######## serial_subtractor ########
serial_subtractor/cell_classes.png
Bar = 20 microns.
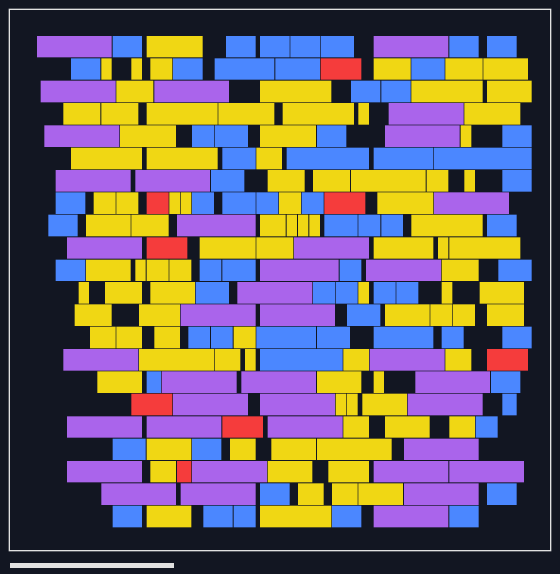

<file path="config.mk">
export PLATFORM = sky130hd
export DESIGN_NAME = serial_subtractor
export DESIGN_NICKNAME = d
export VERILOG_FILES = /design/src/rtl/serial_subtractor.sv
export SDC_FILE = /design/constraint.sdc
export NUM_CORES = 1
export LEC_CHECK = 0
export CAP_MARGIN = 5
export CORE_MARGIN = 2
export CORE_UTILIZATION = 47
export DETAILED_ROUTE_END_ITERATION = 8
export MAX_ROUTING_LAYER = met4
export PLACE_DENSITY = 0.75
export SETUP_SLACK_MARGIN = 0.4
export SLEW_MARGIN = 20
export SYNTH_ARGS = -nofsm -noshare
export SYNTH_HDL_FRONTEND = slang
export SYNTH_HIERARCHICAL = 1
export SYNTH_SLANG_ARGS = --single-unit
export TNS_END_PERCENT = 100
</file>
<file path="constraint.sdc">
create_clock -name clk -period 1.5 [get_ports clk]
set_input_delay 0.15 -clock clk [delete_from_list [all_inputs] [get_ports clk]]
set_output_delay 0.15 -clock clk [all_outputs]
set_load 0.01 [all_outputs]
</file>
<file path="src/rtl/serial_subtractor.sv">
// -----------------------------------------------------------------------------
// serial_subtractor
//
// Bit-serial unsigned subtractor: D = (A - B) mod 2^WIDTH, Br = (A < B).
// One bit pair is processed per clock, LSB first, through a full-subtractor
// step built from two chained half-subtractor cells. The borrow is registered
// between cycles. The result word is assembled in a shift register and only
// published to D/Br on the final shift edge, so partial results never appear
// on the outputs.
//
// Ports
//   clk    in   1      rising-edge clock
//   rst_n  in   1      asynchronous active-low reset
//   start  in   1      operation request, sampled only in IDLE
//   A      in   WIDTH  minuend, captured on the accepting edge
//   B      in   WIDTH  subtrahend, captured on the accepting edge
//   busy   out  1      high while bits are being shifted
//   done   out  1      one-cycle pulse; D/Br valid from this cycle on
//   D      out  WIDTH  (A - B) mod 2^WIDTH, held until the next completion
//   Br     out  1      final borrow, 1 iff A < B (unsigned)
//
// Timing: start accepted at edge E0 -> busy for WIDTH cycles -> done for one
// cycle -> IDLE. Back-to-back throughput is one operation per WIDTH+2 cycles.
// -----------------------------------------------------------------------------

// Half-subtractor cell: difference and borrow-out of a - b.
module half_subtractor (
  input  logic i_a,
  input  logic i_b,
  output logic o_d,
  output logic o_br
);
  assign o_d  = i_a ^ i_b;
  assign o_br = ~i_a & i_b;
endmodule

module serial_subtractor #(
  parameter int WIDTH = 8  // legal range 2..32
) (
  input  logic             clk,
  input  logic             rst_n,
  input  logic             start,
  input  logic [WIDTH-1:0] A,
  input  logic [WIDTH-1:0] B,
  output logic             busy,
  output logic             done,
  output logic [WIDTH-1:0] D,
  output logic             Br
);

  localparam int                CNT_W    = $clog2(WIDTH);
  localparam logic [CNT_W-1:0]  LAST_CNT = CNT_W'(WIDTH - 1);

  typedef enum logic [1:0] {
    IDLE  = 2'd0,
    SHIFT = 2'd1,
    DONE  = 2'd2
  } state_t;

  state_t r_state;
  state_t w_state_next;

  logic [WIDTH-1:0] r_ra;
  logic [WIDTH-1:0] r_rb;
  logic [WIDTH-1:0] r_res;
  logic [CNT_W-1:0] r_cnt;
  logic             r_borrow;
  logic [WIDTH-1:0] r_d;
  logic             r_br;

  logic             w_accept;
  logic             w_shift;
  logic             w_last;
  logic             w_d1;
  logic             w_b1;
  logic             w_d;
  logic             w_b2;
  logic             w_borrow_next;
  logic [WIDTH-1:0] w_res_next;

  // ---------------------------------------------------------------------------
  // Full-subtractor step: stage 1 subtracts the operand bits, stage 2 subtracts
  // the incoming borrow. At most one stage can borrow, so OR merges them.
  // ---------------------------------------------------------------------------
  half_subtractor u_stage1 (
    .i_a  (r_ra[0]),
    .i_b  (r_rb[0]),
    .o_d  (w_d1),
    .o_br (w_b1)
  );

  half_subtractor u_stage2 (
    .i_a  (w_d1),
    .i_b  (r_borrow),
    .o_d  (w_d),
    .o_br (w_b2)
  );

  assign w_borrow_next = w_b1 | w_b2;

  // New difference bit enters at the MSB; after WIDTH shifts bit 0 sits at LSB.
  assign w_res_next = {w_d, r_res[WIDTH-1:1]};

  assign w_accept = (r_state == IDLE) && start;
  assign w_shift  = (r_state == SHIFT);
  assign w_last   = w_shift && (r_cnt == LAST_CNT);

  // ---------------------------------------------------------------------------
  // State register
  // ---------------------------------------------------------------------------
  // NOTE: clocked state uses non-blocking (<=) so every register samples the
  // pre-edge values of its neighbours, regardless of statement order.
  always_ff @(posedge clk or negedge rst_n) begin
    if (!rst_n) begin
      r_state <= IDLE;
    end else begin
      r_state <= w_state_next;
    end
  end

  // ---------------------------------------------------------------------------
  // Next-state logic
  // ---------------------------------------------------------------------------
  // NOTE: the default assignment first guarantees a value on every path, so no
  // latch is inferred even if a case arm forgets to assign.
  always_comb begin
    w_state_next = r_state;
    unique case (r_state)
      IDLE:    if (start)  w_state_next = SHIFT;
      SHIFT:   if (w_last) w_state_next = DONE;
      DONE:    w_state_next = IDLE;
      default: w_state_next = IDLE;
    endcase
  end

  // ---------------------------------------------------------------------------
  // Datapath: operand shifters, borrow, bit counter, result assembly.
  // D/Br are written only on the final shift edge so they hold the previous
  // result through IDLE and through the whole next SHIFT phase.
  // ---------------------------------------------------------------------------
  always_ff @(posedge clk or negedge rst_n) begin
    if (!rst_n) begin
      r_ra     <= '0;
      r_rb     <= '0;
      r_res    <= '0;
      r_cnt    <= '0;
      r_borrow <= 1'b0;
      r_d      <= '0;
      r_br     <= 1'b0;
    end else if (w_accept) begin
      r_ra     <= A;
      r_rb     <= B;
      r_res    <= '0;
      r_cnt    <= '0;
      r_borrow <= 1'b0;
    end else if (w_shift) begin
      r_ra     <= {1'b0, r_ra[WIDTH-1:1]};
      r_rb     <= {1'b0, r_rb[WIDTH-1:1]};
      r_res    <= w_res_next;
      r_cnt    <= r_cnt + 1'b1;
      r_borrow <= w_borrow_next;
      if (w_last) begin
        r_d  <= w_res_next;
        r_br <= w_borrow_next;
      end
    end
  end

  // Status decoded straight from the state register: glitch-free.
  assign busy = (r_state == SHIFT);
  assign done = (r_state == DONE);
  assign D    = r_d;
  assign Br   = r_br;

endmodule

</file>
######## temp_display_ctrl ########
$ cat config.mk
export PLATFORM = sky130hd
export DESIGN_NAME = temp_display_ctrl
export DESIGN_NICKNAME = d
export VERILOG_FILES = /design/src/rtl/temp_display_ctrl.sv
export SDC_FILE = /design/constraint.sdc
export NUM_CORES = 1
export LEC_CHECK = 0
export CORE_ASPECT_RATIO = 1.1
export CORE_MARGIN = 8
export CORE_UTILIZATION = 52
export DETAILED_ROUTE_END_ITERATION = 8
export PLACE_DENSITY_LB_ADDON = 0.25
export SLEW_MARGIN = 40
export SYNTH_ARGS = -nofsm -noshare
export SYNTH_HDL_FRONTEND = slang
export SYNTH_SLANG_ARGS = --single-unit
$ cat constraint.sdc
create_clock -name clk -period 1.8 [get_ports clk]
set_clock_uncertainty 0.05 [all_clocks]
set_input_delay 0.36 -clock clk [delete_from_list [all_inputs] [get_ports clk]]
set_output_delay 0.36 -clock clk [all_outputs]
set_load 0.01 [all_outputs]
$ cat src/rtl/temp_display_ctrl.sv
// temp_display_ctrl
//   Samples a 10-bit binary temperature on a free-running refresh tick or on an
//   update_now request. It converts the sample to BCD with a serial
//   shift-add-3 (double-dabble) engine and drives three active-low 7-segment
//   digits (bit 0..6 = segments a..g). Values above MAX_TEMP show three dashes
//   and raise overrange.
//
//   Build option: define TEMP_DISP_LZB_EN to blank leading zeros on hex100 and
//   hex10. hex1 and the overrange dashes are never blanked.

module temp_display_ctrl #(
  parameter int unsigned REFRESH_CYCLES = 50_000_000,
  parameter int unsigned TEMP_W         = 10,
  parameter int unsigned MAX_TEMP       = 999
) (
  input  logic              clk,
  input  logic              reset_n,
  input  logic [TEMP_W-1:0] temp_in,
  input  logic              temp_valid,
  input  logic              update_now,
  input  logic              hold,
  output logic [0:6]        hex100,
  output logic [0:6]        hex10,
  output logic [0:6]        hex1,
  output logic              busy,
  output logic              overrange
);

  localparam int unsigned TMR_W = $clog2(REFRESH_CYCLES);
  localparam int unsigned SR_W  = 12 + TEMP_W;
  localparam int unsigned CNT_W = $clog2(TEMP_W + 1);

  localparam logic [TMR_W-1:0]  TMR_LAST  = TMR_W'(REFRESH_CYCLES - 1);
  localparam logic [CNT_W-1:0]  CNT_FULL  = CNT_W'(TEMP_W - 1);
  localparam logic [CNT_W-1:0]  CNT_SHORT = CNT_W'(TEMP_W - 2);
  localparam logic [TEMP_W-1:0] MAX_T     = TEMP_W'(MAX_TEMP);

  // Segment patterns, written abcdefg from MSB to LSB.
  localparam logic [6:0] SEG_BLANK = 7'b1111111;
  localparam logic [6:0] SEG_DASH  = 7'b1111110;

  typedef enum logic [1:0] {
    IDLE,
    CAPTURE,
    CONVERT,
    ENCODE
  } state_t;

  state_t           state;
  logic [TMR_W-1:0] timer;
  logic             tick;
  logic             trig;
  logic [SR_W-1:0]  shift_reg;
  logic [CNT_W-1:0] conv_cnt;
  logic             ovr_pend;
  logic [3:0]       bcd_h;
  logic [3:0]       bcd_t;
  logic [3:0]       bcd_o;
  logic [6:0]       seg_h;
  logic [6:0]       seg_t;
  logic [6:0]       seg_o;

  // One double-dabble iteration: correct each BCD nibble that would overflow
  // past 9 when doubled, then shift the whole word left by one.
  function automatic logic [SR_W-1:0] dabble_step(input logic [SR_W-1:0] sr);
    logic [SR_W-1:0] adj;
    adj = sr;
    for (int d = 0; d < 3; d++) begin
      if (adj[TEMP_W + 4*d +: 4] >= 4'd5)
        adj[TEMP_W + 4*d +: 4] = adj[TEMP_W + 4*d +: 4] + 4'd3;
    end
    return {adj[SR_W-2:0], 1'b0};
  endfunction

  // BCD digit to active-low abcdefg pattern.
  function automatic logic [6:0] seg7(input logic [3:0] d);
    logic [6:0] s;
    case (d)
      4'd0:    s = 7'b0000001;
      4'd1:    s = 7'b1001111;
      4'd2:    s = 7'b0010010;
      4'd3:    s = 7'b0000110;
      4'd4:    s = 7'b1001100;
      4'd5:    s = 7'b0100100;
      4'd6:    s = 7'b0100000;
      4'd7:    s = 7'b0001111;
      4'd8:    s = 7'b0000000;
      4'd9:    s = 7'b0000100;
      default: s = SEG_BLANK;
    endcase
    return s;
  endfunction

  assign tick = (timer == TMR_LAST);

  // A request is honoured only when the sample is valid and the display is
  // not frozen; the FSM looks at it in IDLE only, so late requests are dropped.
  assign trig = (tick | update_now) & temp_valid & ~hold;

  // Finished BCD digits sit in the top 12 bits of the shift register.
  assign bcd_h = shift_reg[SR_W-1  -: 4];
  assign bcd_t = shift_reg[SR_W-5  -: 4];
  assign bcd_o = shift_reg[SR_W-9  -: 4];

  // Free-running refresh timer; keeps counting through hold and busy.
  always_ff @(posedge clk or negedge reset_n) begin
    // NOTE: registers are assigned with <= so every flop samples pre-edge values.
    if (!reset_n)  timer <= '0;
    else if (tick) timer <= '0;
    else           timer <= timer + TMR_W'(1);
  end

  // Map the converted digits to segment patterns, with optional blanking.
  always_comb begin
    // NOTE: outputs of a combinational block get a default first so no path
    // leaves them unassigned and a latch is never inferred.
    seg_h = seg7(bcd_h);
    seg_t = seg7(bcd_t);
    seg_o = seg7(bcd_o);
`ifdef TEMP_DISP_LZB_EN
    if (bcd_h == 4'd0) begin
      seg_h = SEG_BLANK;
      if (bcd_t == 4'd0) seg_t = SEG_BLANK;
    end
`endif
  end

  // Sequencer: capture, serial BCD conversion, then a single registered update
  // of all digits so no intermediate value is ever visible.
  always_ff @(posedge clk or negedge reset_n) begin
    if (!reset_n) begin
      state     <= IDLE;
      shift_reg <= '0;
      conv_cnt  <= '0;
      ovr_pend  <= 1'b0;
      busy      <= 1'b0;
      overrange <= 1'b0;
      hex100    <= SEG_BLANK;
      hex10     <= SEG_BLANK;
      hex1      <= SEG_BLANK;
    end else begin
      unique case (state)
        IDLE: begin
          if (trig) begin
            state <= CAPTURE;
            busy  <= 1'b1;
          end
        end

        CAPTURE: begin
          shift_reg <= {{12{1'b0}}, temp_in};
          ovr_pend  <= (temp_in > MAX_T);
          // An overrange sample needs no digits; it waits one cycle less so
          // its dashes land 11 cycles after the trigger instead of 12.
          conv_cnt  <= (temp_in > MAX_T) ? CNT_SHORT : CNT_FULL;
          state     <= CONVERT;
        end

        CONVERT: begin
          shift_reg <= dabble_step(shift_reg);
          if (conv_cnt == '0) state <= ENCODE;
          else                conv_cnt <= conv_cnt - CNT_W'(1);
        end

        ENCODE: begin
          if (ovr_pend) begin
            hex100 <= SEG_DASH;
            hex10  <= SEG_DASH;
            hex1   <= SEG_DASH;
          end else begin
            hex100 <= seg_h;
            hex10  <= seg_t;
            hex1   <= seg_o;
          end
          overrange <= ovr_pend;
          busy      <= 1'b0;
          state     <= IDLE;
        end

        default: state <= IDLE;
      endcase
    end
  end

endmodule

######## sram_scan_sequencer ########
## src/rtl/sram_scan_pkg.sv

```systemverilog
// Shared widths, packet field offsets, sequencer states and pack/unpack helpers
// for the SRAM test scan-chain sequencer.
package sram_scan_pkg;

   localparam int SEL_W   = 4;
   localparam int ADDR_W  = 16;
   localparam int DATA_W  = 32;
   localparam int WMASK_W = 4;
   localparam int PORT_W  = ADDR_W + DATA_W + 2 + WMASK_W;
   localparam int PKT_W   = SEL_W + 2 * PORT_W;

   // Packet is {sel, addr0, din0, csb0, web0, wmask0, addr1, din1, csb1, web1, wmask1}, MSB first
   localparam int WMASK1_LSB = 0;
   localparam int WEB1_BIT   = WMASK_W;
   localparam int CSB1_BIT   = WMASK_W + 1;
   localparam int DIN1_LSB   = WMASK_W + 2;
   localparam int ADDR1_LSB  = DIN1_LSB + DATA_W;
   localparam int WMASK0_LSB = PORT_W;
   localparam int WEB0_BIT   = PORT_W + WEB1_BIT;
   localparam int CSB0_BIT   = PORT_W + CSB1_BIT;
   localparam int DIN0_LSB   = PORT_W + DIN1_LSB;
   localparam int ADDR0_LSB  = PORT_W + ADDR1_LSB;
   localparam int SEL_LSB    = 2 * PORT_W;

   typedef enum logic [2:0] {
      S_IDLE      = 3'd0,
      S_SHIFT_IN  = 3'd1,
      S_ACCESS    = 3'd2,
      S_CAPTURE   = 3'd3,
      S_LOAD      = 3'd4,
      S_SHIFT_OUT = 3'd5,
      S_RESP      = 3'd6
   } scan_state_e;

   typedef struct packed {
      logic [ADDR_W-1:0]  addr;
      logic [DATA_W-1:0]  din;
      logic               csb;
      logic               web;
      logic [WMASK_W-1:0] wmask;
   } scan_port_t;

   typedef struct packed {
      logic [SEL_W-1:0] sel;
      scan_port_t       p0;
      scan_port_t       p1;
   } scan_cmd_t;

   function automatic logic [PKT_W-1:0] pack_cmd(input scan_cmd_t c);
      logic [PKT_W-1:0] p;
      p = '0;
      p[SEL_LSB    +: SEL_W]   = c.sel;
      p[ADDR0_LSB  +: ADDR_W]  = c.p0.addr;
      p[DIN0_LSB   +: DATA_W]  = c.p0.din;
      p[CSB0_BIT]              = c.p0.csb;
      p[WEB0_BIT]              = c.p0.web;
      p[WMASK0_LSB +: WMASK_W] = c.p0.wmask;
      p[ADDR1_LSB  +: ADDR_W]  = c.p1.addr;
      p[DIN1_LSB   +: DATA_W]  = c.p1.din;
      p[CSB1_BIT]              = c.p1.csb;
      p[WEB1_BIT]              = c.p1.web;
      p[WMASK1_LSB +: WMASK_W] = c.p1.wmask;
      return p;
   endfunction

   function automatic scan_cmd_t unpack_cmd(input logic [PKT_W-1:0] p);
      scan_cmd_t c;
      c.sel      = p[SEL_LSB    +: SEL_W];
      c.p0.addr  = p[ADDR0_LSB  +: ADDR_W];
      c.p0.din   = p[DIN0_LSB   +: DATA_W];
      c.p0.csb   = p[CSB0_BIT];
      c.p0.web   = p[WEB0_BIT];
      c.p0.wmask = p[WMASK0_LSB +: WMASK_W];
      c.p1.addr  = p[ADDR1_LSB  +: ADDR_W];
      c.p1.din   = p[DIN1_LSB   +: DATA_W];
      c.p1.csb   = p[CSB1_BIT];
      c.p1.web   = p[WEB1_BIT];
      c.p1.wmask = p[WMASK1_LSB +: WMASK_W];
      return c;
   endfunction

endpackage

```

## src/rtl/scan_shift_reg.sv

```systemverilog
// Parallel-load, serial-in/serial-out MSB-first shift register with a shift
// counter that flags the last bit of a packet.
module scan_shift_reg
   import sram_scan_pkg::*;
#(
   parameter int  WIDTH = PKT_W,
   localparam int CNT_W = $clog2(WIDTH)
) (
   input  logic             clk,
   input  logic             resetn,
   input  logic             load,
   input  logic [WIDTH-1:0] load_data,
   input  logic             clr,
   input  logic             shift,
   input  logic             serial_in,
   output logic             serial_out,
   output logic [WIDTH-1:0] captured,
   output logic             done
);

   logic [WIDTH-1:0] data;
   logic [CNT_W-1:0] cnt;

   always_ff @(posedge clk or negedge resetn) begin
      if (!resetn) begin
         data <= '0;
         cnt  <= '0;
      end else if (load) begin
         data <= load_data;
         cnt  <= '0;
      end else begin
         if (shift) data <= {data[WIDTH-2:0], serial_in};
         if (clr) cnt <= '0;
         else if (shift && !done) cnt <= cnt + 1'b1;
      end
   end

   assign done       = (cnt == CNT_W'(WIDTH - 1));
   assign serial_out = data[WIDTH-1];
   // Value the register will hold after the current shift completes
   assign captured   = {data[WIDTH-2:0], serial_in};

endmodule

```

## src/rtl/sram_scan_sequencer.sv

```systemverilog
// Scan-chain sequencer: serialises a dual-port SRAM command, fires one access and
// scans read results back out. Define SCAN_LOOPBACK_CHECK_EN to enable rsp_err.
module sram_scan_sequencer
   import sram_scan_pkg::*;
#(
   parameter int  SEL_WIDTH   = SEL_W,
   parameter int  ADDR_WIDTH  = ADDR_W,
   parameter int  DATA_WIDTH  = DATA_W,
   parameter int  WMASK_WIDTH = WMASK_W,
   localparam int PKT_WIDTH   = SEL_WIDTH + 2 * (ADDR_WIDTH + DATA_WIDTH + 2 + WMASK_WIDTH)
) (
   input  logic                 clk,
   input  logic                 resetn,
   input  logic                 req_valid,
   output logic                 req_ready,
   input  logic                 req_read,
   input  logic [PKT_WIDTH-1:0] req_pkt,
   output logic                 rsp_valid,
   input  logic                 rsp_ready,
   output logic [PKT_WIDTH-1:0] rsp_pkt,
   output logic                 rsp_err,
   output logic                 scan_out,
   input  logic                 scan_in,
   output logic                 scan_en,
   output logic                 sram_load,
   output logic                 global_csb,
   output logic                 busy
);

   localparam logic [2:0] IDLE      = S_IDLE;
   localparam logic [2:0] SHIFT_IN  = S_SHIFT_IN;
   localparam logic [2:0] ACCESS    = S_ACCESS;
   localparam logic [2:0] CAPTURE   = S_CAPTURE;
   localparam logic [2:0] LOAD      = S_LOAD;
   localparam logic [2:0] SHIFT_OUT = S_SHIFT_OUT;
   localparam logic [2:0] RESP      = S_RESP;

   logic [2:0]           state, state_nxt;
   logic                 cmd_read, accept, sr_done, sr_serial_out;
   logic [PKT_WIDTH-1:0] sr_captured;

   assign accept = (state == IDLE) && req_valid && req_ready;

   // The MSB goes straight to scan_out at accept, so the register holds the rest pre-shifted
   scan_shift_reg #(.WIDTH(PKT_WIDTH)) u_shift (
      .clk        (clk),
      .resetn     (resetn),
      .load       (accept),
      .load_data  ({req_pkt[PKT_WIDTH-2:0], 1'b0}),
      .clr        (state_nxt != state),
      .shift      ((state == SHIFT_IN) || (state == SHIFT_OUT)),
      .serial_in  (scan_in),
      .serial_out (sr_serial_out),
      .captured   (sr_captured),
      .done       (sr_done)
   );

   always_comb begin
      state_nxt = state;
      case (state)
         IDLE:      if (accept) state_nxt = SHIFT_IN;
         SHIFT_IN:  if (sr_done) state_nxt = ACCESS;
         ACCESS:    state_nxt = cmd_read ? CAPTURE : IDLE;
         CAPTURE:   state_nxt = LOAD;
         LOAD:      state_nxt = SHIFT_OUT;
         SHIFT_OUT: if (sr_done) state_nxt = RESP;
         RESP:      if (rsp_ready) state_nxt = IDLE;
         default:   state_nxt = IDLE;
      endcase
   end

   always_ff @(posedge clk or negedge resetn) begin
      if (!resetn) begin
         state      <= IDLE;
         cmd_read   <= 1'b0;
         req_ready  <= 1'b0;
         busy       <= 1'b0;
         rsp_valid  <= 1'b0;
         rsp_pkt    <= '0;
         scan_out   <= 1'b0;
         scan_en    <= 1'b0;
         sram_load  <= 1'b0;
         global_csb <= 1'b1;
      end else begin
         state      <= state_nxt;
         req_ready  <= (state_nxt == IDLE);
         busy       <= (state_nxt != IDLE);
         scan_en    <= (state_nxt == SHIFT_IN) || (state_nxt == SHIFT_OUT);
         sram_load  <= (state_nxt == LOAD);
         global_csb <= (state_nxt != ACCESS);
         if (accept) cmd_read <= req_read;

         if (accept) scan_out <= req_pkt[PKT_WIDTH-1];
         else if ((state == SHIFT_IN) && !sr_done) scan_out <= sr_serial_out;
         else scan_out <= 1'b0;

         if ((state == SHIFT_OUT) && sr_done) begin
            rsp_pkt   <= sr_captured;
            rsp_valid <= 1'b1;
         end else if ((state == RESP) && rsp_ready) begin
            rsp_valid <= 1'b0;
         end
      end
   end

`ifdef SCAN_LOOPBACK_CHECK_EN
   localparam int PORT_WIDTH = ADDR_WIDTH + DATA_WIDTH + 2 + WMASK_WIDTH;
   localparam int DIN1_POS   = WMASK_WIDTH + 2;
   localparam int DIN0_POS   = PORT_WIDTH + DIN1_POS;
   localparam logic [PKT_WIDTH-1:0] DATA_ONES = PKT_WIDTH'({DATA_WIDTH{1'b1}});
   localparam logic [PKT_WIDTH-1:0] CTRL_MASK = ~((DATA_ONES << DIN0_POS) | (DATA_ONES << DIN1_POS));

   logic [PKT_WIDTH-1:0] cmd_pkt;

   // Everything except the din fields must survive the round trip through the chain
   always_ff @(posedge clk or negedge resetn) begin
      if (!resetn) begin
         cmd_pkt <= '0;
         rsp_err <= 1'b0;
      end else begin
         if (accept) cmd_pkt <= req_pkt;
         if ((state == SHIFT_OUT) && sr_done)
            rsp_err <= ((sr_captured & CTRL_MASK) !== (cmd_pkt & CTRL_MASK));
         else if ((state == RESP) && rsp_ready)
            rsp_err <= 1'b0;
      end
   end
`else
   assign rsp_err = 1'b0;
`endif

endmodule
```

## config.mk

```make
export PLATFORM = sky130hd
export DESIGN_NAME = sram_scan_sequencer
export DESIGN_NICKNAME = d
export VERILOG_FILES = /design/src/rtl/sram_scan_pkg.sv /design/src/rtl/scan_shift_reg.sv /design/src/rtl/sram_scan_sequencer.sv
export SDC_FILE = /design/constraint.sdc
export NUM_CORES = 1
export LEC_CHECK = 0
export ABC_AREA = 1
export ABC_CLOCK_PERIOD_IN_PS = 1400
export CAP_MARGIN = 20
export CORE_UTILIZATION = 45
export CTS_CLUSTER_SIZE = 25
export DETAILED_ROUTE_END_ITERATION = 8
export PLACE_DENSITY = 0.81
export SLEW_MARGIN = 15
export SYNTH_ARGS = -nofsm -noshare
export SYNTH_HDL_FRONTEND = slang
export SYNTH_SLANG_ARGS = --single-unit
```

## constraint.sdc

```tcl
create_clock -name clk -period 1.4 [get_ports clk]
set_input_delay 0.42 -clock clk [delete_from_list [all_inputs] [get_ports clk]]
set_output_delay 0.42 -clock clk [all_outputs]
set_load 0.02 [all_outputs]
```

temp_display_ctrl/pdn.png
Bar = 20 microns. Pins as bars on the die edge.
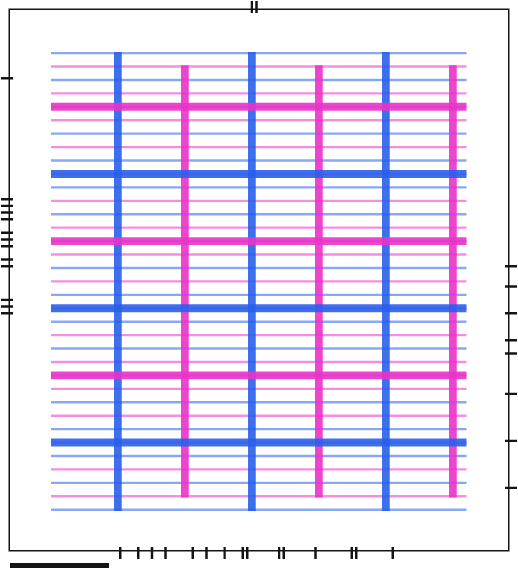
[VDD] magenta
[VSS] blue
met5 straps: 6
met4 straps: 6
rows: 34
die width: 101 microns
Max rail drop VDD: 946 uV

==> run summary, temp_display_ctrl <==
Numbers from the implementation run.

The run finished, with violations left. The final reports fail on setup timing. Ranked by instance count, the synthesized netlist is headed by 60 x nor2_1, 57 x dfrtp_1, 40 x a21oi_1.

The ratio of routed vias to standard cells is 5.43. The number of nets at the end of the flow is 541. The dominant register cell is dfrtp_1. The worst setup path is launched from a flop. The final timing report counts setup violations totalling 3. For the sequential group, total power comes out at 2.73 mW.

For this run, the slowest stage of the critical path takes 0.41 ns. The inverter count is 24. Non-clock buffers make up 13.1% of the layout cell area. Looking at the max-slew report, the worst-margin pin has a slew of 0.433 ns. The synthesis-to-layout area growth is 24.9%. The setup slack after layout is -0.0350 ns.
## temp_display_ctrl: worst min-delay path, stage by stage (launching register included)
cell	delay, ns
dfstp_2	0.37
nor2_1	0.07
nor2_1	0.05
## temp_display_ctrl: metrics by stage
stage / setup slack, ns / util [%]
2_1_floorplan: 0.0105 / -
3_3_place_gp: -0.00892 / 62.5
3_5_place_dp: -0.0748 / 62.5
4_1_cts: -0.000145 / 65.1
5_1_grt: -0.144 / 66.1
6_report: -0.0350 / 66.1
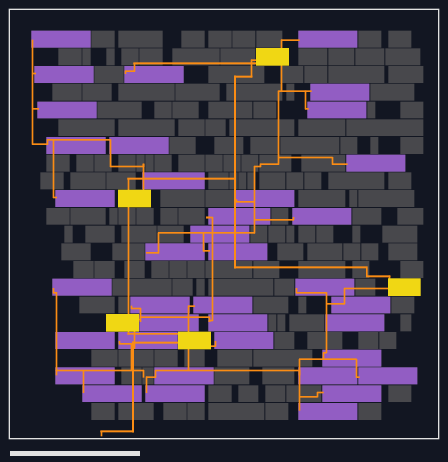
serial_subtractor/clock_map.png
Bar = 20 microns.
[clock wires] orange | length: 488 microns
[flip-flops] purple | count: 38
[cells driving clock nets] yellow | count: 5
flops lie: spread over the die
clock share of power: 12.8%
final clock skew: 0.0155 ns
clk latency of the worst-skew pair: 0.31 ns
clk pwr: 0.759 mW

Notes on serial_subtractor/cell_classes.png above:
[other buffers and delay cells] blue | cells: 66 | share of their area: 25%
[clock drivers and dummy loads] red | cells: 8 | share of their area: 3.3%
[all other logic] yellow | cells: 94 | share of their area: 39%
[flops] purple | cells: 38 | share of their area: 33%
final design area excluding fillers: 0.00298 sq mm
CORE AREA: 0.00366 sq mm
Core Util, Final: 81.3%
sequential share of cell area: 32.0%
count of standard-cell rows: 22

==> run summary, serial_subtractor <==
Numbers from the implementation run.

The clock buffers instantiated in the layout total 6. The final reports fail on setup timing. The slew at the pin closest to its max-slew limit is 0.477 ns.

Setup repair after global routing could not meet its margin everywhere. Summing all placed instances gives a cell area of 0.00221 sq mm. Each instance of the synthesized netlist takes up on average 12.4 sq um.

After detailed routing, the met2 layer carries 2.71 mm of wire. In the final layout, the fill cell count is 187. The setup slack after layout is -0.0628 ns. The stage logs contain a warning count of 29.

Per the timing report, the achievable frequency comes out to 0.640 GHz. The global routing report lists combined usage of all routing layers as 25.1%. The library cells used most frequently in the layout, excluding fill and tap cells, are 36 x dfrtp_1, 17 x clkdlybuf4s50_1, 17 x buf_4, 15 x inv_1. Summed over all nets, the switching power comes to 2.16 mW. The total clock buffers created by CTS is 5.

The horizontal die dimension reported for this design is 65.7 microns. For reference, compound AND-OR and OR-AND cells occupy 13.1% of the area reported after synthesis. The worst setup path is launched from a flop. From the final report, the count of setup violators was given as 1. OpenROAD reports that the post-layout worst path occupies 104% of the period. The clock tree cell share of total cell area is 3.20%. The combinational power share is 55.9%. Of the post-synthesis cell area, the dominant cell type holds 53.2%. The flow ran to the end, but the final reports show violations. Entering global routing, the biggest net connects 39 pins. The count of cells along the worst register-to-register path is 7. The library cell used most frequently in the layout, excluding fill and tap cells, is dfrtp_1.

Per the post-synthesis report, the nets total 167.
==> serial_subtractor: power groups by stage <==
stage                     Sequential, mW  Clock [mW]  Combinational [mW]
after global routing                1.89       0.807                3.51
after global placement              1.77           0                1.87
after floorplan                     1.77           0                1.32
after detailed placement            1.81           0                1.97
after CTS                           1.79       0.759                2.74
final                               1.85       0.759                3.31
==> serial_subtractor: worst max-delay path: stages, from the launching register on <==
cell and delay, ns:
dfrtp_1 0.39, inv_2 0.08, ha_4 0.21, inv_2 0.07
inv_2 0.05, ha_4 0.15, or2_4 0.23, mux2_4 0.27
sram_scan_sequencer/final_placement.png
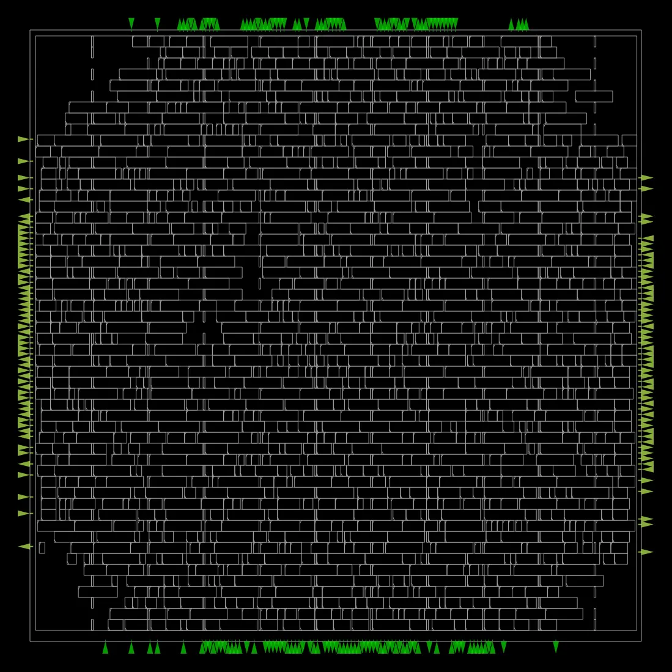
count of placed standard cells in the final layout, fillers left out: 1726
tally of filler cells in the layout: 993
CORE AREA: 0.0218 sq mm
Core Util, Final: 84.3%
FF+latch count: 242

sram_scan_sequencer/clock_map.png
Bar = 50 microns.
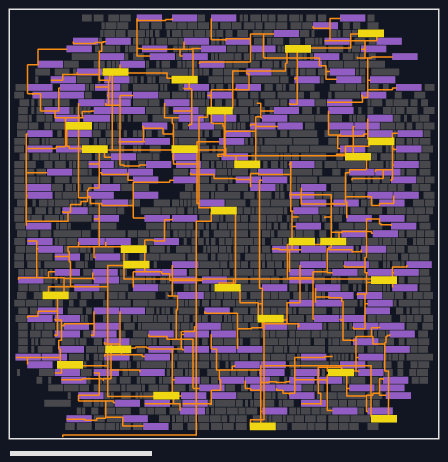
[cells driving clock nets] yellow | count: 26
[flip-flops] purple | count: 242
[clock wires] orange | length: 3360 microns
flops lie: spread over the die
clock share of power: 47.5%
clk pwr: 7.13 mW
final clock skew: 0.0322 ns
clk latency of the worst-skew pair: 0.56 ns

==> run summary, sram_scan_sequencer <==
Numbers from the implementation run.

The final report lists the setup-violating endpoint count as 359. At the placement stage, the worst setup path has a slack of -0.576 ns. For reference, the final report shows the max-slew violation count at 0. Per the cell usage report, the commonest logic cells after layout are 230 x dfrtp_1, 144 x buf_4, 139 x buf_6, 125 x inv_1, 123 x nand2_1. The standard cell area after detailed placement is 0.0132 sq mm.

The final hold violation count is 0. Max fanout on the critical path was recorded as 5. The flow ran to the end, but the final reports show violations.

Per the GRT log, the top usage layer is met2. The Yosys step of the flow raised 0 warnings. The synthesized design devotes to its leading area cell type 60.3% of total area.

The post-synthesis adder-cell area fraction is 0.125%. The flow reports that sequential cells draw 47.2% of the design power. By area the synthesized netlist is led by dfrtp_1 60%, o221ai_1 9.5%, nand2_1 9.1%. The setup slack after layout is -0.361 ns.

The die covers 0.0228 sq mm. The worst VDD IR drop from the latest analysis is 790 uV. Among cell families on the critical path, the largest total delay comes from buffers and inverters.

Per report_power, the Sequential row totals 7.09 mW. Setup repair after global routing could not meet its margin everywhere. The final reports fail on setup timing.

The fraction of layout instances using a drive strength above 1 is 53.8%.
sram_scan_sequencer: flip-flops by register name (all words and copies together) (netlist names):
signal / flops
sram_load: 1
scan_out: 1
global_csb: 1
state: 3
busy: 1
req_ready: 1
scan_en: 1
cmd_read: 1
rsp_valid: 1
rsp_pkt: 112
u_shift.data: 112
u_shift.cnt: 7
sram_scan_sequencer: area by class of cell:
class,instances,share of cell area [%]
sequential,242,33.0
timing repair buffer,497,32.5
multi-input combinational,528,25.1
clock buffer,36,4.07
inverter,133,2.85
tap,280,1.90
clock inverter,9,0.592
antenna,1,0.0136

######## cam_capture_flat ########
cam_capture_flat/final_placement.png
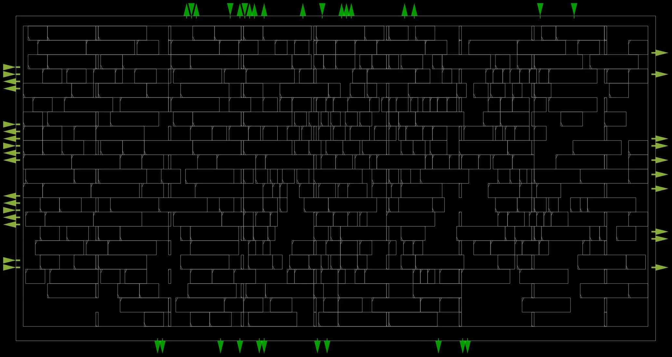

File: src/rtl/cam_pkg.sv
// cam_pkg: types and constants shared by the DVP capture block.
//   rgb565_t     - packed RGB565 pixel {r[4:0], g[5:0], b[4:0]}
//   cap_state_t  - capture FSM states
//   CAM_H_ACTIVE - default active pixels per line
//   CAM_V_ACTIVE - default active lines per frame
package cam_pkg;

  localparam int CAM_H_ACTIVE = 640;
  localparam int CAM_V_ACTIVE = 480;

  typedef struct packed {
    logic [4:0] r;
    logic [5:0] g;
    logic [4:0] b;
  } rgb565_t;

  typedef enum logic [1:0] {
    IDLE,
    VBLANK,
    LINE,
    HBLANK
  } cap_state_t;

endpackage

File: src/rtl/cam_capture_if.sv
// cam_capture_if: tagged pixel stream leaving the capture block.
//   pix_valid - qualifies every other signal of this bundle
//   pix_data  - RGB565 pixel
//   pix_x     - column 0..H_ACTIVE-1
//   pix_y     - row 0..V_ACTIVE-1
//   sof       - first pixel of the frame (0,0)
//   eol       - last pixel of the line (x = H_ACTIVE-1)
//
// Handshake: pix_valid high for one pclk cycle means pix_data/pix_x/pix_y/
// sof/eol carry one pixel in that cycle. There is no ready: the sensor cannot
// be stalled, so the sink must accept every cycle in which pix_valid is high.
interface cam_capture_if #(
  parameter int XW = 10,
  parameter int YW = 9
);
  import cam_pkg::*;

  logic          pix_valid;
  rgb565_t       pix_data;
  logic [XW-1:0] pix_x;
  logic [YW-1:0] pix_y;
  logic          sof;
  logic          eol;

  modport master (
    output pix_valid, pix_data, pix_x, pix_y, sof, eol
  );

  modport slave (
    input pix_valid, pix_data, pix_x, pix_y, sof, eol
  );

endinterface

File: src/rtl/cam_byte_pack.sv
// cam_byte_pack: registers the DVP pins once and pairs bytes into RGB565.
//   pclk, reset_n - clock, asynchronous active-low reset
//   vsync, href   - sensor sync pins
//   data          - sensor byte
//   s_href        - registered href
//   vsync_rise    - rising edge of registered vsync
//   href_rise     - rising edge of registered href
//   href_fall     - falling edge of registered href
//   pair_valid    - a byte pair completes this cycle (combinational)
//   pair_data     - {hi, lo} for the completing pair
//   odd_err       - href fell with an unpaired byte left over
module cam_byte_pack
  import cam_pkg::*;
(
  input  logic       pclk,
  input  logic       reset_n,
  input  logic       vsync,
  input  logic       href,
  input  logic [7:0] data,
  output logic       s_href,
  output logic       vsync_rise,
  output logic       href_rise,
  output logic       href_fall,
  output logic       pair_valid,
  output rgb565_t    pair_data,
  output logic       odd_err
);

  logic       s_vsync;
  logic       prev_vsync;
  logic       prev_href;
  logic [7:0] s_data;
  logic [7:0] hi;
  logic       phase;

  always_ff @(posedge pclk or negedge reset_n) begin
    if (!reset_n) begin
      s_vsync    <= 1'b0;
      s_href     <= 1'b0;
      s_data     <= '0;
      prev_vsync <= 1'b0;
      prev_href  <= 1'b0;
      hi         <= '0;
      phase      <= 1'b0;
    end else begin
      s_vsync    <= vsync;
      s_href     <= href;
      s_data     <= data;
      prev_vsync <= s_vsync;
      prev_href  <= s_href;
      // Phase only advances inside a line; a gap always restarts at the hi byte.
      if (s_href) begin
        phase <= ~phase;
        if (!phase) hi <= s_data;
      end else begin
        phase <= 1'b0;
      end
    end
  end

  assign vsync_rise = s_vsync & ~prev_vsync;
  assign href_rise  = s_href & ~prev_href;
  assign href_fall  = ~s_href & prev_href;
  assign pair_valid = s_href & phase;
  assign pair_data  = rgb565_t'({hi, s_data});
  // phase still holds its last in-line value on the fall cycle.
  assign odd_err    = href_fall & phase;

endmodule

File: src/rtl/cam_capture.sv
// cam_capture: DVP camera receiver producing tagged RGB565 pixels.
//   pclk, reset_n - pixel clock, asynchronous active-low reset
//   enable        - capture armed; sampled at each vsync rise
//   vsync, href   - sensor frame / line sync
//   data          - sensor byte
//   pix           - pixel stream (master side of cam_capture_if)
//   frame_done    - one-cycle pulse at the end of each captured frame
//   frame_err     - geometry error of the last frame, cleared at next sof
//   busy          - FSM is not IDLE
//   dbg_state     - current FSM state
module cam_capture
  import cam_pkg::*;
#(
  parameter int H_ACTIVE = CAM_H_ACTIVE,
  parameter int V_ACTIVE = CAM_V_ACTIVE,
  parameter int XW       = 10,
  parameter int YW       = 9
) (
  input  logic                 pclk,
  input  logic                 reset_n,
  input  logic                 enable,
  input  logic                 vsync,
  input  logic                 href,
  input  logic [7:0]           data,
  cam_capture_if.master        pix,
  output logic                 frame_done,
  output logic                 frame_err,
  output logic                 busy,
  output cap_state_t           dbg_state
);

  logic    s_href;
  logic    vsync_rise;
  logic    href_rise;
  logic    href_fall;
  logic    pair_valid;
  rgb565_t pair_data;
  logic    odd_err;

  cam_byte_pack u_byte_pack (
    .pclk       (pclk),
    .reset_n    (reset_n),
    .vsync      (vsync),
    .href       (href),
    .data       (data),
    .s_href     (s_href),
    .vsync_rise (vsync_rise),
    .href_rise  (href_rise),
    .href_fall  (href_fall),
    .pair_valid (pair_valid),
    .pair_data  (pair_data),
    .odd_err    (odd_err)
  );

  cap_state_t    state;
  logic [XW-1:0] x;
  logic [YW-1:0] y;
  logic          err;

  logic          line_end_err;
  logic [YW-1:0] y_line;
  logic          frame_end_err;
  logic          in_window;

  // Line-end check is evaluated first so a same-cycle vsync rise sees the
  // row count and error flag as they would stand after the line closed.
  always_comb begin
    line_end_err = 1'b0;
    y_line       = y;
    if (state == LINE && href_fall) begin
      line_end_err = odd_err || (x != XW'(H_ACTIVE));
      // Rows saturate at V_ACTIVE; only lines that produced a pixel count.
      if (x != '0 && y != YW'(V_ACTIVE)) y_line = y + YW'(1);
    end
    frame_end_err = err || line_end_err || (y_line != YW'(V_ACTIVE)) || s_href;
  end

  assign in_window = (x < XW'(H_ACTIVE)) && (y < YW'(V_ACTIVE));

  always_ff @(posedge pclk or negedge reset_n) begin
    if (!reset_n) begin
      state         <= IDLE;
      x             <= '0;
      y             <= '0;
      err           <= 1'b0;
      pix.pix_valid <= 1'b0;
      pix.pix_data  <= '0;
      pix.pix_x     <= '0;
      pix.pix_y     <= '0;
      pix.sof       <= 1'b0;
      pix.eol       <= 1'b0;
      frame_done    <= 1'b0;
      frame_err     <= 1'b0;
    end else begin
      pix.pix_valid <= 1'b0;
      pix.sof       <= 1'b0;
      pix.eol       <= 1'b0;
      frame_done    <= 1'b0;
      case (state)
        IDLE: begin
          if (vsync_rise && enable) begin
            state <= VBLANK;
            y     <= '0;
            err   <= 1'b0;
          end
        end
        VBLANK: begin
          if (vsync_rise && !enable) begin
            state <= IDLE;
          end else if (href_rise) begin
            state <= LINE;
            x     <= '0;
          end
        end
        LINE, HBLANK: begin
          if (vsync_rise) begin
            // A pair completing on this cycle belongs to an aborted line.
            frame_done <= 1'b1;
            frame_err  <= frame_end_err;
            x          <= '0;
            y          <= '0;
            err        <= 1'b0;
            state      <= enable ? VBLANK : IDLE;
          end else if (state == LINE) begin
            if (href_fall) begin
              err   <= err | line_end_err;
              y     <= y_line;
              state <= HBLANK;
            end else if (pair_valid) begin
              if (in_window) begin
                pix.pix_valid <= 1'b1;
                pix.pix_data  <= pair_data;
                pix.pix_x     <= x;
                pix.pix_y     <= y;
                pix.sof       <= (x == '0) && (y == '0);
                pix.eol       <= (x == XW'(H_ACTIVE - 1));
                if (x == '0 && y == '0) frame_err <= 1'b0;
              end else begin
                err <= 1'b1;
              end
              if (x < XW'(H_ACTIVE)) x <= x + XW'(1);
            end
          end else if (href_rise) begin
            state <= LINE;
            x     <= '0;
          end
        end
        default: state <= IDLE;
      endcase
    end
  end

  assign busy      = (state != IDLE);
  assign dbg_state = state;

endmodule

File: src/flat_wrapper.sv
// flat-port wrapper written by rule: the top's interface ports become plain ports
module cam_capture_flat import cam_pkg::*;
#(
  parameter int H_ACTIVE = CAM_H_ACTIVE,
  parameter int V_ACTIVE = CAM_V_ACTIVE,
  parameter int XW       = 10,
  parameter int YW       = 9
)
  (pclk, reset_n, enable, vsync, href, data, frame_done, frame_err, busy, dbg_state, pix_pix_valid, pix_pix_data, pix_pix_x, pix_pix_y, pix_sof, pix_eol);
  cam_capture_if #(.XW(XW), .YW(YW)) pix_i ();
  input  logic pclk;
  input  logic reset_n;
  input  logic enable;
  input  logic vsync;
  input  logic href;
  input  logic [7:0] data;
  output logic frame_done;
  output logic frame_err;
  output logic busy;
  output cap_state_t dbg_state;
  output wire logic [$bits(pix_i.pix_valid)-1:0] pix_pix_valid;
  output wire logic [$bits(pix_i.pix_data)-1:0] pix_pix_data;
  output wire logic [$bits(pix_i.pix_x)-1:0] pix_pix_x;
  output wire logic [$bits(pix_i.pix_y)-1:0] pix_pix_y;
  output wire logic [$bits(pix_i.sof)-1:0] pix_sof;
  output wire logic [$bits(pix_i.eol)-1:0] pix_eol;
  assign pix_pix_valid = pix_i.pix_valid;
  assign pix_pix_data = pix_i.pix_data;
  assign pix_pix_x = pix_i.pix_x;
  assign pix_pix_y = pix_i.pix_y;
  assign pix_sof = pix_i.sof;
  assign pix_eol = pix_i.eol;
  cam_capture #(.H_ACTIVE(H_ACTIVE), .V_ACTIVE(V_ACTIVE), .XW(XW), .YW(YW)) u_core (.pclk(pclk), .reset_n(reset_n), .enable(enable), .vsync(vsync), .href(href), .data(data), .pix(pix_i), .frame_done(frame_done), .frame_err(frame_err), .busy(busy), .dbg_state(dbg_state));
endmodule
File: config.mk
export PLATFORM = sky130hd
export DESIGN_NAME = cam_capture_flat
export DESIGN_NICKNAME = d
export VERILOG_FILES = /design/src/rtl/cam_pkg.sv /design/src/rtl/cam_capture_if.sv /design/src/rtl/cam_byte_pack.sv /design/src/rtl/cam_capture.sv /design/src/flat_wrapper.sv
export SDC_FILE = /design/constraint.sdc
export NUM_CORES = 1
export LEC_CHECK = 0
export CAP_MARGIN = 20
export CORE_ASPECT_RATIO = 0.5
export CORE_UTILIZATION = 54
export CTS_CLUSTER_SIZE = 30
export DETAILED_ROUTE_END_ITERATION = 10
export PLACE_DENSITY = 0.9
export SKIP_CTS_REPAIR_TIMING = 1
export SLEW_MARGIN = 20
export SYNTH_ARGS = -nofsm -noshare
export SYNTH_HDL_FRONTEND = slang
export SYNTH_SLANG_ARGS = --single-unit
File: constraint.sdc
create_clock -name pclk -period 2.3 [get_ports pclk]
set_input_delay 0.46 -clock pclk [delete_from_list [all_inputs] [get_ports pclk]]
set_output_delay 0.46 -clock pclk [all_outputs]
set_load 0.01 [all_outputs]
######## load_store_unit ########
$ cat config.mk
export PLATFORM = sky130hd
export DESIGN_NAME = load_store_unit
export DESIGN_NICKNAME = d
export VERILOG_FILES = /design/src/rtl/load_store_unit.sv
export SDC_FILE = /design/constraint.sdc
export NUM_CORES = 1
export LEC_CHECK = 0
export CAP_MARGIN = 5
export CORE_MARGIN = 2
export CORE_UTILIZATION = 46
export CTS_CLUSTER_DIAMETER = 80
export DETAILED_ROUTE_END_ITERATION = 10
export PLACE_DENSITY = 0.79
export SETUP_SLACK_MARGIN = 0.5
export SYNTH_ARGS = -nofsm -noshare
export SYNTH_HDL_FRONTEND = slang
export SYNTH_SLANG_ARGS = --single-unit
$ cat constraint.sdc
create_clock -name CLK -period 5.45 [get_ports CLK]
set_input_delay 0.8175 -clock CLK [delete_from_list [all_inputs] [get_ports CLK]]
set_output_delay 0.8175 -clock CLK [all_outputs]
set_load 0.01 [all_outputs]
$ cat src/rtl/load_store_unit.sv
// Load/store unit: byte/halfword/word accesses to a big-endian word-wide data memory.
// Each access is a single read-modify-write over one aligned word, with registered memory strobes.
module load_store_unit #(
    parameter int unsigned MEM_BYTES = 400
) (
    input  logic        CLK,
    input  logic        Reset,
    input  logic        Req,
    input  logic        MemWrite,
    input  logic [1:0]  Size,
    input  logic        SignExt,
    input  logic [31:0] Addr,
    input  logic [31:0] WData,
    output logic        Busy,
    output logic        Done,
    output logic [31:0] RData,
    output logic        Fault,
    output logic        mRD,
    output logic        mWR,
    output logic [31:0] mAddr,
    output logic [31:0] mDataOut,
    input  logic [31:0] mDataIn
);

    localparam int unsigned XW = 33;
    localparam logic [XW-1:0] LAST_BYTE = XW'(MEM_BYTES - 1);

    typedef enum logic [1:0] {
        IDLE  = 2'd0,
        READ  = 2'd1,
        WRITE = 2'd2,
        DONE  = 2'd3
    } state_t;

    state_t      state;
    logic        lat_write;
    logic [1:0]  lat_size;
    logic        lat_sext;
    logic [1:0]  lat_off;
    logic [31:0] lat_wdata;

    logic [XW-1:0] last_c;
    logic          illegal_c;

    // Select the addressed lane of a big-endian word and extend it to 32 bits.
    function automatic logic [31:0] load_extract(input logic [31:0] w, input logic [1:0] sz,
                                                 input logic [1:0] off, input logic sx);
        logic [7:0]  b;
        logic [15:0] h;
        logic [31:0] r;
        case (off)
            2'd0:    b = w[31:24];
            2'd1:    b = w[23:16];
            2'd2:    b = w[15:8];
            default: b = w[7:0];
        endcase
        h = off[1] ? w[15:0] : w[31:16];
        case (sz)
            2'b00:   r = {{24{sx & b[7]}}, b};
            2'b01:   r = {{16{sx & h[15]}}, h};
            default: r = w;
        endcase
        return r;
    endfunction

    // Replace the addressed lane of the captured word with right-aligned store data.
    function automatic logic [31:0] store_merge(input logic [31:0] w, input logic [31:0] wd,
                                                input logic [1:0] sz, input logic [1:0] off);
        logic [31:0] r;
        r = w;
        case (sz)
            2'b00: begin
                case (off)
                    2'd0:    r[31:24] = wd[7:0];
                    2'd1:    r[23:16] = wd[7:0];
                    2'd2:    r[15:8]  = wd[7:0];
                    default: r[7:0]   = wd[7:0];
                endcase
            end
            2'b01: begin
                if (off[1]) r[15:0] = wd[15:0];
                else        r[31:16] = wd[15:0];
            end
            default: r = wd;
        endcase
        return r;
    endfunction

    // Legality of the request on the input pins; the last-byte test is widened to avoid wrap.
    always_comb begin
        last_c    = {1'b0, Addr[31:2], 2'b11};
        illegal_c = 1'b0;
        case (Size)
            2'b01:   illegal_c = Addr[0];
            2'b10:   illegal_c = |Addr[1:0];
            2'b11:   illegal_c = 1'b1;
            default: illegal_c = 1'b0;
        endcase
        if (last_c > LAST_BYTE) illegal_c = 1'b1;
    end

    always_ff @(posedge CLK or posedge Reset) begin
        if (Reset) begin
            state     <= IDLE;
            Busy      <= 1'b0;
            Done      <= 1'b0;
            Fault     <= 1'b0;
            RData     <= '0;
            mRD       <= 1'b1;
            mWR       <= 1'b1;
            mAddr     <= '0;
            mDataOut  <= '0;
            lat_write <= 1'b0;
            lat_size  <= '0;
            lat_sext  <= 1'b0;
            lat_off   <= '0;
            lat_wdata <= '0;
        end else begin
            case (state)
                IDLE: begin
                    Done  <= 1'b0;
                    Fault <= 1'b0;
                    if (Req) begin
                        lat_write <= MemWrite;
                        lat_size  <= Size;
                        lat_sext  <= SignExt;
                        lat_off   <= Addr[1:0];
                        lat_wdata <= WData;
                        Busy      <= 1'b1;
                        if (illegal_c) begin
                            Done  <= 1'b1;
                            Fault <= 1'b1;
                            state <= DONE;
                        end else begin
                            mRD   <= 1'b0;
                            mAddr <= {Addr[31:2], 2'b00};
                            state <= READ;
                        end
                    end
                end
                READ: begin
                    mRD <= 1'b1;
                    if (lat_write) begin
                        mDataOut <= store_merge(mDataIn, lat_wdata, lat_size, lat_off);
                        mWR      <= 1'b0;
                        state    <= WRITE;
                    end else begin
                        RData <= load_extract(mDataIn, lat_size, lat_off, lat_sext);
                        Done  <= 1'b1;
                        state <= DONE;
                    end
                end
                WRITE: begin
                    mWR   <= 1'b1;
                    Done  <= 1'b1;
                    state <= DONE;
                end
                DONE: begin
                    Done  <= 1'b0;
                    Fault <= 1'b0;
                    Busy  <= 1'b0;
                    state <= IDLE;
                end
                default: state <= IDLE;
            endcase
        end
    end

endmodule

######## led_fade_flat ########
File: config.mk
export PLATFORM = sky130hd
export DESIGN_NAME = led_fade_flat
export DESIGN_NICKNAME = d
export VERILOG_FILES = /design/src/rtl/led_fade_if.sv /design/src/rtl/led_fade.sv /design/src/flat_wrapper.sv
export SDC_FILE = /design/constraint.sdc
export NUM_CORES = 1
export LEC_CHECK = 0
export CORE_AREA = 2 2 120 122
export DETAILED_ROUTE_END_ITERATION = 8
export DIE_AREA = 0 0 122 124
export MAX_ROUTING_LAYER = met4
export PLACE_DENSITY = 0.47
export SYNTH_ARGS = -nofsm -noshare
export SYNTH_HDL_FRONTEND = slang
export SYNTH_SLANG_ARGS = --single-unit
File: constraint.sdc
create_clock -name sys_clk -period 2.4 [get_ports sys_clk]
set_input_delay 0.36 -clock sys_clk [delete_from_list [all_inputs] [get_ports sys_clk]]
set_output_delay 0.36 -clock sys_clk [all_outputs]
set_load 0.05 [all_outputs]
File: src/rtl/led_fade_if.sv
// Pattern-in / PWM-out bundle for the LED fade stage.
// The master side is the upstream pattern generator; the slave side is led_fade.
interface led_fade_if;
  logic [7:0] led_in;
  logic [7:0] led_pwm;
  logic       fade_active;

  modport master (output led_in, input led_pwm, fade_active);
  modport slave  (input led_in, output led_pwm, fade_active);
endinterface

File: src/rtl/led_fade.sv
// Comet-tail LED fader: lit inputs drive full brightness, dropped ones fade linearly via 15-step PWM.
// Define LED_FADE_GAMMA_EN to map levels through a perceptual gamma table before the PWM compare.
module led_fade #(
  parameter logic [23:0] DECAY_MAX = 24'd100_000
) (
  input  logic     sys_clk,
  input  logic     sys_rst_n,
  led_fade_if.slave bus
);

  logic [3:0]  lvl [8];
  logic [3:0]  duty [8];
  logic [3:0]  pwm_cnt;
  logic [23:0] dcnt;
  logic        tick;
  logic        any_active;
  logic [7:0]  led_pwm_q;
  logic        fade_active_q;

`ifdef LED_FADE_GAMMA_EN
  function automatic logic [3:0] gamma(input logic [3:0] l);
    logic [3:0] g;
    case (l)
      4'd0, 4'd1, 4'd2:   g = 4'd0;
      4'd3, 4'd4, 4'd5:   g = 4'd1;
      4'd6, 4'd7:         g = 4'd2;
      4'd8:               g = 4'd3;
      4'd9:               g = 4'd4;
      4'd10:              g = 4'd5;
      4'd11:              g = 4'd6;
      4'd12:              g = 4'd8;
      4'd13:              g = 4'd10;
      4'd14:              g = 4'd12;
      default:            g = 4'd15;
    endcase
    return g;
  endfunction
`endif

  assign tick = (dcnt == DECAY_MAX);

  always_comb begin
    any_active = 1'b0;
    for (int i = 0; i < 8; i++) begin
`ifdef LED_FADE_GAMMA_EN
      duty[i] = gamma(lvl[i]);
`else
      duty[i] = lvl[i];
`endif
      any_active = any_active | (lvl[i] != 4'd0);
    end
  end

  // A lit input always wins over a coincident decay tick, so the comet head never dims.
  always_ff @(posedge sys_clk) begin
    if (!sys_rst_n) begin
      pwm_cnt       <= 4'd0;
      dcnt          <= 24'd0;
      led_pwm_q     <= 8'h00;
      fade_active_q <= 1'b0;
      for (int i = 0; i < 8; i++) lvl[i] <= 4'd0;
    end else begin
      pwm_cnt       <= (pwm_cnt == 4'd14) ? 4'd0 : pwm_cnt + 4'd1;
      dcnt          <= tick ? 24'd0 : dcnt + 24'd1;
      fade_active_q <= any_active;
      for (int i = 0; i < 8; i++) begin
        if (bus.led_in[i])
          lvl[i] <= 4'd15;
        else if (tick && (lvl[i] != 4'd0))
          lvl[i] <= lvl[i] - 4'd1;
        led_pwm_q[i] <= (duty[i] > pwm_cnt);
      end
    end
  end

  assign bus.led_pwm     = led_pwm_q;
  assign bus.fade_active = fade_active_q;

endmodule

File: src/flat_wrapper.sv
// flat-port wrapper written by rule: the top's interface ports become plain ports
module led_fade_flat 
#(
  parameter logic [23:0] DECAY_MAX = 24'd100_000
)
  (sys_clk, sys_rst_n, bus_led_in, bus_led_pwm, bus_fade_active);
  led_fade_if bus_i ();
  input  logic sys_clk;
  input  logic sys_rst_n;
  input wire logic [$bits(bus_i.led_in)-1:0] bus_led_in;
  output wire logic [$bits(bus_i.led_pwm)-1:0] bus_led_pwm;
  output wire logic [$bits(bus_i.fade_active)-1:0] bus_fade_active;
  assign bus_i.led_in = bus_led_in;
  assign bus_led_pwm = bus_i.led_pwm;
  assign bus_fade_active = bus_i.fade_active;
  led_fade #(.DECAY_MAX(DECAY_MAX)) u_core (.sys_clk(sys_clk), .sys_rst_n(sys_rst_n), .bus(bus_i));
endmodule
cam_capture_flat/cell_classes.png
Bar = 20 microns.
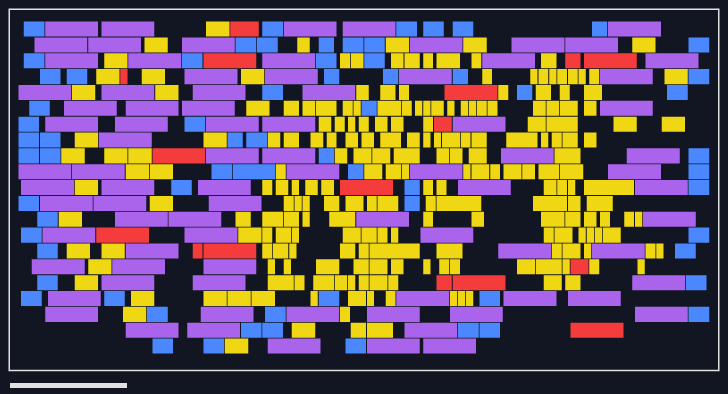
[clock drivers and dummy loads] red | cells: 16 | share of their area: 6.0%
[all other logic] yellow | cells: 221 | share of their area: 36%
[flops] purple | cells: 83 | share of their area: 45%
[other buffers and delay cells] blue | cells: 67 | share of their area: 14%
Core Util, Final: 70.5%
sequential share of cell area: 43.4%

## Picture notes: cam_capture_flat/final_placement.png
tally of filler cells in the layout: 467
count of standard-cell rows: 21
CORE AREA: 0.00678 sq mm
tapcells inserted: 92

==> run summary, cam_capture_flat <==
Numbers from the implementation run.

The flow ran to the end, and the final reports show no timing, DRC or antenna violations. The delay of the slowest cell on the worst path is 0.48 ns. For this run, the number of standard cells in the final layout without fillers is 479. The number of cells reported by Yosys stat comes to 324. The count of flip-flops with a built-in enable after synthesis is 0.

Counting I/O delays and the setup requirement, the final critical path takes 2.20 ns. The power report attributes to the clock group a share of 29.8%. The fraction of met3 tracks used by global routing is 7.57%. The reg-to-reg setup timing slack is 0.23 ns. Per the OpenROAD power report, switching power amounts to 1.32 mW. Setup violations remaining at the end of the flow were counted as 0.

Pins over their slew limit in the final report were tallied at 0. The synthesized netlist handed to floorplanning was reported with a cell count of 324. In the post-synthesis netlist, the cell with the most instances is dfrtp_1. The critical path launch point is u_core.dbg_state[1]$_DFFE_PN0P_. Of the total power, the share spent switching nets is 29.4%. STA lists the maximum fanout along the critical path as 11.

Hold-check failures listed in the final report amount to 0. The classification of the worst setup path is reg -> out. The fraction of layout instances using a drive strength above 1 is 14.5%.

The tree built by TritonCTS fans out to 83 sinks.
## cam_capture_flat: layout make-up
cell class | count | area (sq um)
clock buffer | 11 | 243
clock inverter | 5 | 37.5
fill | 467 | 2000
inverter | 5 | 18.8
multi-input combinational | 216 | 1640
sequential | 83 | 2080
tap | 92 | 115
timing repair buffer | 67 | 651
## cam_capture_flat: registers in the layout (all words and copies together), names as in the netlist, 2 cells and up
name / flops
u_core.dbg_state: 2
u_core.pix.pix_data: 16
u_core.pix.pix_x: 10
u_core.pix.pix_y: 9
u_core.u_byte_pack.hi: 8
u_core.u_byte_pack.s_data: 8
u_core.x: 10
u_core.y: 9
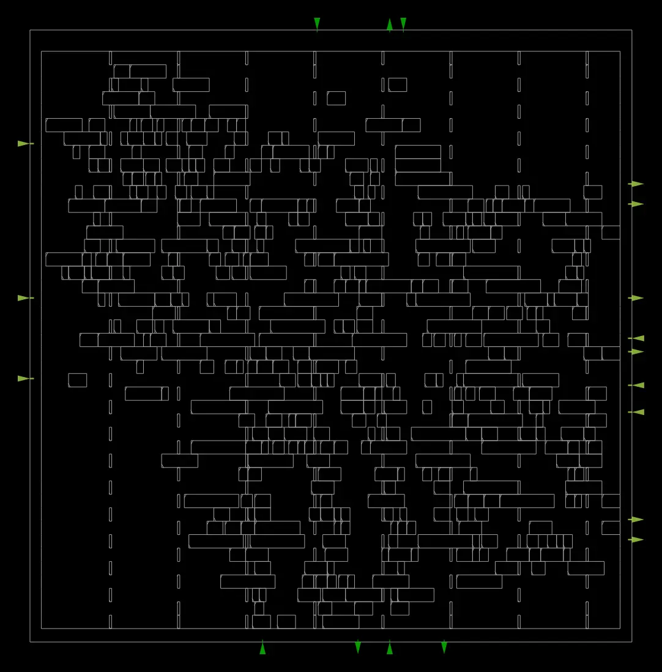
led_fade_flat/final_placement.png
CORE AREA: 0.0137 sq mm
sequential share of cell area: 35.3%

==> run summary, led_fade_flat <==
Numbers from the implementation run.

The reg-to-reg setup timing slack is 0.40 ns. The post-synthesis share of cell area spent on xor and xnor gates is 6.67%. The chip occupies 0.0151 sq mm. By instance count, the leading cell after synthesis is ha_1. Across the whole layout, storage elements account for 0.00170 sq mm. The endpoint of the worst setup timing path is u_core.dcnt[18]$_SDFF_PP0_. The shortest period the worst path allows is 2.00 ns. Nets still carrying antenna violations after routing amount to 0. The count of cells along the worst register-to-register path is 4. On the critical path the largest part of the delay comes from simple AND/OR/NAND/NOR gates. The flow reports that combinational logic draws 14.9% of the design power. The synthesized design contains 69 register bits.

The launch point of the critical path was reported as u_core.dcnt[4]$_SDFF_PP0_. The multi-input combinational cell count is 297. Sequential cells account for 42.1% of the total power. The run finished with clean final reports.

The count of flip-flops with a built-in enable after synthesis is 32. The worst pin sits at a relative slew slack of 53.6%. After layout, the worst path uses 83.4% of the clock period. The total number of clock tree sinks is 69. Looking at the max-slew report, the worst-margin pin has a slew of 0.695 ns.

Note that the worst hold path type here is reg -> reg. The via count of the first global-routing pass came to 3229.
[led_fade_flat: layout by cell type (no fill, tap or decap), drive strengths merged, types with 9 or more instances in the layout]
cell type      instances
nor3b                  9
a21oi                 21
edfxtp                32
ha                    44
nand4                 19
buf                   13
nand2                 22
nor4                  10
nor3                  20
clkdlybuf4s50         18
or3                    9
inv                   36
nor2                  25
xnor2                 23
o21ai                 15
dfxtp                 37
o41ai                 24
clkbuf                11
[led_fade_flat: layer usage]
metal / global-route usage [%] / wire length [microns]
met5: - / 0
met4: 5.53 / 140
met3: 3.34 / 422
met2: 23.7 / 4580
met1: 17.0 / 4470
load_store_unit/cell_classes.png
Bar = 20 microns.
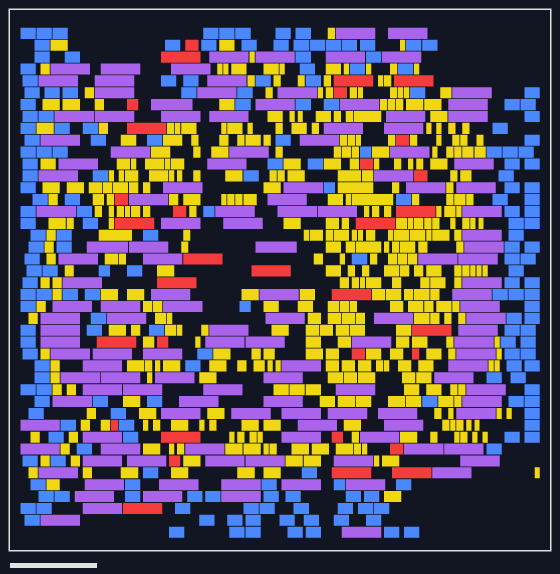
[all other logic] yellow | cells: 408 | share of their area: 32%
[other buffers and delay cells] blue | cells: 207 | share of their area: 23%
[clock drivers and dummy loads] red | cells: 32 | share of their area: 6.1%
[flops] purple | cells: 139 | share of their area: 39%
count of standard-cell rows: 43
final design area excluding fillers: 0.00920 sq mm

load_store_unit/pdn.png
Bar = 20 microns. Pins as bars on the die edge.
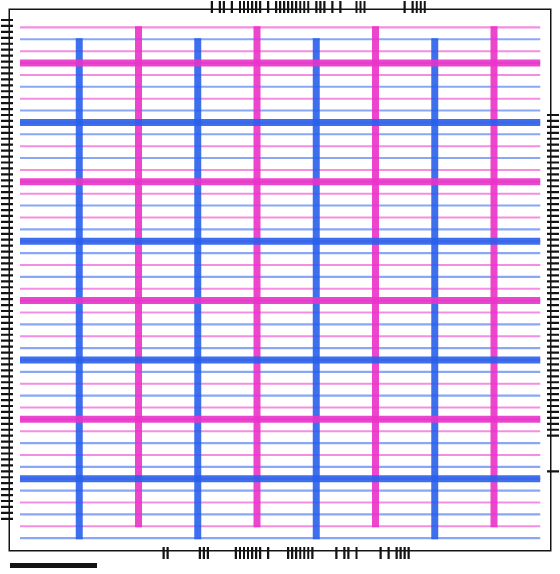
[VDD] magenta
[VSS] blue
met1 rails: 44
signal pins: 204
Die Y-Extent: 124 microns
die width: 124 microns
CORE AREA: 0.0139 sq mm

==> run summary, load_store_unit <==
Numbers from the implementation run.

The layout report gives the multi-input gate share of total cell area as 30.9%. The remaining max-slew budget at the tightest pin is 25.1%. The met3 layer wire length in the routed design is 2.21 mm.

The post-synthesis share of cell area spent on xor and xnor gates is 0%. The layout summary lists the proportion of cells stronger than drive strength 1 as 14.2%. The run finished with clean final reports. The number of synthesis warnings is 0. The maximum buffer depth of the clock tree is 2.

The synthesized netlist devotes 13.3% of its cell area to simple gates. Setup repair after global routing left no endpoint under its margin. The final hold violation count recorded for this run is 0. According to the report, the first pass of detailed routing completed in 8 iterations. In this run, flip-flops and latches consume 35.2% of the power. The clock network fraction of design power is 20.4%. Broken down by cell family, the worst path's largest delay share belongs to simple AND/OR/NAND/NOR gates. The data required time reported for the critical path is 5.75 ns.

The count of unresolved DRC violations after routing is 0. The average footprint of a synthesized cell is 11.1 sq um.
load_store_unit: tightest hold or removal path: cells and delay by family (launching register included):
kind / cells / cell delay [ns]
flops: 1 / 0.34
simple gates: 1 / 0.04
compound gates: 1 / 0.06
load_store_unit: power by group through the flow:
| stage | sequential [mW] | clock, mW | combinational (mW) |
|---|---|---|---|
| final | 1.81 | 1.05 | 2.28 |
| after global routing | 1.86 | 1.12 | 2.48 |
| after CTS | 1.81 | 1.06 | 2.28 |
| after detailed placement | 1.82 | 0 | 2.26 |
| after global placement | 1.80 | 0 | 2.19 |
| after floorplan | 1.78 | 0 | 1.38 |

==> notes/layouts.md <==
Pictures saved along the way, in no particular order.

Clock network drawn from the DEF.
Bar = 20 microns.
panel A
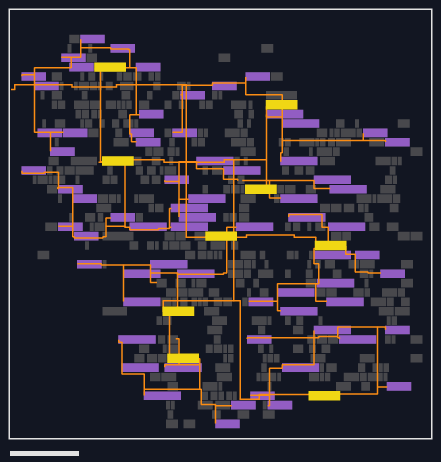
panel B
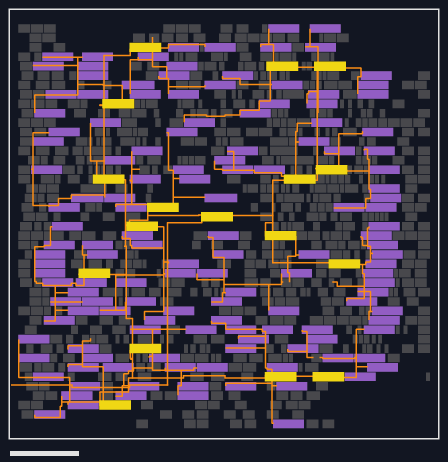
panel C
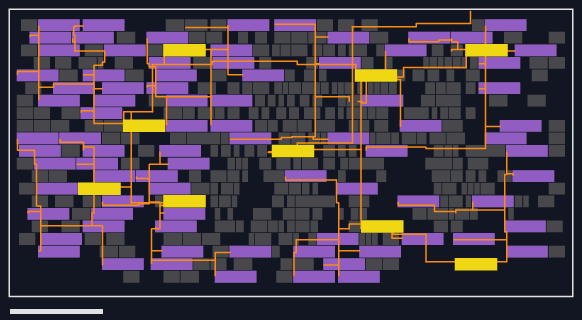
Of these, fewest sequential cells: panel A
Of these, most sequential cells: panel B
Panel A comes from led_fade_flat.
Panel C comes from cam_capture_flat.
Panel B comes from load_store_unit.

Key to panel A:
[flip-flops] purple | count: 69
[cells driving clock nets] yellow | count: 9
[clock wires] orange | length: 1170 microns
routed clock nets: 10


######## cmd_merge_core ########
cmd_merge_core/pdn.png
Bar = 20 microns. Pins as bars on the die edge.
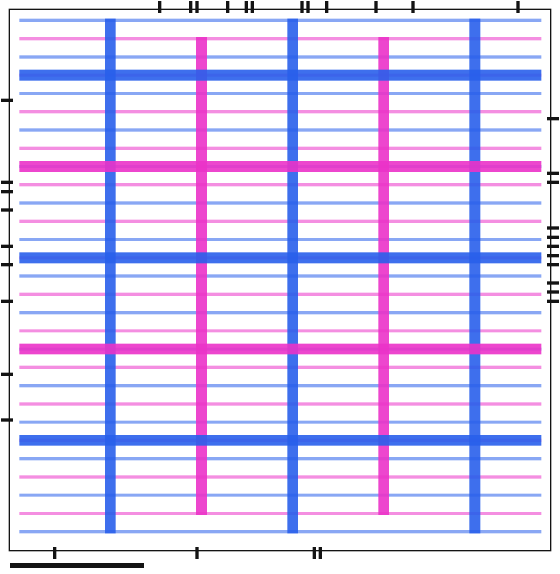

===== config.mk =====
export PLATFORM = sky130hd
export DESIGN_NAME = cmd_merge_core
export DESIGN_NICKNAME = d
export VERILOG_FILES = /design/src/rtl/thermo_cmd_pkg.sv /design/src/rtl/cmd_src_capture.sv /design/src/rtl/cmd_merge_core.sv
export SDC_FILE = /design/constraint.sdc
export NUM_CORES = 1
export LEC_CHECK = 0
export ABC_AREA = 1
export ABC_CLOCK_PERIOD_IN_PS = 4700
export CAP_MARGIN = 20
export CORE_UTILIZATION = 30
export CTS_BUF_LIST = sky130_fd_sc_hd__clkbuf_2
export CTS_CLUSTER_DIAMETER = 120
export DETAILED_ROUTE_END_ITERATION = 10
export GPL_ROUTABILITY_DRIVEN = 0
export GPL_TIMING_DRIVEN = 0
export SLEW_MARGIN = 20
export SYNTH_ARGS = -nofsm -noshare
export SYNTH_HDL_FRONTEND = slang
export SYNTH_SLANG_ARGS = --single-unit

===== constraint.sdc =====
create_clock -name clk -period 4.7 [get_ports clk]
set_clock_uncertainty 0.2 [all_clocks]
set_input_delay 0.47 -clock clk [delete_from_list [all_inputs] [get_ports clk]]
set_output_delay 0.47 -clock clk [all_outputs]
set_load 0.02 [all_outputs]

===== src/rtl/thermo_cmd_pkg.sv =====
// Shared types and helpers for the thermostat command return path.
// Command and FSM encodings used by cmd_src_capture and cmd_merge_core.
package thermo_cmd_pkg;

    localparam int DT_W_DEF = 5;

    localparam logic SRC_MAN = 1'b0;
    localparam logic SRC_CEL = 1'b1;

    typedef enum logic [1:0] {
        CMD_NONE,
        CMD_INCR,
        CMD_DECR,
        CMD_CONF
    } cmd_t;

    typedef enum logic [1:0] {
        ST_IDLE,
        ST_OWN_MAN,
        ST_OWN_CEL
    } state_t;

    // Saturating 8-bit accumulate of 0..3.
    function automatic logic [7:0] satAdd8(input logic [7:0] a, input logic [1:0] b);
        logic [8:0] sum;
        sum = {1'b0, a} + {7'd0, b};
        return sum[8] ? 8'hFF : sum[7:0];
    endfunction

endpackage


===== src/rtl/cmd_src_capture.sv =====
// One command source: rising-edge detection, coincidence resolution and a one-deep pending slot.
// drop_o flags a new command overwriting an occupied slot that is not being issued this cycle.
module cmd_src_capture
    import thermo_cmd_pkg::*;
#(
    parameter int DT_W = DT_W_DEF
) (
    input  logic            clk,
    input  logic            rst,
    input  logic            incr_i,
    input  logic            decr_i,
    input  logic            conf_i,
    input  logic [DT_W-1:0] dt_i,
    input  logic            issue_i,
    output logic            valid_o,
    output cmd_t            cmd_o,
    output logic [DT_W-1:0] dt_o,
    output logic            drop_o
);

    logic [2:0]      hist_q;
    logic [2:0]      rise;
    cmd_t            newCmd;
    logic            valid_q, valid_d;
    cmd_t            cmd_q, cmd_d;
    logic [DT_W-1:0] dt_q, dt_d;

    // CONF dominates; INCR and DECR rising together cancel each other and leave the slot untouched.
    always_comb begin
        rise    = {conf_i, decr_i, incr_i} & ~hist_q;
        newCmd  = CMD_NONE;
        valid_d = valid_q;
        cmd_d   = cmd_q;
        dt_d    = dt_q;
        if (rise[2]) begin
            newCmd = CMD_CONF;
        end else if (rise[0] && !rise[1]) begin
            newCmd = CMD_INCR;
        end else if (rise[1] && !rise[0]) begin
            newCmd = CMD_DECR;
        end
        if (issue_i) begin
            valid_d = 1'b0;
            cmd_d   = CMD_NONE;
        end
        if (newCmd != CMD_NONE) begin
            valid_d = 1'b1;
            cmd_d   = newCmd;
            if (newCmd == CMD_CONF) begin
                dt_d = dt_i;
            end
        end
        drop_o = (newCmd != CMD_NONE) && valid_q && !issue_i;
    end

    // History resets high so levels held through reset never look like edges.
    always_ff @(posedge clk or posedge rst) begin
        if (rst) begin
            hist_q  <= 3'b111;
            valid_q <= 1'b0;
            cmd_q   <= CMD_NONE;
            dt_q    <= '0;
        end else begin
            hist_q  <= {conf_i, decr_i, incr_i};
            valid_q <= valid_d;
            cmd_q   <= cmd_d;
            dt_q    <= dt_d;
        end
    end

    assign valid_o = valid_q;
    assign cmd_o   = cmd_q;
    assign dt_o    = dt_q;

endmodule


===== src/rtl/cmd_merge_core.sv =====
// Merges MAN and CEL command streams into one pulse stream with an ownership lock.
// Optional dropped-command counter enabled by defining DROP_CNT_EN.
module cmd_merge_core
    import thermo_cmd_pkg::*;
#(
    parameter int LOCK_CYC = 20,
    parameter int MAN_PRIO = 1,
    parameter int DT_W     = DT_W_DEF
) (
    input  logic            clk,
    input  logic            rst,
    input  logic            INCR_MAN,
    input  logic            DECR_MAN,
    input  logic            CONF_MAN,
    input  logic [DT_W-1:0] DT_MAN,
    input  logic            INCR_CEL,
    input  logic            DECR_CEL,
    input  logic            CONF_CEL,
    input  logic [DT_W-1:0] DT_CEL,
    output logic            INCR,
    output logic            DECR,
    output logic            CONF,
    output logic [DT_W-1:0] DT,
    output logic            SRC,
    output logic            BUSY,
    output logic [7:0]      DROP_CNT
);

    localparam int TW = (LOCK_CYC > 1) ? $clog2(LOCK_CYC + 1) : 1;

    logic            manValid, celValid, manDrop, celDrop;
    cmd_t            manCmd, celCmd, selCmd;
    logic [DT_W-1:0] manDt, celDt, selDt;
    logic            issueMan, issueCel, expired;

    state_t          state_q, state_d;
    logic [TW-1:0]   timer_q, timer_d;
    logic            incr_q, incr_d, decr_q, decr_d, conf_q, conf_d, src_q, src_d;
    logic [DT_W-1:0] dt_q, dt_d;

    cmd_src_capture #(.DT_W(DT_W)) uMan (
        .clk(clk), .rst(rst),
        .incr_i(INCR_MAN), .decr_i(DECR_MAN), .conf_i(CONF_MAN), .dt_i(DT_MAN),
        .issue_i(issueMan),
        .valid_o(manValid), .cmd_o(manCmd), .dt_o(manDt), .drop_o(manDrop)
    );

    cmd_src_capture #(.DT_W(DT_W)) uCel (
        .clk(clk), .rst(rst),
        .incr_i(INCR_CEL), .decr_i(DECR_CEL), .conf_i(CONF_CEL), .dt_i(DT_CEL),
        .issue_i(issueCel),
        .valid_o(celValid), .cmd_o(celCmd), .dt_o(celDt), .drop_o(celDrop)
    );

    // The owner always goes first; the other source only gets in once the lock timer has run out.
    always_comb begin
        issueMan = 1'b0;
        issueCel = 1'b0;
        state_d  = state_q;
        timer_d  = timer_q;
        incr_d   = 1'b0;
        decr_d   = 1'b0;
        conf_d   = 1'b0;
        dt_d     = dt_q;
        src_d    = src_q;
        selCmd   = CMD_NONE;
        selDt    = manDt;
        expired  = (timer_q == '0);

        case (state_q)
            ST_OWN_MAN: begin
                if (manValid) begin
                    issueMan = 1'b1;
                end else if (expired && celValid) begin
                    issueCel = 1'b1;
                end
            end
            ST_OWN_CEL: begin
                if (celValid) begin
                    issueCel = 1'b1;
                end else if (expired && manValid) begin
                    issueMan = 1'b1;
                end
            end
            default: begin
                if (manValid && celValid) begin
                    if (MAN_PRIO != 0) begin
                        issueMan = 1'b1;
                    end else begin
                        issueCel = 1'b1;
                    end
                end else if (manValid) begin
                    issueMan = 1'b1;
                end else if (celValid) begin
                    issueCel = 1'b1;
                end
            end
        endcase

        if (issueMan || issueCel) begin
            selCmd = issueCel ? celCmd : manCmd;
            selDt  = issueCel ? celDt : manDt;
            src_d  = issueCel ? SRC_CEL : SRC_MAN;
            incr_d = (selCmd == CMD_INCR);
            decr_d = (selCmd == CMD_DECR);
            conf_d = (selCmd == CMD_CONF);
            if (selCmd == CMD_CONF) begin
                dt_d = selDt;
            end
            if (LOCK_CYC == 0) begin
                state_d = ST_IDLE;
            end else begin
                state_d = issueCel ? ST_OWN_CEL : ST_OWN_MAN;
                timer_d = TW'(LOCK_CYC);
            end
        end else if (state_q != ST_IDLE) begin
            if (expired) begin
                state_d = ST_IDLE;
            end else begin
                timer_d = timer_q - TW'(1);
            end
        end
    end

    always_ff @(posedge clk or posedge rst) begin
        if (rst) begin
            state_q <= ST_IDLE;
            timer_q <= '0;
            incr_q  <= 1'b0;
            decr_q  <= 1'b0;
            conf_q  <= 1'b0;
            dt_q    <= '0;
            src_q   <= 1'b0;
        end else begin
            state_q <= state_d;
            timer_q <= timer_d;
            incr_q  <= incr_d;
            decr_q  <= decr_d;
            conf_q  <= conf_d;
            dt_q    <= dt_d;
            src_q   <= src_d;
        end
    end

    assign INCR = incr_q;
    assign DECR = decr_q;
    assign CONF = conf_q;
    assign DT   = dt_q;
    assign SRC  = src_q;
    assign BUSY = (state_q != ST_IDLE);

`ifdef DROP_CNT_EN
    logic [7:0] dropCnt_q, dropCnt_d;

    always_comb begin
        dropCnt_d = satAdd8(dropCnt_q, {1'b0, manDrop} + {1'b0, celDrop});
    end

    always_ff @(posedge clk or posedge rst) begin
        if (rst) begin
            dropCnt_q <= 8'd0;
        end else begin
            dropCnt_q <= dropCnt_d;
        end
    end

    assign DROP_CNT = dropCnt_q;
`else
    logic unusedDrops;
    assign unusedDrops = manDrop ^ celDrop;
    assign DROP_CNT    = 8'd0;
`endif

endmodule

######## bfp_norm_ctrl_flat ########
--- src/rtl/bfp_norm_if.sv ---
// Sample-stream bundle for the block-floating-point normalizer.
// The producer/consumer side uses the master modport. The normalizer uses the slave modport.
interface bfp_norm_if #(
    parameter int WIDTH = 16,
    parameter int EXP_W = $clog2(WIDTH)
);
    logic             in_valid;
    logic             in_ready;
    logic [WIDTH-1:0] in_data;
    logic             out_valid;
    logic             out_ready;
    logic [WIDTH-1:0] out_data;
    logic [EXP_W-1:0] out_exp;
    logic             out_last;

    modport master (
        output in_valid, in_data, out_ready,
        input  in_ready, out_valid, out_data, out_exp, out_last
    );

    modport slave (
        input  in_valid, in_data, out_ready,
        output in_ready, out_valid, out_data, out_exp, out_last
    );
endinterface

--- src/rtl/bfp_norm_ctrl.sv ---
// Block-floating-point normalizer.
// The block collects BLOCK_LEN signed samples and tracks the smallest redundant-sign-bit count.
// It then replays the block, shifting each sample left by that common exponent.
// Optional macro BFP_NORM_EXP_CAP_EN limits the registered exponent to MAX_EXP.
//
// state | meaning
// FILL  | accepting samples, tracking running minimum rsb
// DRAIN | replaying buf[rd_idx] <<< exp, exponent frozen
module bfp_norm_ctrl #(
    parameter int WIDTH     = 16,
    parameter int BLOCK_LEN = 8,
    parameter int EXP_W     = $clog2(WIDTH),
    parameter int MAX_EXP   = WIDTH - 1
) (
    input  logic      clk,
    input  logic      rst_n,
    bfp_norm_if.slave bus
);
    localparam int IDX_W = $clog2(BLOCK_LEN);

    typedef enum logic {FILL, DRAIN} state_t;

    state_t           state;
    logic [IDX_W-1:0] wr_idx;
    logic [IDX_W-1:0] rd_idx;
    logic [EXP_W-1:0] exp_q;
    logic [WIDTH-1:0] sample_buf [BLOCK_LEN];

    logic             in_ready_q;
    logic             out_valid_q;
    logic [WIDTH-1:0] out_data_q;
    logic [EXP_W-1:0] out_exp_q;
    logic             out_last_q;

    logic             in_hs;
    logic             last_wr;
    logic [EXP_W-1:0] rsb_in;
    logic [EXP_W-1:0] exp_run;
    logic [EXP_W-1:0] exp_fin;
    logic [IDX_W-1:0] rd_next;

    // Count the bits below the MSB that match it, stopping at the first one that differs.
    function automatic logic [EXP_W-1:0] rsb_f(input logic [WIDTH-1:0] x);
        logic             run;
        logic [EXP_W-1:0] n;
        run = 1'b1;
        n   = '0;
        for (int i = WIDTH - 2; i >= 0; i--) begin
            if (run && (x[i] == x[WIDTH-1])) n = n + 1'b1;
            else                              run = 1'b0;
        end
        return n;
    endfunction

    assign in_hs   = (state == FILL) && bus.in_valid;
    assign last_wr = (wr_idx == IDX_W'(BLOCK_LEN - 1));
    assign rsb_in  = rsb_f(bus.in_data);
    assign rd_next = rd_idx + 1'b1;

    // The first sample of a block restarts the minimum, so the previous block's exponent cannot leak in.
    assign exp_run = (wr_idx == '0) ? rsb_in : ((rsb_in < exp_q) ? rsb_in : exp_q);

`ifdef BFP_NORM_EXP_CAP_EN
    assign exp_fin = (exp_run > EXP_W'(MAX_EXP)) ? EXP_W'(MAX_EXP) : exp_run;
`else
    assign exp_fin = exp_run;
`endif

    assign bus.in_ready  = in_ready_q;
    assign bus.out_valid = out_valid_q;
    assign bus.out_data  = out_data_q;
    assign bus.out_exp   = out_exp_q;
    assign bus.out_last  = out_last_q;

    // Sample storage: no reset, because the contents are rewritten before every replay.
    always_ff @(posedge clk) begin
        if (in_hs) sample_buf[wr_idx] <= bus.in_data;
    end

    // Sequencer. Outputs are loaded one beat ahead, so each output is a plain flop.
    always_ff @(posedge clk or negedge rst_n) begin
        if (!rst_n) begin
            state       <= FILL;
            wr_idx      <= '0;
            rd_idx      <= '0;
            exp_q       <= '0;
            in_ready_q  <= 1'b1;
            out_valid_q <= 1'b0;
            out_data_q  <= '0;
            out_exp_q   <= '0;
            out_last_q  <= 1'b0;
        end else begin
            case (state)
                FILL: begin
                    if (in_hs) begin
                        wr_idx <= wr_idx + 1'b1;
                        if (last_wr) begin
                            exp_q       <= exp_fin;
                            rd_idx      <= '0;
                            state       <= DRAIN;
                            in_ready_q  <= 1'b0;
                            out_valid_q <= 1'b1;
                            out_data_q  <= sample_buf[0] << exp_fin;
                            out_exp_q   <= exp_fin;
                            out_last_q  <= 1'b0;
                        end else begin
                            exp_q <= exp_run;
                        end
                    end
                end
                DRAIN: begin
                    if (bus.out_ready) begin
                        if (out_last_q) begin
                            rd_idx      <= '0;
                            state       <= FILL;
                            in_ready_q  <= 1'b1;
                            out_valid_q <= 1'b0;
                            out_data_q  <= '0;
                            out_exp_q   <= '0;
                            out_last_q  <= 1'b0;
                        end else begin
                            rd_idx     <= rd_next;
                            out_data_q <= sample_buf[rd_next] << exp_q;
                            out_last_q <= (rd_next == IDX_W'(BLOCK_LEN - 1));
                        end
                    end
                end
                default: state <= FILL;
            endcase
        end
    end
endmodule

--- src/flat_wrapper.sv ---
// flat-port wrapper written by rule: the top's interface ports become plain ports
module bfp_norm_ctrl_flat 
#(
    parameter int WIDTH     = 16,
    parameter int BLOCK_LEN = 8,
    parameter int EXP_W     = $clog2(WIDTH),
    parameter int MAX_EXP   = WIDTH - 1
)
  (clk, rst_n, bus_in_valid, bus_in_data, bus_out_ready, bus_in_ready, bus_out_valid, bus_out_data, bus_out_exp, bus_out_last);
  bfp_norm_if #(.WIDTH(WIDTH), .EXP_W(EXP_W)) bus_i ();
  input  logic clk;
  input  logic rst_n;
  input wire logic [$bits(bus_i.in_valid)-1:0] bus_in_valid;
  input wire logic [$bits(bus_i.in_data)-1:0] bus_in_data;
  input wire logic [$bits(bus_i.out_ready)-1:0] bus_out_ready;
  output wire logic [$bits(bus_i.in_ready)-1:0] bus_in_ready;
  output wire logic [$bits(bus_i.out_valid)-1:0] bus_out_valid;
  output wire logic [$bits(bus_i.out_data)-1:0] bus_out_data;
  output wire logic [$bits(bus_i.out_exp)-1:0] bus_out_exp;
  output wire logic [$bits(bus_i.out_last)-1:0] bus_out_last;
  assign bus_i.in_valid = bus_in_valid;
  assign bus_i.in_data = bus_in_data;
  assign bus_i.out_ready = bus_out_ready;
  assign bus_in_ready = bus_i.in_ready;
  assign bus_out_valid = bus_i.out_valid;
  assign bus_out_data = bus_i.out_data;
  assign bus_out_exp = bus_i.out_exp;
  assign bus_out_last = bus_i.out_last;
  bfp_norm_ctrl #(.WIDTH(WIDTH), .BLOCK_LEN(BLOCK_LEN), .EXP_W(EXP_W), .MAX_EXP(MAX_EXP)) u_core (.clk(clk), .rst_n(rst_n), .bus(bus_i));
endmodule
--- config.mk ---
export PLATFORM = sky130hd
export DESIGN_NAME = bfp_norm_ctrl_flat
export DESIGN_NICKNAME = d
export VERILOG_FILES = /design/src/rtl/bfp_norm_if.sv /design/src/rtl/bfp_norm_ctrl.sv /design/src/flat_wrapper.sv
export SDC_FILE = /design/constraint.sdc
export NUM_CORES = 1
export LEC_CHECK = 0
export CORE_MARGIN = 4
export CORE_UTILIZATION = 35
export CTS_CLUSTER_SIZE = 14
export DETAILED_ROUTE_END_ITERATION = 10
export GPL_ROUTABILITY_DRIVEN = 0
export GPL_TIMING_DRIVEN = 0
export PLACE_DENSITY_LB_ADDON = 0.05
export SYNTH_ARGS = -nofsm -noshare
export SYNTH_HDL_FRONTEND = slang
export SYNTH_SLANG_ARGS = --single-unit
--- constraint.sdc ---
create_clock -name clk -period 7.9 [get_ports clk]
set_input_delay 1.185 -clock clk [delete_from_list [all_inputs] [get_ports clk]]
set_output_delay 1.185 -clock clk [all_outputs]
set_load 0.01 [all_outputs]
######## input_debouncer ########
**src/rtl/input_debouncer.sv**
```systemverilog
// Synchronises and debounces one raw async input into a clean level plus rise/fall strobes.
// Latency: o/rise/fall update STABLE_CYCLES+2 edges after the input change is first sampled.
// Backpressure: none; this block is a free-running level filter with no handshake.
module input_debouncer #(
    parameter int STABLE_CYCLES = 4
) (
    input  logic clk,
    input  logic rst_n,
    input  logic i,
    output logic o,
    output logic rise,
    output logic fall,
    output logic busy
);

    if (STABLE_CYCLES < 2 || STABLE_CYCLES > 255) begin : g_bad_stable_cycles
        $error("input_debouncer: STABLE_CYCLES must be in 2..255");
    end

    localparam logic [7:0] LAST_CNT = 8'(STABLE_CYCLES - 1);

    typedef enum logic [1:0] {
        IDLE_LOW,
        CHK_HIGH,
        IDLE_HIGH,
        CHK_LOW
    } state_t;

    logic       s1;
    logic       s2;
    state_t     state_q;
    state_t     state_d;
    logic [7:0] cnt_q;
    logic [7:0] cnt_d;
    logic       o_d;
    logic       rise_d;
    logic       fall_d;

    // Two-flop synchroniser; nothing downstream looks at s1.
    always_ff @(posedge clk or negedge rst_n) begin
        if (!rst_n) begin
            s1 <= 1'b0;
            s2 <= 1'b0;
        end else begin
            s1 <= i;
            s2 <= s1;
        end
    end

    always_ff @(posedge clk or negedge rst_n) begin
        if (!rst_n) begin
            state_q <= IDLE_LOW;
            cnt_q   <= 8'd0;
            o       <= 1'b0;
            rise    <= 1'b0;
            fall    <= 1'b0;
        end else begin
            state_q <= state_d;
            cnt_q   <= cnt_d;
            o       <= o_d;
            rise    <= rise_d;
            fall    <= fall_d;
        end
    end

    always_comb begin
        state_d = state_q;
        cnt_d   = cnt_q;
        o_d     = o;
        rise_d  = 1'b0;
        fall_d  = 1'b0;
        case (state_q)
            IDLE_LOW: begin
                if (s2) begin
                    state_d = CHK_HIGH;
                    cnt_d   = 8'd1;
                end else begin
                    cnt_d = 8'd0;
                end
            end
            CHK_HIGH: begin
                if (!s2) begin
                    state_d = IDLE_LOW;
                    cnt_d   = 8'd0;
                end else if (cnt_q == LAST_CNT) begin
                    state_d = IDLE_HIGH;
                    o_d     = 1'b1;
                    rise_d  = 1'b1;
                    cnt_d   = 8'd0;
                end else begin
                    cnt_d = cnt_q + 8'd1;
                end
            end
            IDLE_HIGH: begin
                if (!s2) begin
                    state_d = CHK_LOW;
                    cnt_d   = 8'd1;
                end else begin
                    cnt_d = 8'd0;
                end
            end
            CHK_LOW: begin
                // A single cycle back at the old level discards the count.
                if (s2) begin
                    state_d = IDLE_HIGH;
                    cnt_d   = 8'd0;
                end else if (cnt_q == LAST_CNT) begin
                    state_d = IDLE_LOW;
                    o_d     = 1'b0;
                    fall_d  = 1'b1;
                    cnt_d   = 8'd0;
                end else begin
                    cnt_d = cnt_q + 8'd1;
                end
            end
            default: begin
                state_d = IDLE_LOW;
                cnt_d   = 8'd0;
            end
        endcase
    end

    assign busy = (state_q == CHK_HIGH) || (state_q == CHK_LOW);

endmodule

```
**config.mk**
```make
export PLATFORM = sky130hd
export DESIGN_NAME = input_debouncer
export DESIGN_NICKNAME = d
export VERILOG_FILES = /design/src/rtl/input_debouncer.sv
export SDC_FILE = /design/constraint.sdc
export NUM_CORES = 1
export LEC_CHECK = 0
export CAP_MARGIN = 15
export CORE_UTILIZATION = 52
export DETAILED_ROUTE_END_ITERATION = 10
export GPL_TIMING_DRIVEN = 0
export PLACE_DENSITY = 0.75
export REMOVE_ABC_BUFFERS = 1
export SLEW_MARGIN = 10
export SYNTH_ARGS = -nofsm -noshare
export SYNTH_HDL_FRONTEND = slang
export SYNTH_SLANG_ARGS = --single-unit
```
**constraint.sdc**
```tcl
create_clock -name clk -period 1.73 [get_ports clk]
set_input_delay 0.173 -clock clk [delete_from_list [all_inputs] [get_ports clk]]
set_output_delay 0.173 -clock clk [all_outputs]
set_load 0.01 [all_outputs]
```
######## alu_slice_seq ########
[config.mk]
export PLATFORM = sky130hd
export DESIGN_NAME = alu_slice_seq
export DESIGN_NICKNAME = d
export VERILOG_FILES = /design/src/rtl/alu_slice_seq_pkg.sv /design/src/rtl/alu_slice_seq_slice.sv /design/src/rtl/alu_slice_seq.sv
export SDC_FILE = /design/constraint.sdc
export NUM_CORES = 1
export LEC_CHECK = 0
export ABC_AREA = 1
export CORE_ASPECT_RATIO = 1.75
export CORE_MARGIN = 4
export CORE_UTILIZATION = 45
export CTS_CLUSTER_SIZE = 10
export DETAILED_ROUTE_END_ITERATION = 7
export GPL_ROUTABILITY_DRIVEN = 1
export MAX_ROUTING_LAYER = met4
export PLACE_DENSITY_LB_ADDON = 0.2
export SYNTH_ARGS = -nofsm -noshare
export SYNTH_HDL_FRONTEND = slang
export SYNTH_SLANG_ARGS = --single-unit
[constraint.sdc]
create_clock -name clk -period 2.6 [get_ports clk]
set_input_delay 0.52 -clock clk [delete_from_list [all_inputs] [get_ports clk]]
set_output_delay 0.52 -clock clk [all_outputs]
set_load 0.01 [all_outputs]
[src/rtl/alu_slice_seq_pkg.sv]
`default_nettype none
// ============================================================================
//  Module      : definitions (package)
//  Description : Shared types for the sliced ALU sequencer: operation
//                mnemonics, sequencer state encoding and the slice-0
//                carry-in rule.
//  Revision    : 1.0 - initial release
// ============================================================================
package definitions;

  // Operation encoding; all four 2-bit codes are defined.
  typedef enum logic [1:0] {
    ADDU = 2'd0,
    SUBU = 2'd1,
    AND  = 2'd2,
    XOR  = 2'd3
  } op_mne;

  // Sequencer states.
  typedef enum logic [1:0] {
    IDLE = 2'd0,
    RUN  = 2'd1,
    DONE = 2'd2
  } seq_state_e;

  // Carry into the least significant slice: subtraction is a + ~b + 1.
  function automatic logic first_cin(input op_mne op);
    return (op == SUBU);
  endfunction

endpackage
`default_nettype wire

[src/rtl/alu_slice_seq_slice.sv]
`default_nettype none
// ============================================================================
//  Module      : alu_slice
//  Description : Combinational SLICE_W-bit ALU slice. Arithmetic ops produce
//                a carry-out for chaining; logic ops force carry-out to 0.
//  Revision    : 1.0 - initial release
// ============================================================================
module alu_slice
  import definitions::*;
#(
  parameter int SLICE_W = 8
) (
  input  op_mne              op,
  input  logic [SLICE_W-1:0] a,
  input  logic [SLICE_W-1:0] b,
  input  logic               cin,
  output logic [SLICE_W-1:0] y,
  output logic               cout
);

  logic [SLICE_W-1:0] w_b_eff;
  logic [SLICE_W:0]   w_sum;

  // Shared adder (b inverted for SUBU) plus bitwise ops, selected by op.
  always_comb begin
    w_b_eff = (op == SUBU) ? ~b : b;
    w_sum   = {1'b0, a} + {1'b0, w_b_eff} + {{SLICE_W{1'b0}}, cin};
    y       = w_sum[SLICE_W-1:0];
    cout    = 1'b0;
    case (op)
      ADDU, SUBU: begin
        y    = w_sum[SLICE_W-1:0];
        cout = w_sum[SLICE_W];
      end
      AND:     y = a & b;
      XOR:     y = a ^ b;
      default: y = w_sum[SLICE_W-1:0];
    endcase
  end

endmodule
`default_nettype wire

[src/rtl/alu_slice_seq.sv]
`default_nettype none
// ============================================================================
//  Module      : alu_slice_seq
//  Description : Multi-cycle wide ALU built on one narrow slice. Captures a
//                command, walks the slices LSB first chaining the carry, then
//                presents result/carry/zero until the consumer accepts.
//  Revision    : 1.0 - initial release
// ============================================================================
module alu_slice_seq
  import definitions::*;
#(
  parameter int SLICE_W    = 8,
  parameter int NUM_SLICES = 2
) (
  input  logic                          clk,
  input  logic                          reset,
  input  logic                          in_valid,
  output logic                          in_ready,
  input  op_mne                         in_op,
  input  logic [SLICE_W*NUM_SLICES-1:0] in_a,
  input  logic [SLICE_W*NUM_SLICES-1:0] in_b,
  output logic                          out_valid,
  input  logic                          out_ready,
  output logic [SLICE_W*NUM_SLICES-1:0] out_result,
  output logic                          out_carry,
  output logic                          out_zero,
  output logic                          busy
);

  localparam int DATA_W = SLICE_W * NUM_SLICES;
  // Counter must reach NUM_SLICES without wrapping.
  localparam int CNT_W  = $clog2(NUM_SLICES + 1);
  localparam int IDX_W  = (DATA_W > 1) ? $clog2(DATA_W) : 1;

  seq_state_e         state_q,  state_d;
  op_mne              op_q,     op_d;
  logic [DATA_W-1:0]  a_q,      a_d;
  logic [DATA_W-1:0]  b_q,      b_d;
  logic [DATA_W-1:0]  result_q, result_d;
  logic [CNT_W-1:0]   cnt_q,    cnt_d;
  logic               carry_q,  carry_d;
  logic               zero_q,   zero_d;

  logic [IDX_W-1:0]   w_base;
  logic [SLICE_W-1:0] w_a_slice;
  logic [SLICE_W-1:0] w_b_slice;
  logic [SLICE_W-1:0] w_y;
  logic               w_cin;
  logic               w_cout;
  logic               w_last;

  // Select the current slice of each operand and its carry-in.
  always_comb begin
    w_base    = IDX_W'(cnt_q * SLICE_W);
    w_a_slice = a_q[w_base +: SLICE_W];
    w_b_slice = b_q[w_base +: SLICE_W];
    w_cin     = (cnt_q == '0) ? first_cin(op_q) : carry_q;
    w_last    = (cnt_q == CNT_W'(NUM_SLICES - 1));
  end

  alu_slice #(
    .SLICE_W (SLICE_W)
  ) u_slice (
    .op   (op_q),
    .a    (w_a_slice),
    .b    (w_b_slice),
    .cin  (w_cin),
    .y    (w_y),
    .cout (w_cout)
  );

  // Next-state, datapath updates and handshake outputs.
  always_comb begin
    state_d   = state_q;
    op_d      = op_q;
    a_d       = a_q;
    b_d       = b_q;
    result_d  = result_q;
    cnt_d     = cnt_q;
    carry_d   = carry_q;
    zero_d    = zero_q;
    in_ready  = 1'b0;
    out_valid = 1'b0;
    case (state_q)
      IDLE: begin
        in_ready = 1'b1;
        if (in_valid) begin
          op_d    = in_op;
          a_d     = in_a;
          b_d     = in_b;
          cnt_d   = '0;
          carry_d = 1'b0;
          state_d = RUN;
        end
      end
      RUN: begin
        result_d[w_base +: SLICE_W] = w_y;
        carry_d = w_cout;
        cnt_d   = cnt_q + CNT_W'(1);
        if (w_last) begin
          // Zero flag taken from the fully assembled result.
          zero_d  = (result_d == '0);
          state_d = DONE;
        end
      end
      DONE: begin
        out_valid = 1'b1;
        if (out_ready) begin
          state_d = IDLE;
        end
      end
      default: state_d = IDLE;
    endcase
  end

  // State and datapath registers with synchronous reset.
  always_ff @(posedge clk) begin
    if (reset) begin
      state_q  <= IDLE;
      op_q     <= ADDU;
      a_q      <= '0;
      b_q      <= '0;
      result_q <= '0;
      cnt_q    <= '0;
      carry_q  <= 1'b0;
      zero_q   <= 1'b0;
    end else begin
      state_q  <= state_d;
      op_q     <= op_d;
      a_q      <= a_d;
      b_q      <= b_d;
      result_q <= result_d;
      cnt_q    <= cnt_d;
      carry_q  <= carry_d;
      zero_q   <= zero_d;
    end
  end

  assign out_result = result_q;
  assign out_carry  = carry_q;
  assign out_zero   = zero_q;
  assign busy       = (state_q != IDLE);

endmodule
`default_nettype wire

alu_slice_seq/cell_classes.png
Bar = 20 microns.
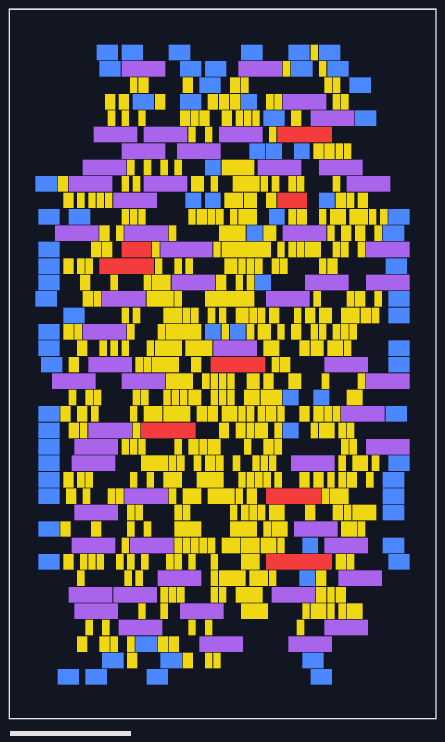
[flops] purple | cells: 56 | share of their area: 29%
[clock drivers and dummy loads] red | cells: 8 | share of their area: 4.7%
[all other logic] yellow | cells: 379 | share of their area: 48%
[other buffers and delay cells] blue | cells: 76 | share of their area: 18%
Core Util, Final: 61.0%
CORE AREA: 0.00659 sq mm
count of standard-cell rows: 39

==> run summary, alu_slice_seq <==
Numbers from the implementation run.

Signal routing reaches up to met4. The number of antenna violations at the first check in global routing is 0. The count of unresolved DRC violations after routing is 0. The post-synthesis cell type with the largest combined area is dfxtp_1. The cell count after placement is 590.

The synthesis-to-layout area growth is 31.1%. All stages included, the depth of the critical timing path comes to 15. On the critical path the largest part of the delay comes from adder cells. The count of clock buffers in the final design is 7.

The standard cell area after detailed placement is 0.00378 sq mm. The setup slack after layout is 0.0343 ns. The worst hold path passes through 2 cells. The required time at the endpoint of the critical path is 2.83 ns. The total detailed-routing wirelength is 7.25 mm. In the routed layout, each cell is associated on average with a via count of 4.85. The H-tree was split into 2 levels. Routability-driven placement finished with a final weighted congestion of 0.860. The path class of the lowest-slack min-delay path is reg -> reg. The most common cell in the synthesized netlist is nand2_1.

Across the whole layout, multi-input logic makes up 42.4% of the cell area. The flow ran to the end, and the final reports show no timing, DRC or antenna violations. In this run the tool buffered the top-level ports with 58 buffer cells. Of the total power, the share spent switching nets is 30.2%. The fraction of layout instances using a drive strength above 1 is 9.44%. In the synthesized netlist, the cells that appear most often are 112 x nand2_1, 82 x nor2_1, 56 x dfxtp_1.

The layout report lists the multi-input gate area as 0.00170 sq mm.
## alu_slice_seq: cell families (layout without fill, tap and decap cells)
family,Yosys count,after routing,share of synthesized area [%]
AOI/OAI and AO/OA,86,86,15.8
xor gates and xnor gates,8,8,2.29
adders and majority gates,19,19,8.24
buffers and inverters,70,134,9.10
DFF,56,56,36.6
and+or+nand+nor,216,216,28.0
## alu_slice_seq: tightest hold or removal path, stage by stage, from the launching register on
cell and delay (ns):
dfxtp_1 0.30, inv_1 0.06, a21oi_1 0.05
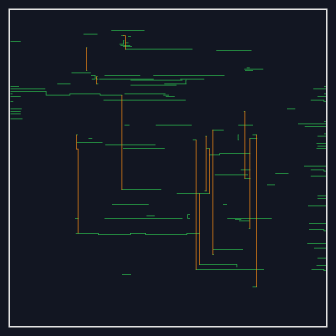
bfp_norm_ctrl_flat/metal_stack.png
Only two layers are drawn.
[met4] orange | wire length: 532 microns
[met3] green | wire length: 1150 microns
Via Count: 7249
post-detailed-routing wire length: 28.5 mm

==> run summary, bfp_norm_ctrl_flat <==
Numbers from the implementation run.

The final-report setup violation count is 22. According to the I/O placement log, the pin count is 43. Clock skew on the completed layout was measured at 0.00943 ns. The delay of the slowest cell on the worst path is 0.37 ns. The clock tree from TritonCTS is yes. The worst setup path is captured at a flop. The clock network fraction of design power is 19.4%. The setup TNS is -25.41 ns.

The worst slack at placement is -3.39 ns. The insertion delay at the late pin of the worst-skew pair is 0.43 ns. In this run, power in the clock network comes to 0.847 mW. The critical path's slowest cell is or3_1. The flow ran to the end, but the final reports show violations. The register with the most flip-flops in the layout has 128 of them.

The critical path in the final layout is reported with a setup slack of -1.42 ns. On met1, the global router reports a usage of 26.4%. The minimum hold slack is 0.468 ns. The power report lists the combinational group at 2.37 mW. The vertical die dimension reported for this design is 173 microns. The first detailed-routing pass ran for 5 iterations.

The reg-to-reg setup timing slack is 2.48 ns. The count of buffers from port buffering is 42. The maximum fanout along the worst path is 10. The checks that failed: setup timing. The number of cells produced by synthesis is 824. Of the post-synthesis cell area, the dominant cell type holds 40.5%.
-- bfp_norm_ctrl_flat: cells by family (layout without fill, tap and decap cells) --
family | count (synthesis) | in the layout | share of synthesized area, %
buffers and inverters | 64 | 195 | 2.86
and+or+nand+nor | 268 | 268 | 13.4
DFF | 162 | 162 | 49.5
AOI/OAI and AO/OA | 173 | 173 | 12.5
adders and majority gates | 21 | 21 | 2.77
muxes | 121 | 121 | 17.6
xor gates and xnor gates | 15 | 15 | 1.46
cmd_merge_core/cell_classes.png
Bar = 20 microns.
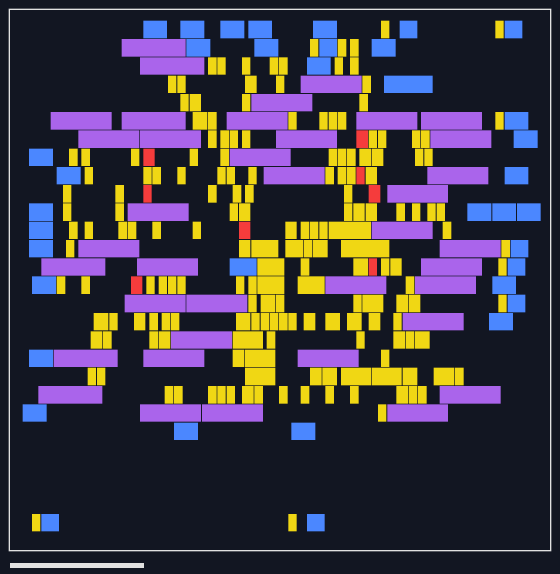
[clock drivers and dummy loads] red | cells: 8 | share of their area: 1.7%
[all other logic] yellow | cells: 178 | share of their area: 38%
[other buffers and delay cells] blue | cells: 37 | share of their area: 16%
[flops] purple | cells: 38 | share of their area: 44%
Core Util, Final: 38.7%
final design area excluding fillers: 0.00229 sq mm
CORE AREA: 0.00592 sq mm
count of standard-cell rows: 28
sequential share of cell area: 41.8%

cmd_merge_core/final_placement.png
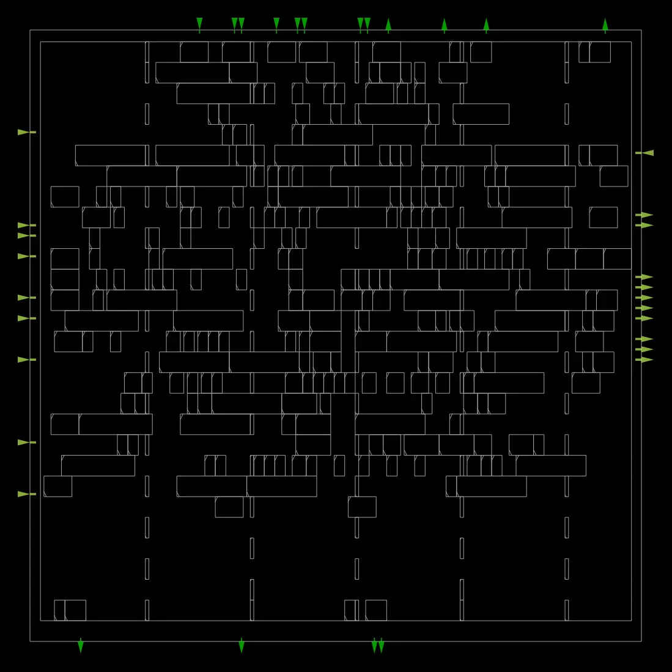
tapcells inserted: 75
count of placed standard cells in the final layout, fillers left out: 336
FF+latch count: 38

About cmd_merge_core/pdn.png:
[VDD] magenta
[VSS] blue
met4 straps: 5
signal pins: 36
met5 straps: 5
met1 rails: 29
rows: 28
die width: 80.4 microns
Die Y-Extent: 80.4 microns
Max rail drop VDD: 166 uV

==> run summary, cmd_merge_core <==
Numbers from the implementation run.

The critical path capture point type is an output pin. The maximum level of the CTS H-tree is 2. The total detailed-routing wirelength is 3.23 mm. The maximum number of pins on one net before global-route repair is 26.

Per the detail_route report, routed wire per instance is 9.61 microns. Per the CTS log, the buffer count on the longest clock path is 2. The pre-CTS setup check shows a worst slack of 2.50 ns. The first detailed-routing pass took 4 iterations.

Global routing used 3.52% of the available met3 tracks. The share of synthesized area in the top cell type comes to 43.4%. For this run, global-route usage on met2 was measured as 17.4%. The setup TNS is 0 ns. Looking at area per cell type in the netlist, the leader is dfrtp_1. In this run, post-CTS repair resized a total of 0 instances.

The met1 track utilization from global routing is 15.7%. The flow ran to the end, and the final reports show no timing, DRC or antenna violations. The overall die size recorded for this design is 0.00647 sq mm. The shortest period the worst path allows is 2.40 ns.
==> cmd_merge_core: where the power goes <==
part,switching [mW],internal [mW],leakage (nW),total (mW)
clock,0.101,0.0318,0.0255,0.132
combinational,0.281,0.193,0.729,0.474
sequential,0.0450,0.403,0.455,0.448
==> cmd_merge_core: per-stage QoR <==
stage	std cells	area (sq um)	utilization, %
2_1_floorplan	225	1870	-
3_3_place_gp	327	2240	37.8
3_5_place_dp	328	2260	38.1
4_1_cts	336	2290	38.7
5_1_grt	336	2290	38.7
6_report	336	2290	38.7
input_debouncer/clock_map.png
Bar = 10 microns.
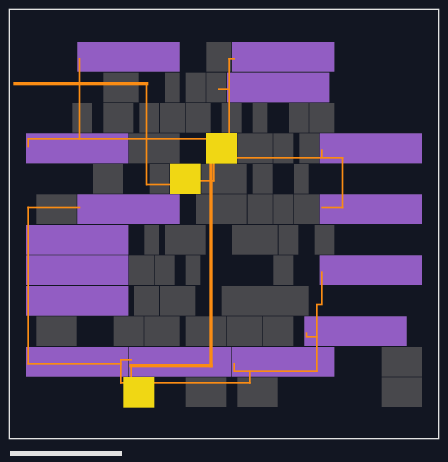
[flip-flops] purple | count: 15
[clock wires] orange | length: 170 microns
[cells driving clock nets] yellow | count: 3
routed clock nets: 4
final clock skew: 0.00169 ns
clock share of power: 22.9%
clk latency of the worst-skew pair: 0.29 ns
clk pwr: 0.201 mW

==> run summary, input_debouncer <==
Numbers from the implementation run.

The flow ran to the end, and the final reports show no timing, DRC or antenna violations. Summing all flip-flop and latch instances after layout gives 375 sq um. Post-synthesis, Yosys gives the total cell area as 681 sq um. TritonCTS built the clock tree. The critical path runs through a total of 3 cells.

The final design area excluding fillers is 782 sq um. The number of maximum-capacitance constraint violations is 0. Per the timing report, the achievable frequency comes out to 0.609 GHz. The buffers plus inverters on the worst setup path is 0.

In the power breakdown, the biggest contributor is registers. Looking at the clock tree report, the root buffer type is clkbuf_4. According to the timing report, the arrival time at the worst endpoint equals 1.80 ns.

Buffers inserted to repair hold after CTS numbered 0. After synthesis the netlist holds a flip-flop and latch count of 15. The reg-to-reg setup timing slack is 0.09 ns. The count of buffers from port buffering is 6. For this run the aggregate overflow at the end of global routing stands at 0. The fraction of met3 tracks used by global routing is 5.23%.

The post-CTS repair timing setup buffer count is 0. Yosys mapped the design onto 28 distinct sky130hd cell types. The total clock buffers created by CTS is 3.

The most critical min-delay path falls under in -> async.
[input_debouncer: kinds of logic (layout without fill, tap and decap cells)]
group / Yosys count / after routing / share of synthesized area (%)
adder cells (fa/ha/maj): 1 / 1 / 1.84
AND-OR/OR-AND: 14 / 14 / 11.8
AND/OR/NAND/NOR: 24 / 24 / 25.0
XOR/XNOR: 4 / 4 / 5.15
flip-flops: 15 / 15 / 55.1
buffers and inverters: 2 / 11 / 1.10
[input_debouncer: registers in the layout, indices dropped and copies added, names as in the netlist, named ones only]
register	flops
state_q	1
cnt_q	8
rise	1
o	1
s1	1
fall	1
s2	1


==> notes/layouts.md <==
Pictures saved along the way, in no particular order.

Cell outlines without signal wires.
shot_01.png
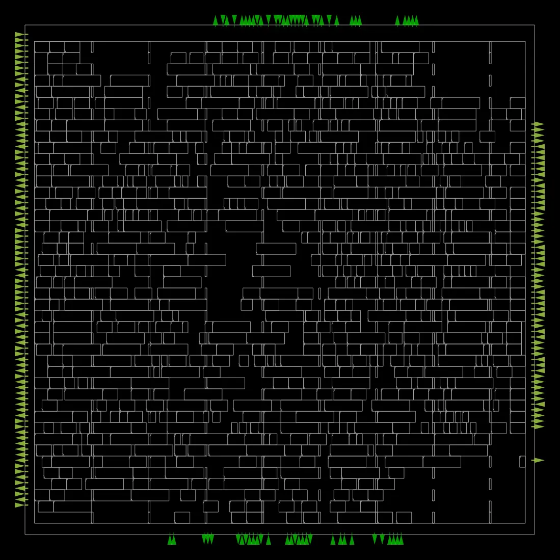
shot_02.png
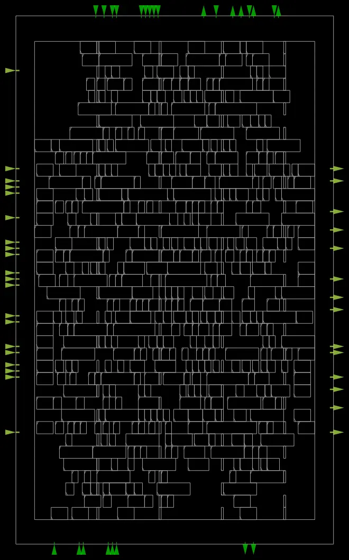
shot_03.png
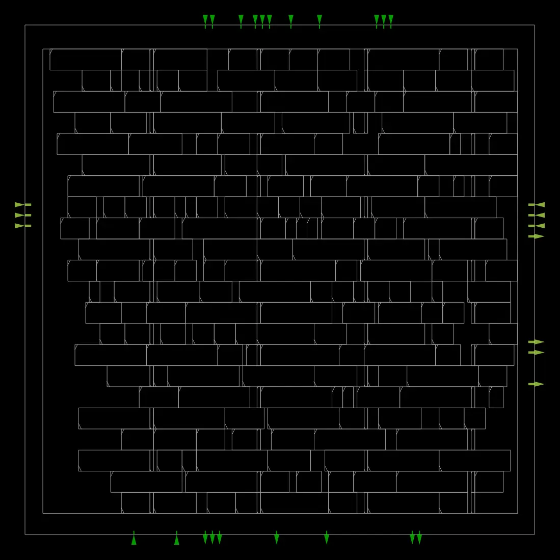
shot_04.png
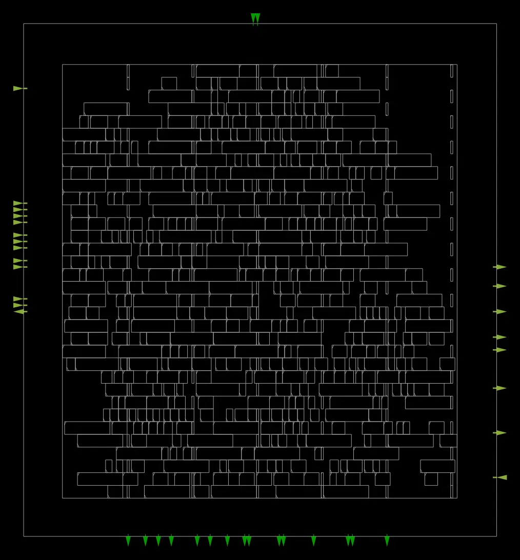
shot_05.png
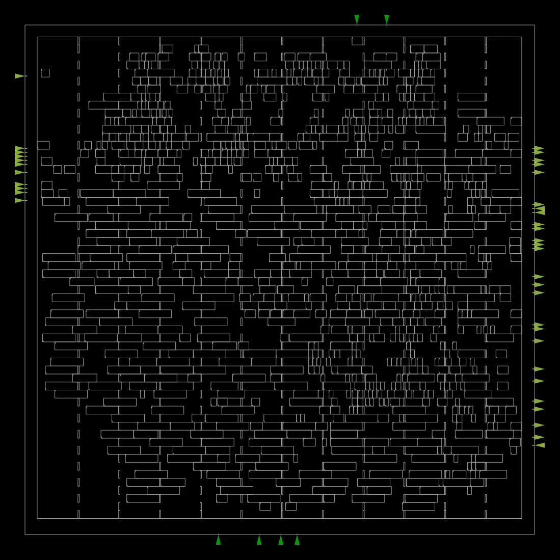
| picture | from |
|---|---|
| shot_05.png | bfp_norm_ctrl_flat |
| shot_03.png | serial_subtractor |
| shot_02.png | alu_slice_seq |
| shot_04.png | temp_display_ctrl |
| shot_01.png | load_store_unit |
- lowest utilization: shot_05.png
- most cells: shot_05.png


## Gallery

Supply network.
Plate I
Bar = 10 microns. Pins as bars on the die edge.
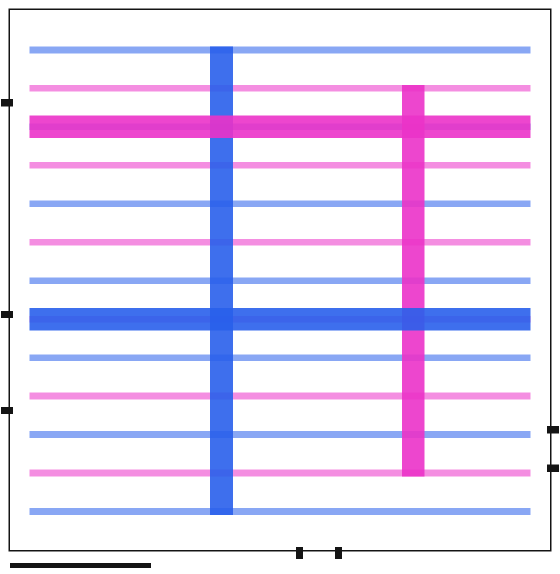
Plate II
Bar = 20 microns. Pins as bars on the die edge.
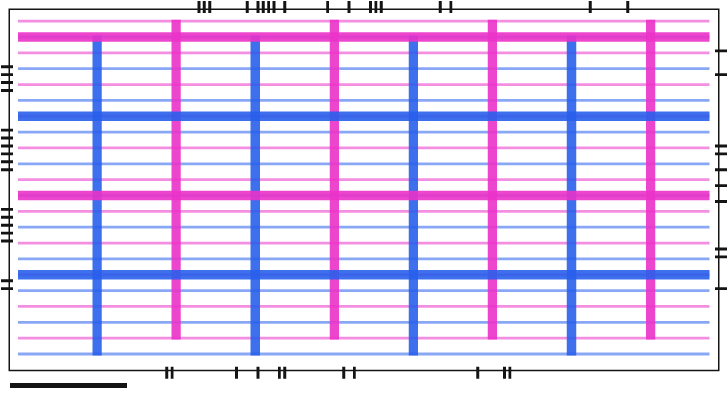
Plate III
Bar = 20 microns. Pins as bars on the die edge.
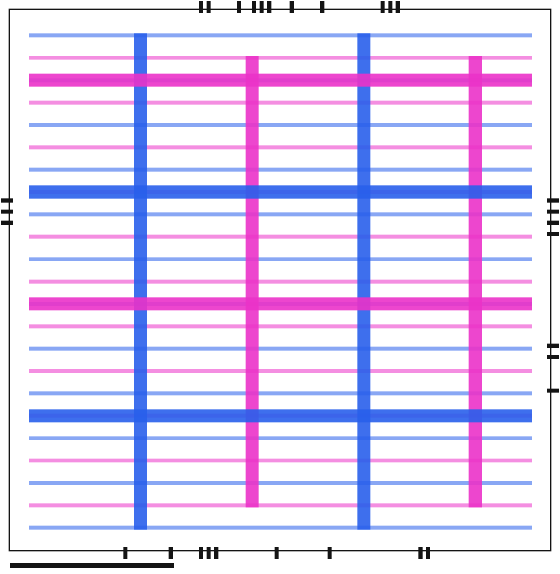
Plate IV
Bar = 50 microns. Pins as bars on the die edge.
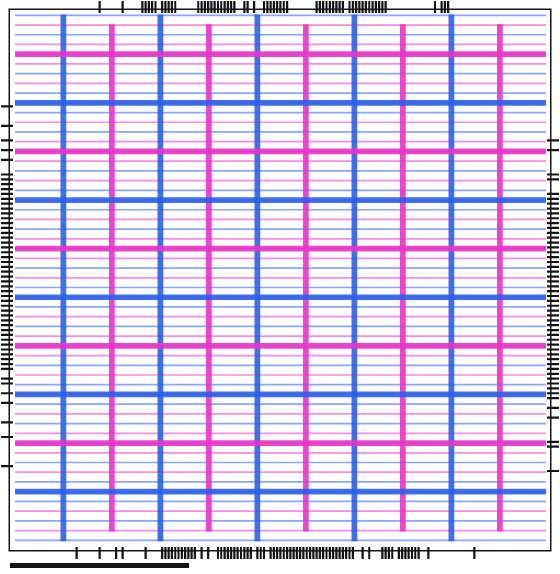
Plate V
Bar = 20 microns. Pins as bars on the die edge.
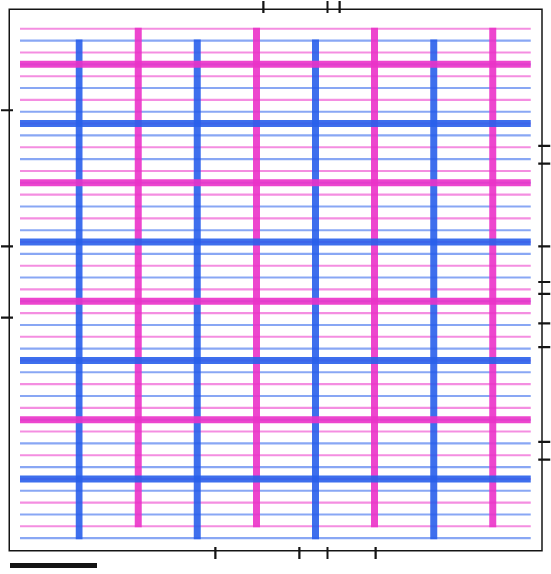
Plate VI
Bar = 50 microns. Pins as bars on the die edge.
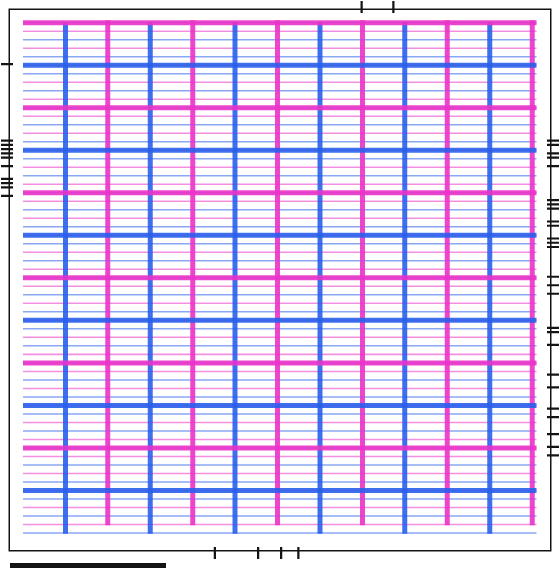
Of these, largest die: Plate VI
Of these, smallest die: Plate I
- Plate II = cam_capture_flat
- Plate IV = sram_scan_sequencer
- Plate V = led_fade_flat
- Plate VI = bfp_norm_ctrl_flat
- Plate III = serial_subtractor
- Plate I = input_debouncer

Power and IR drop assume default switching activity.
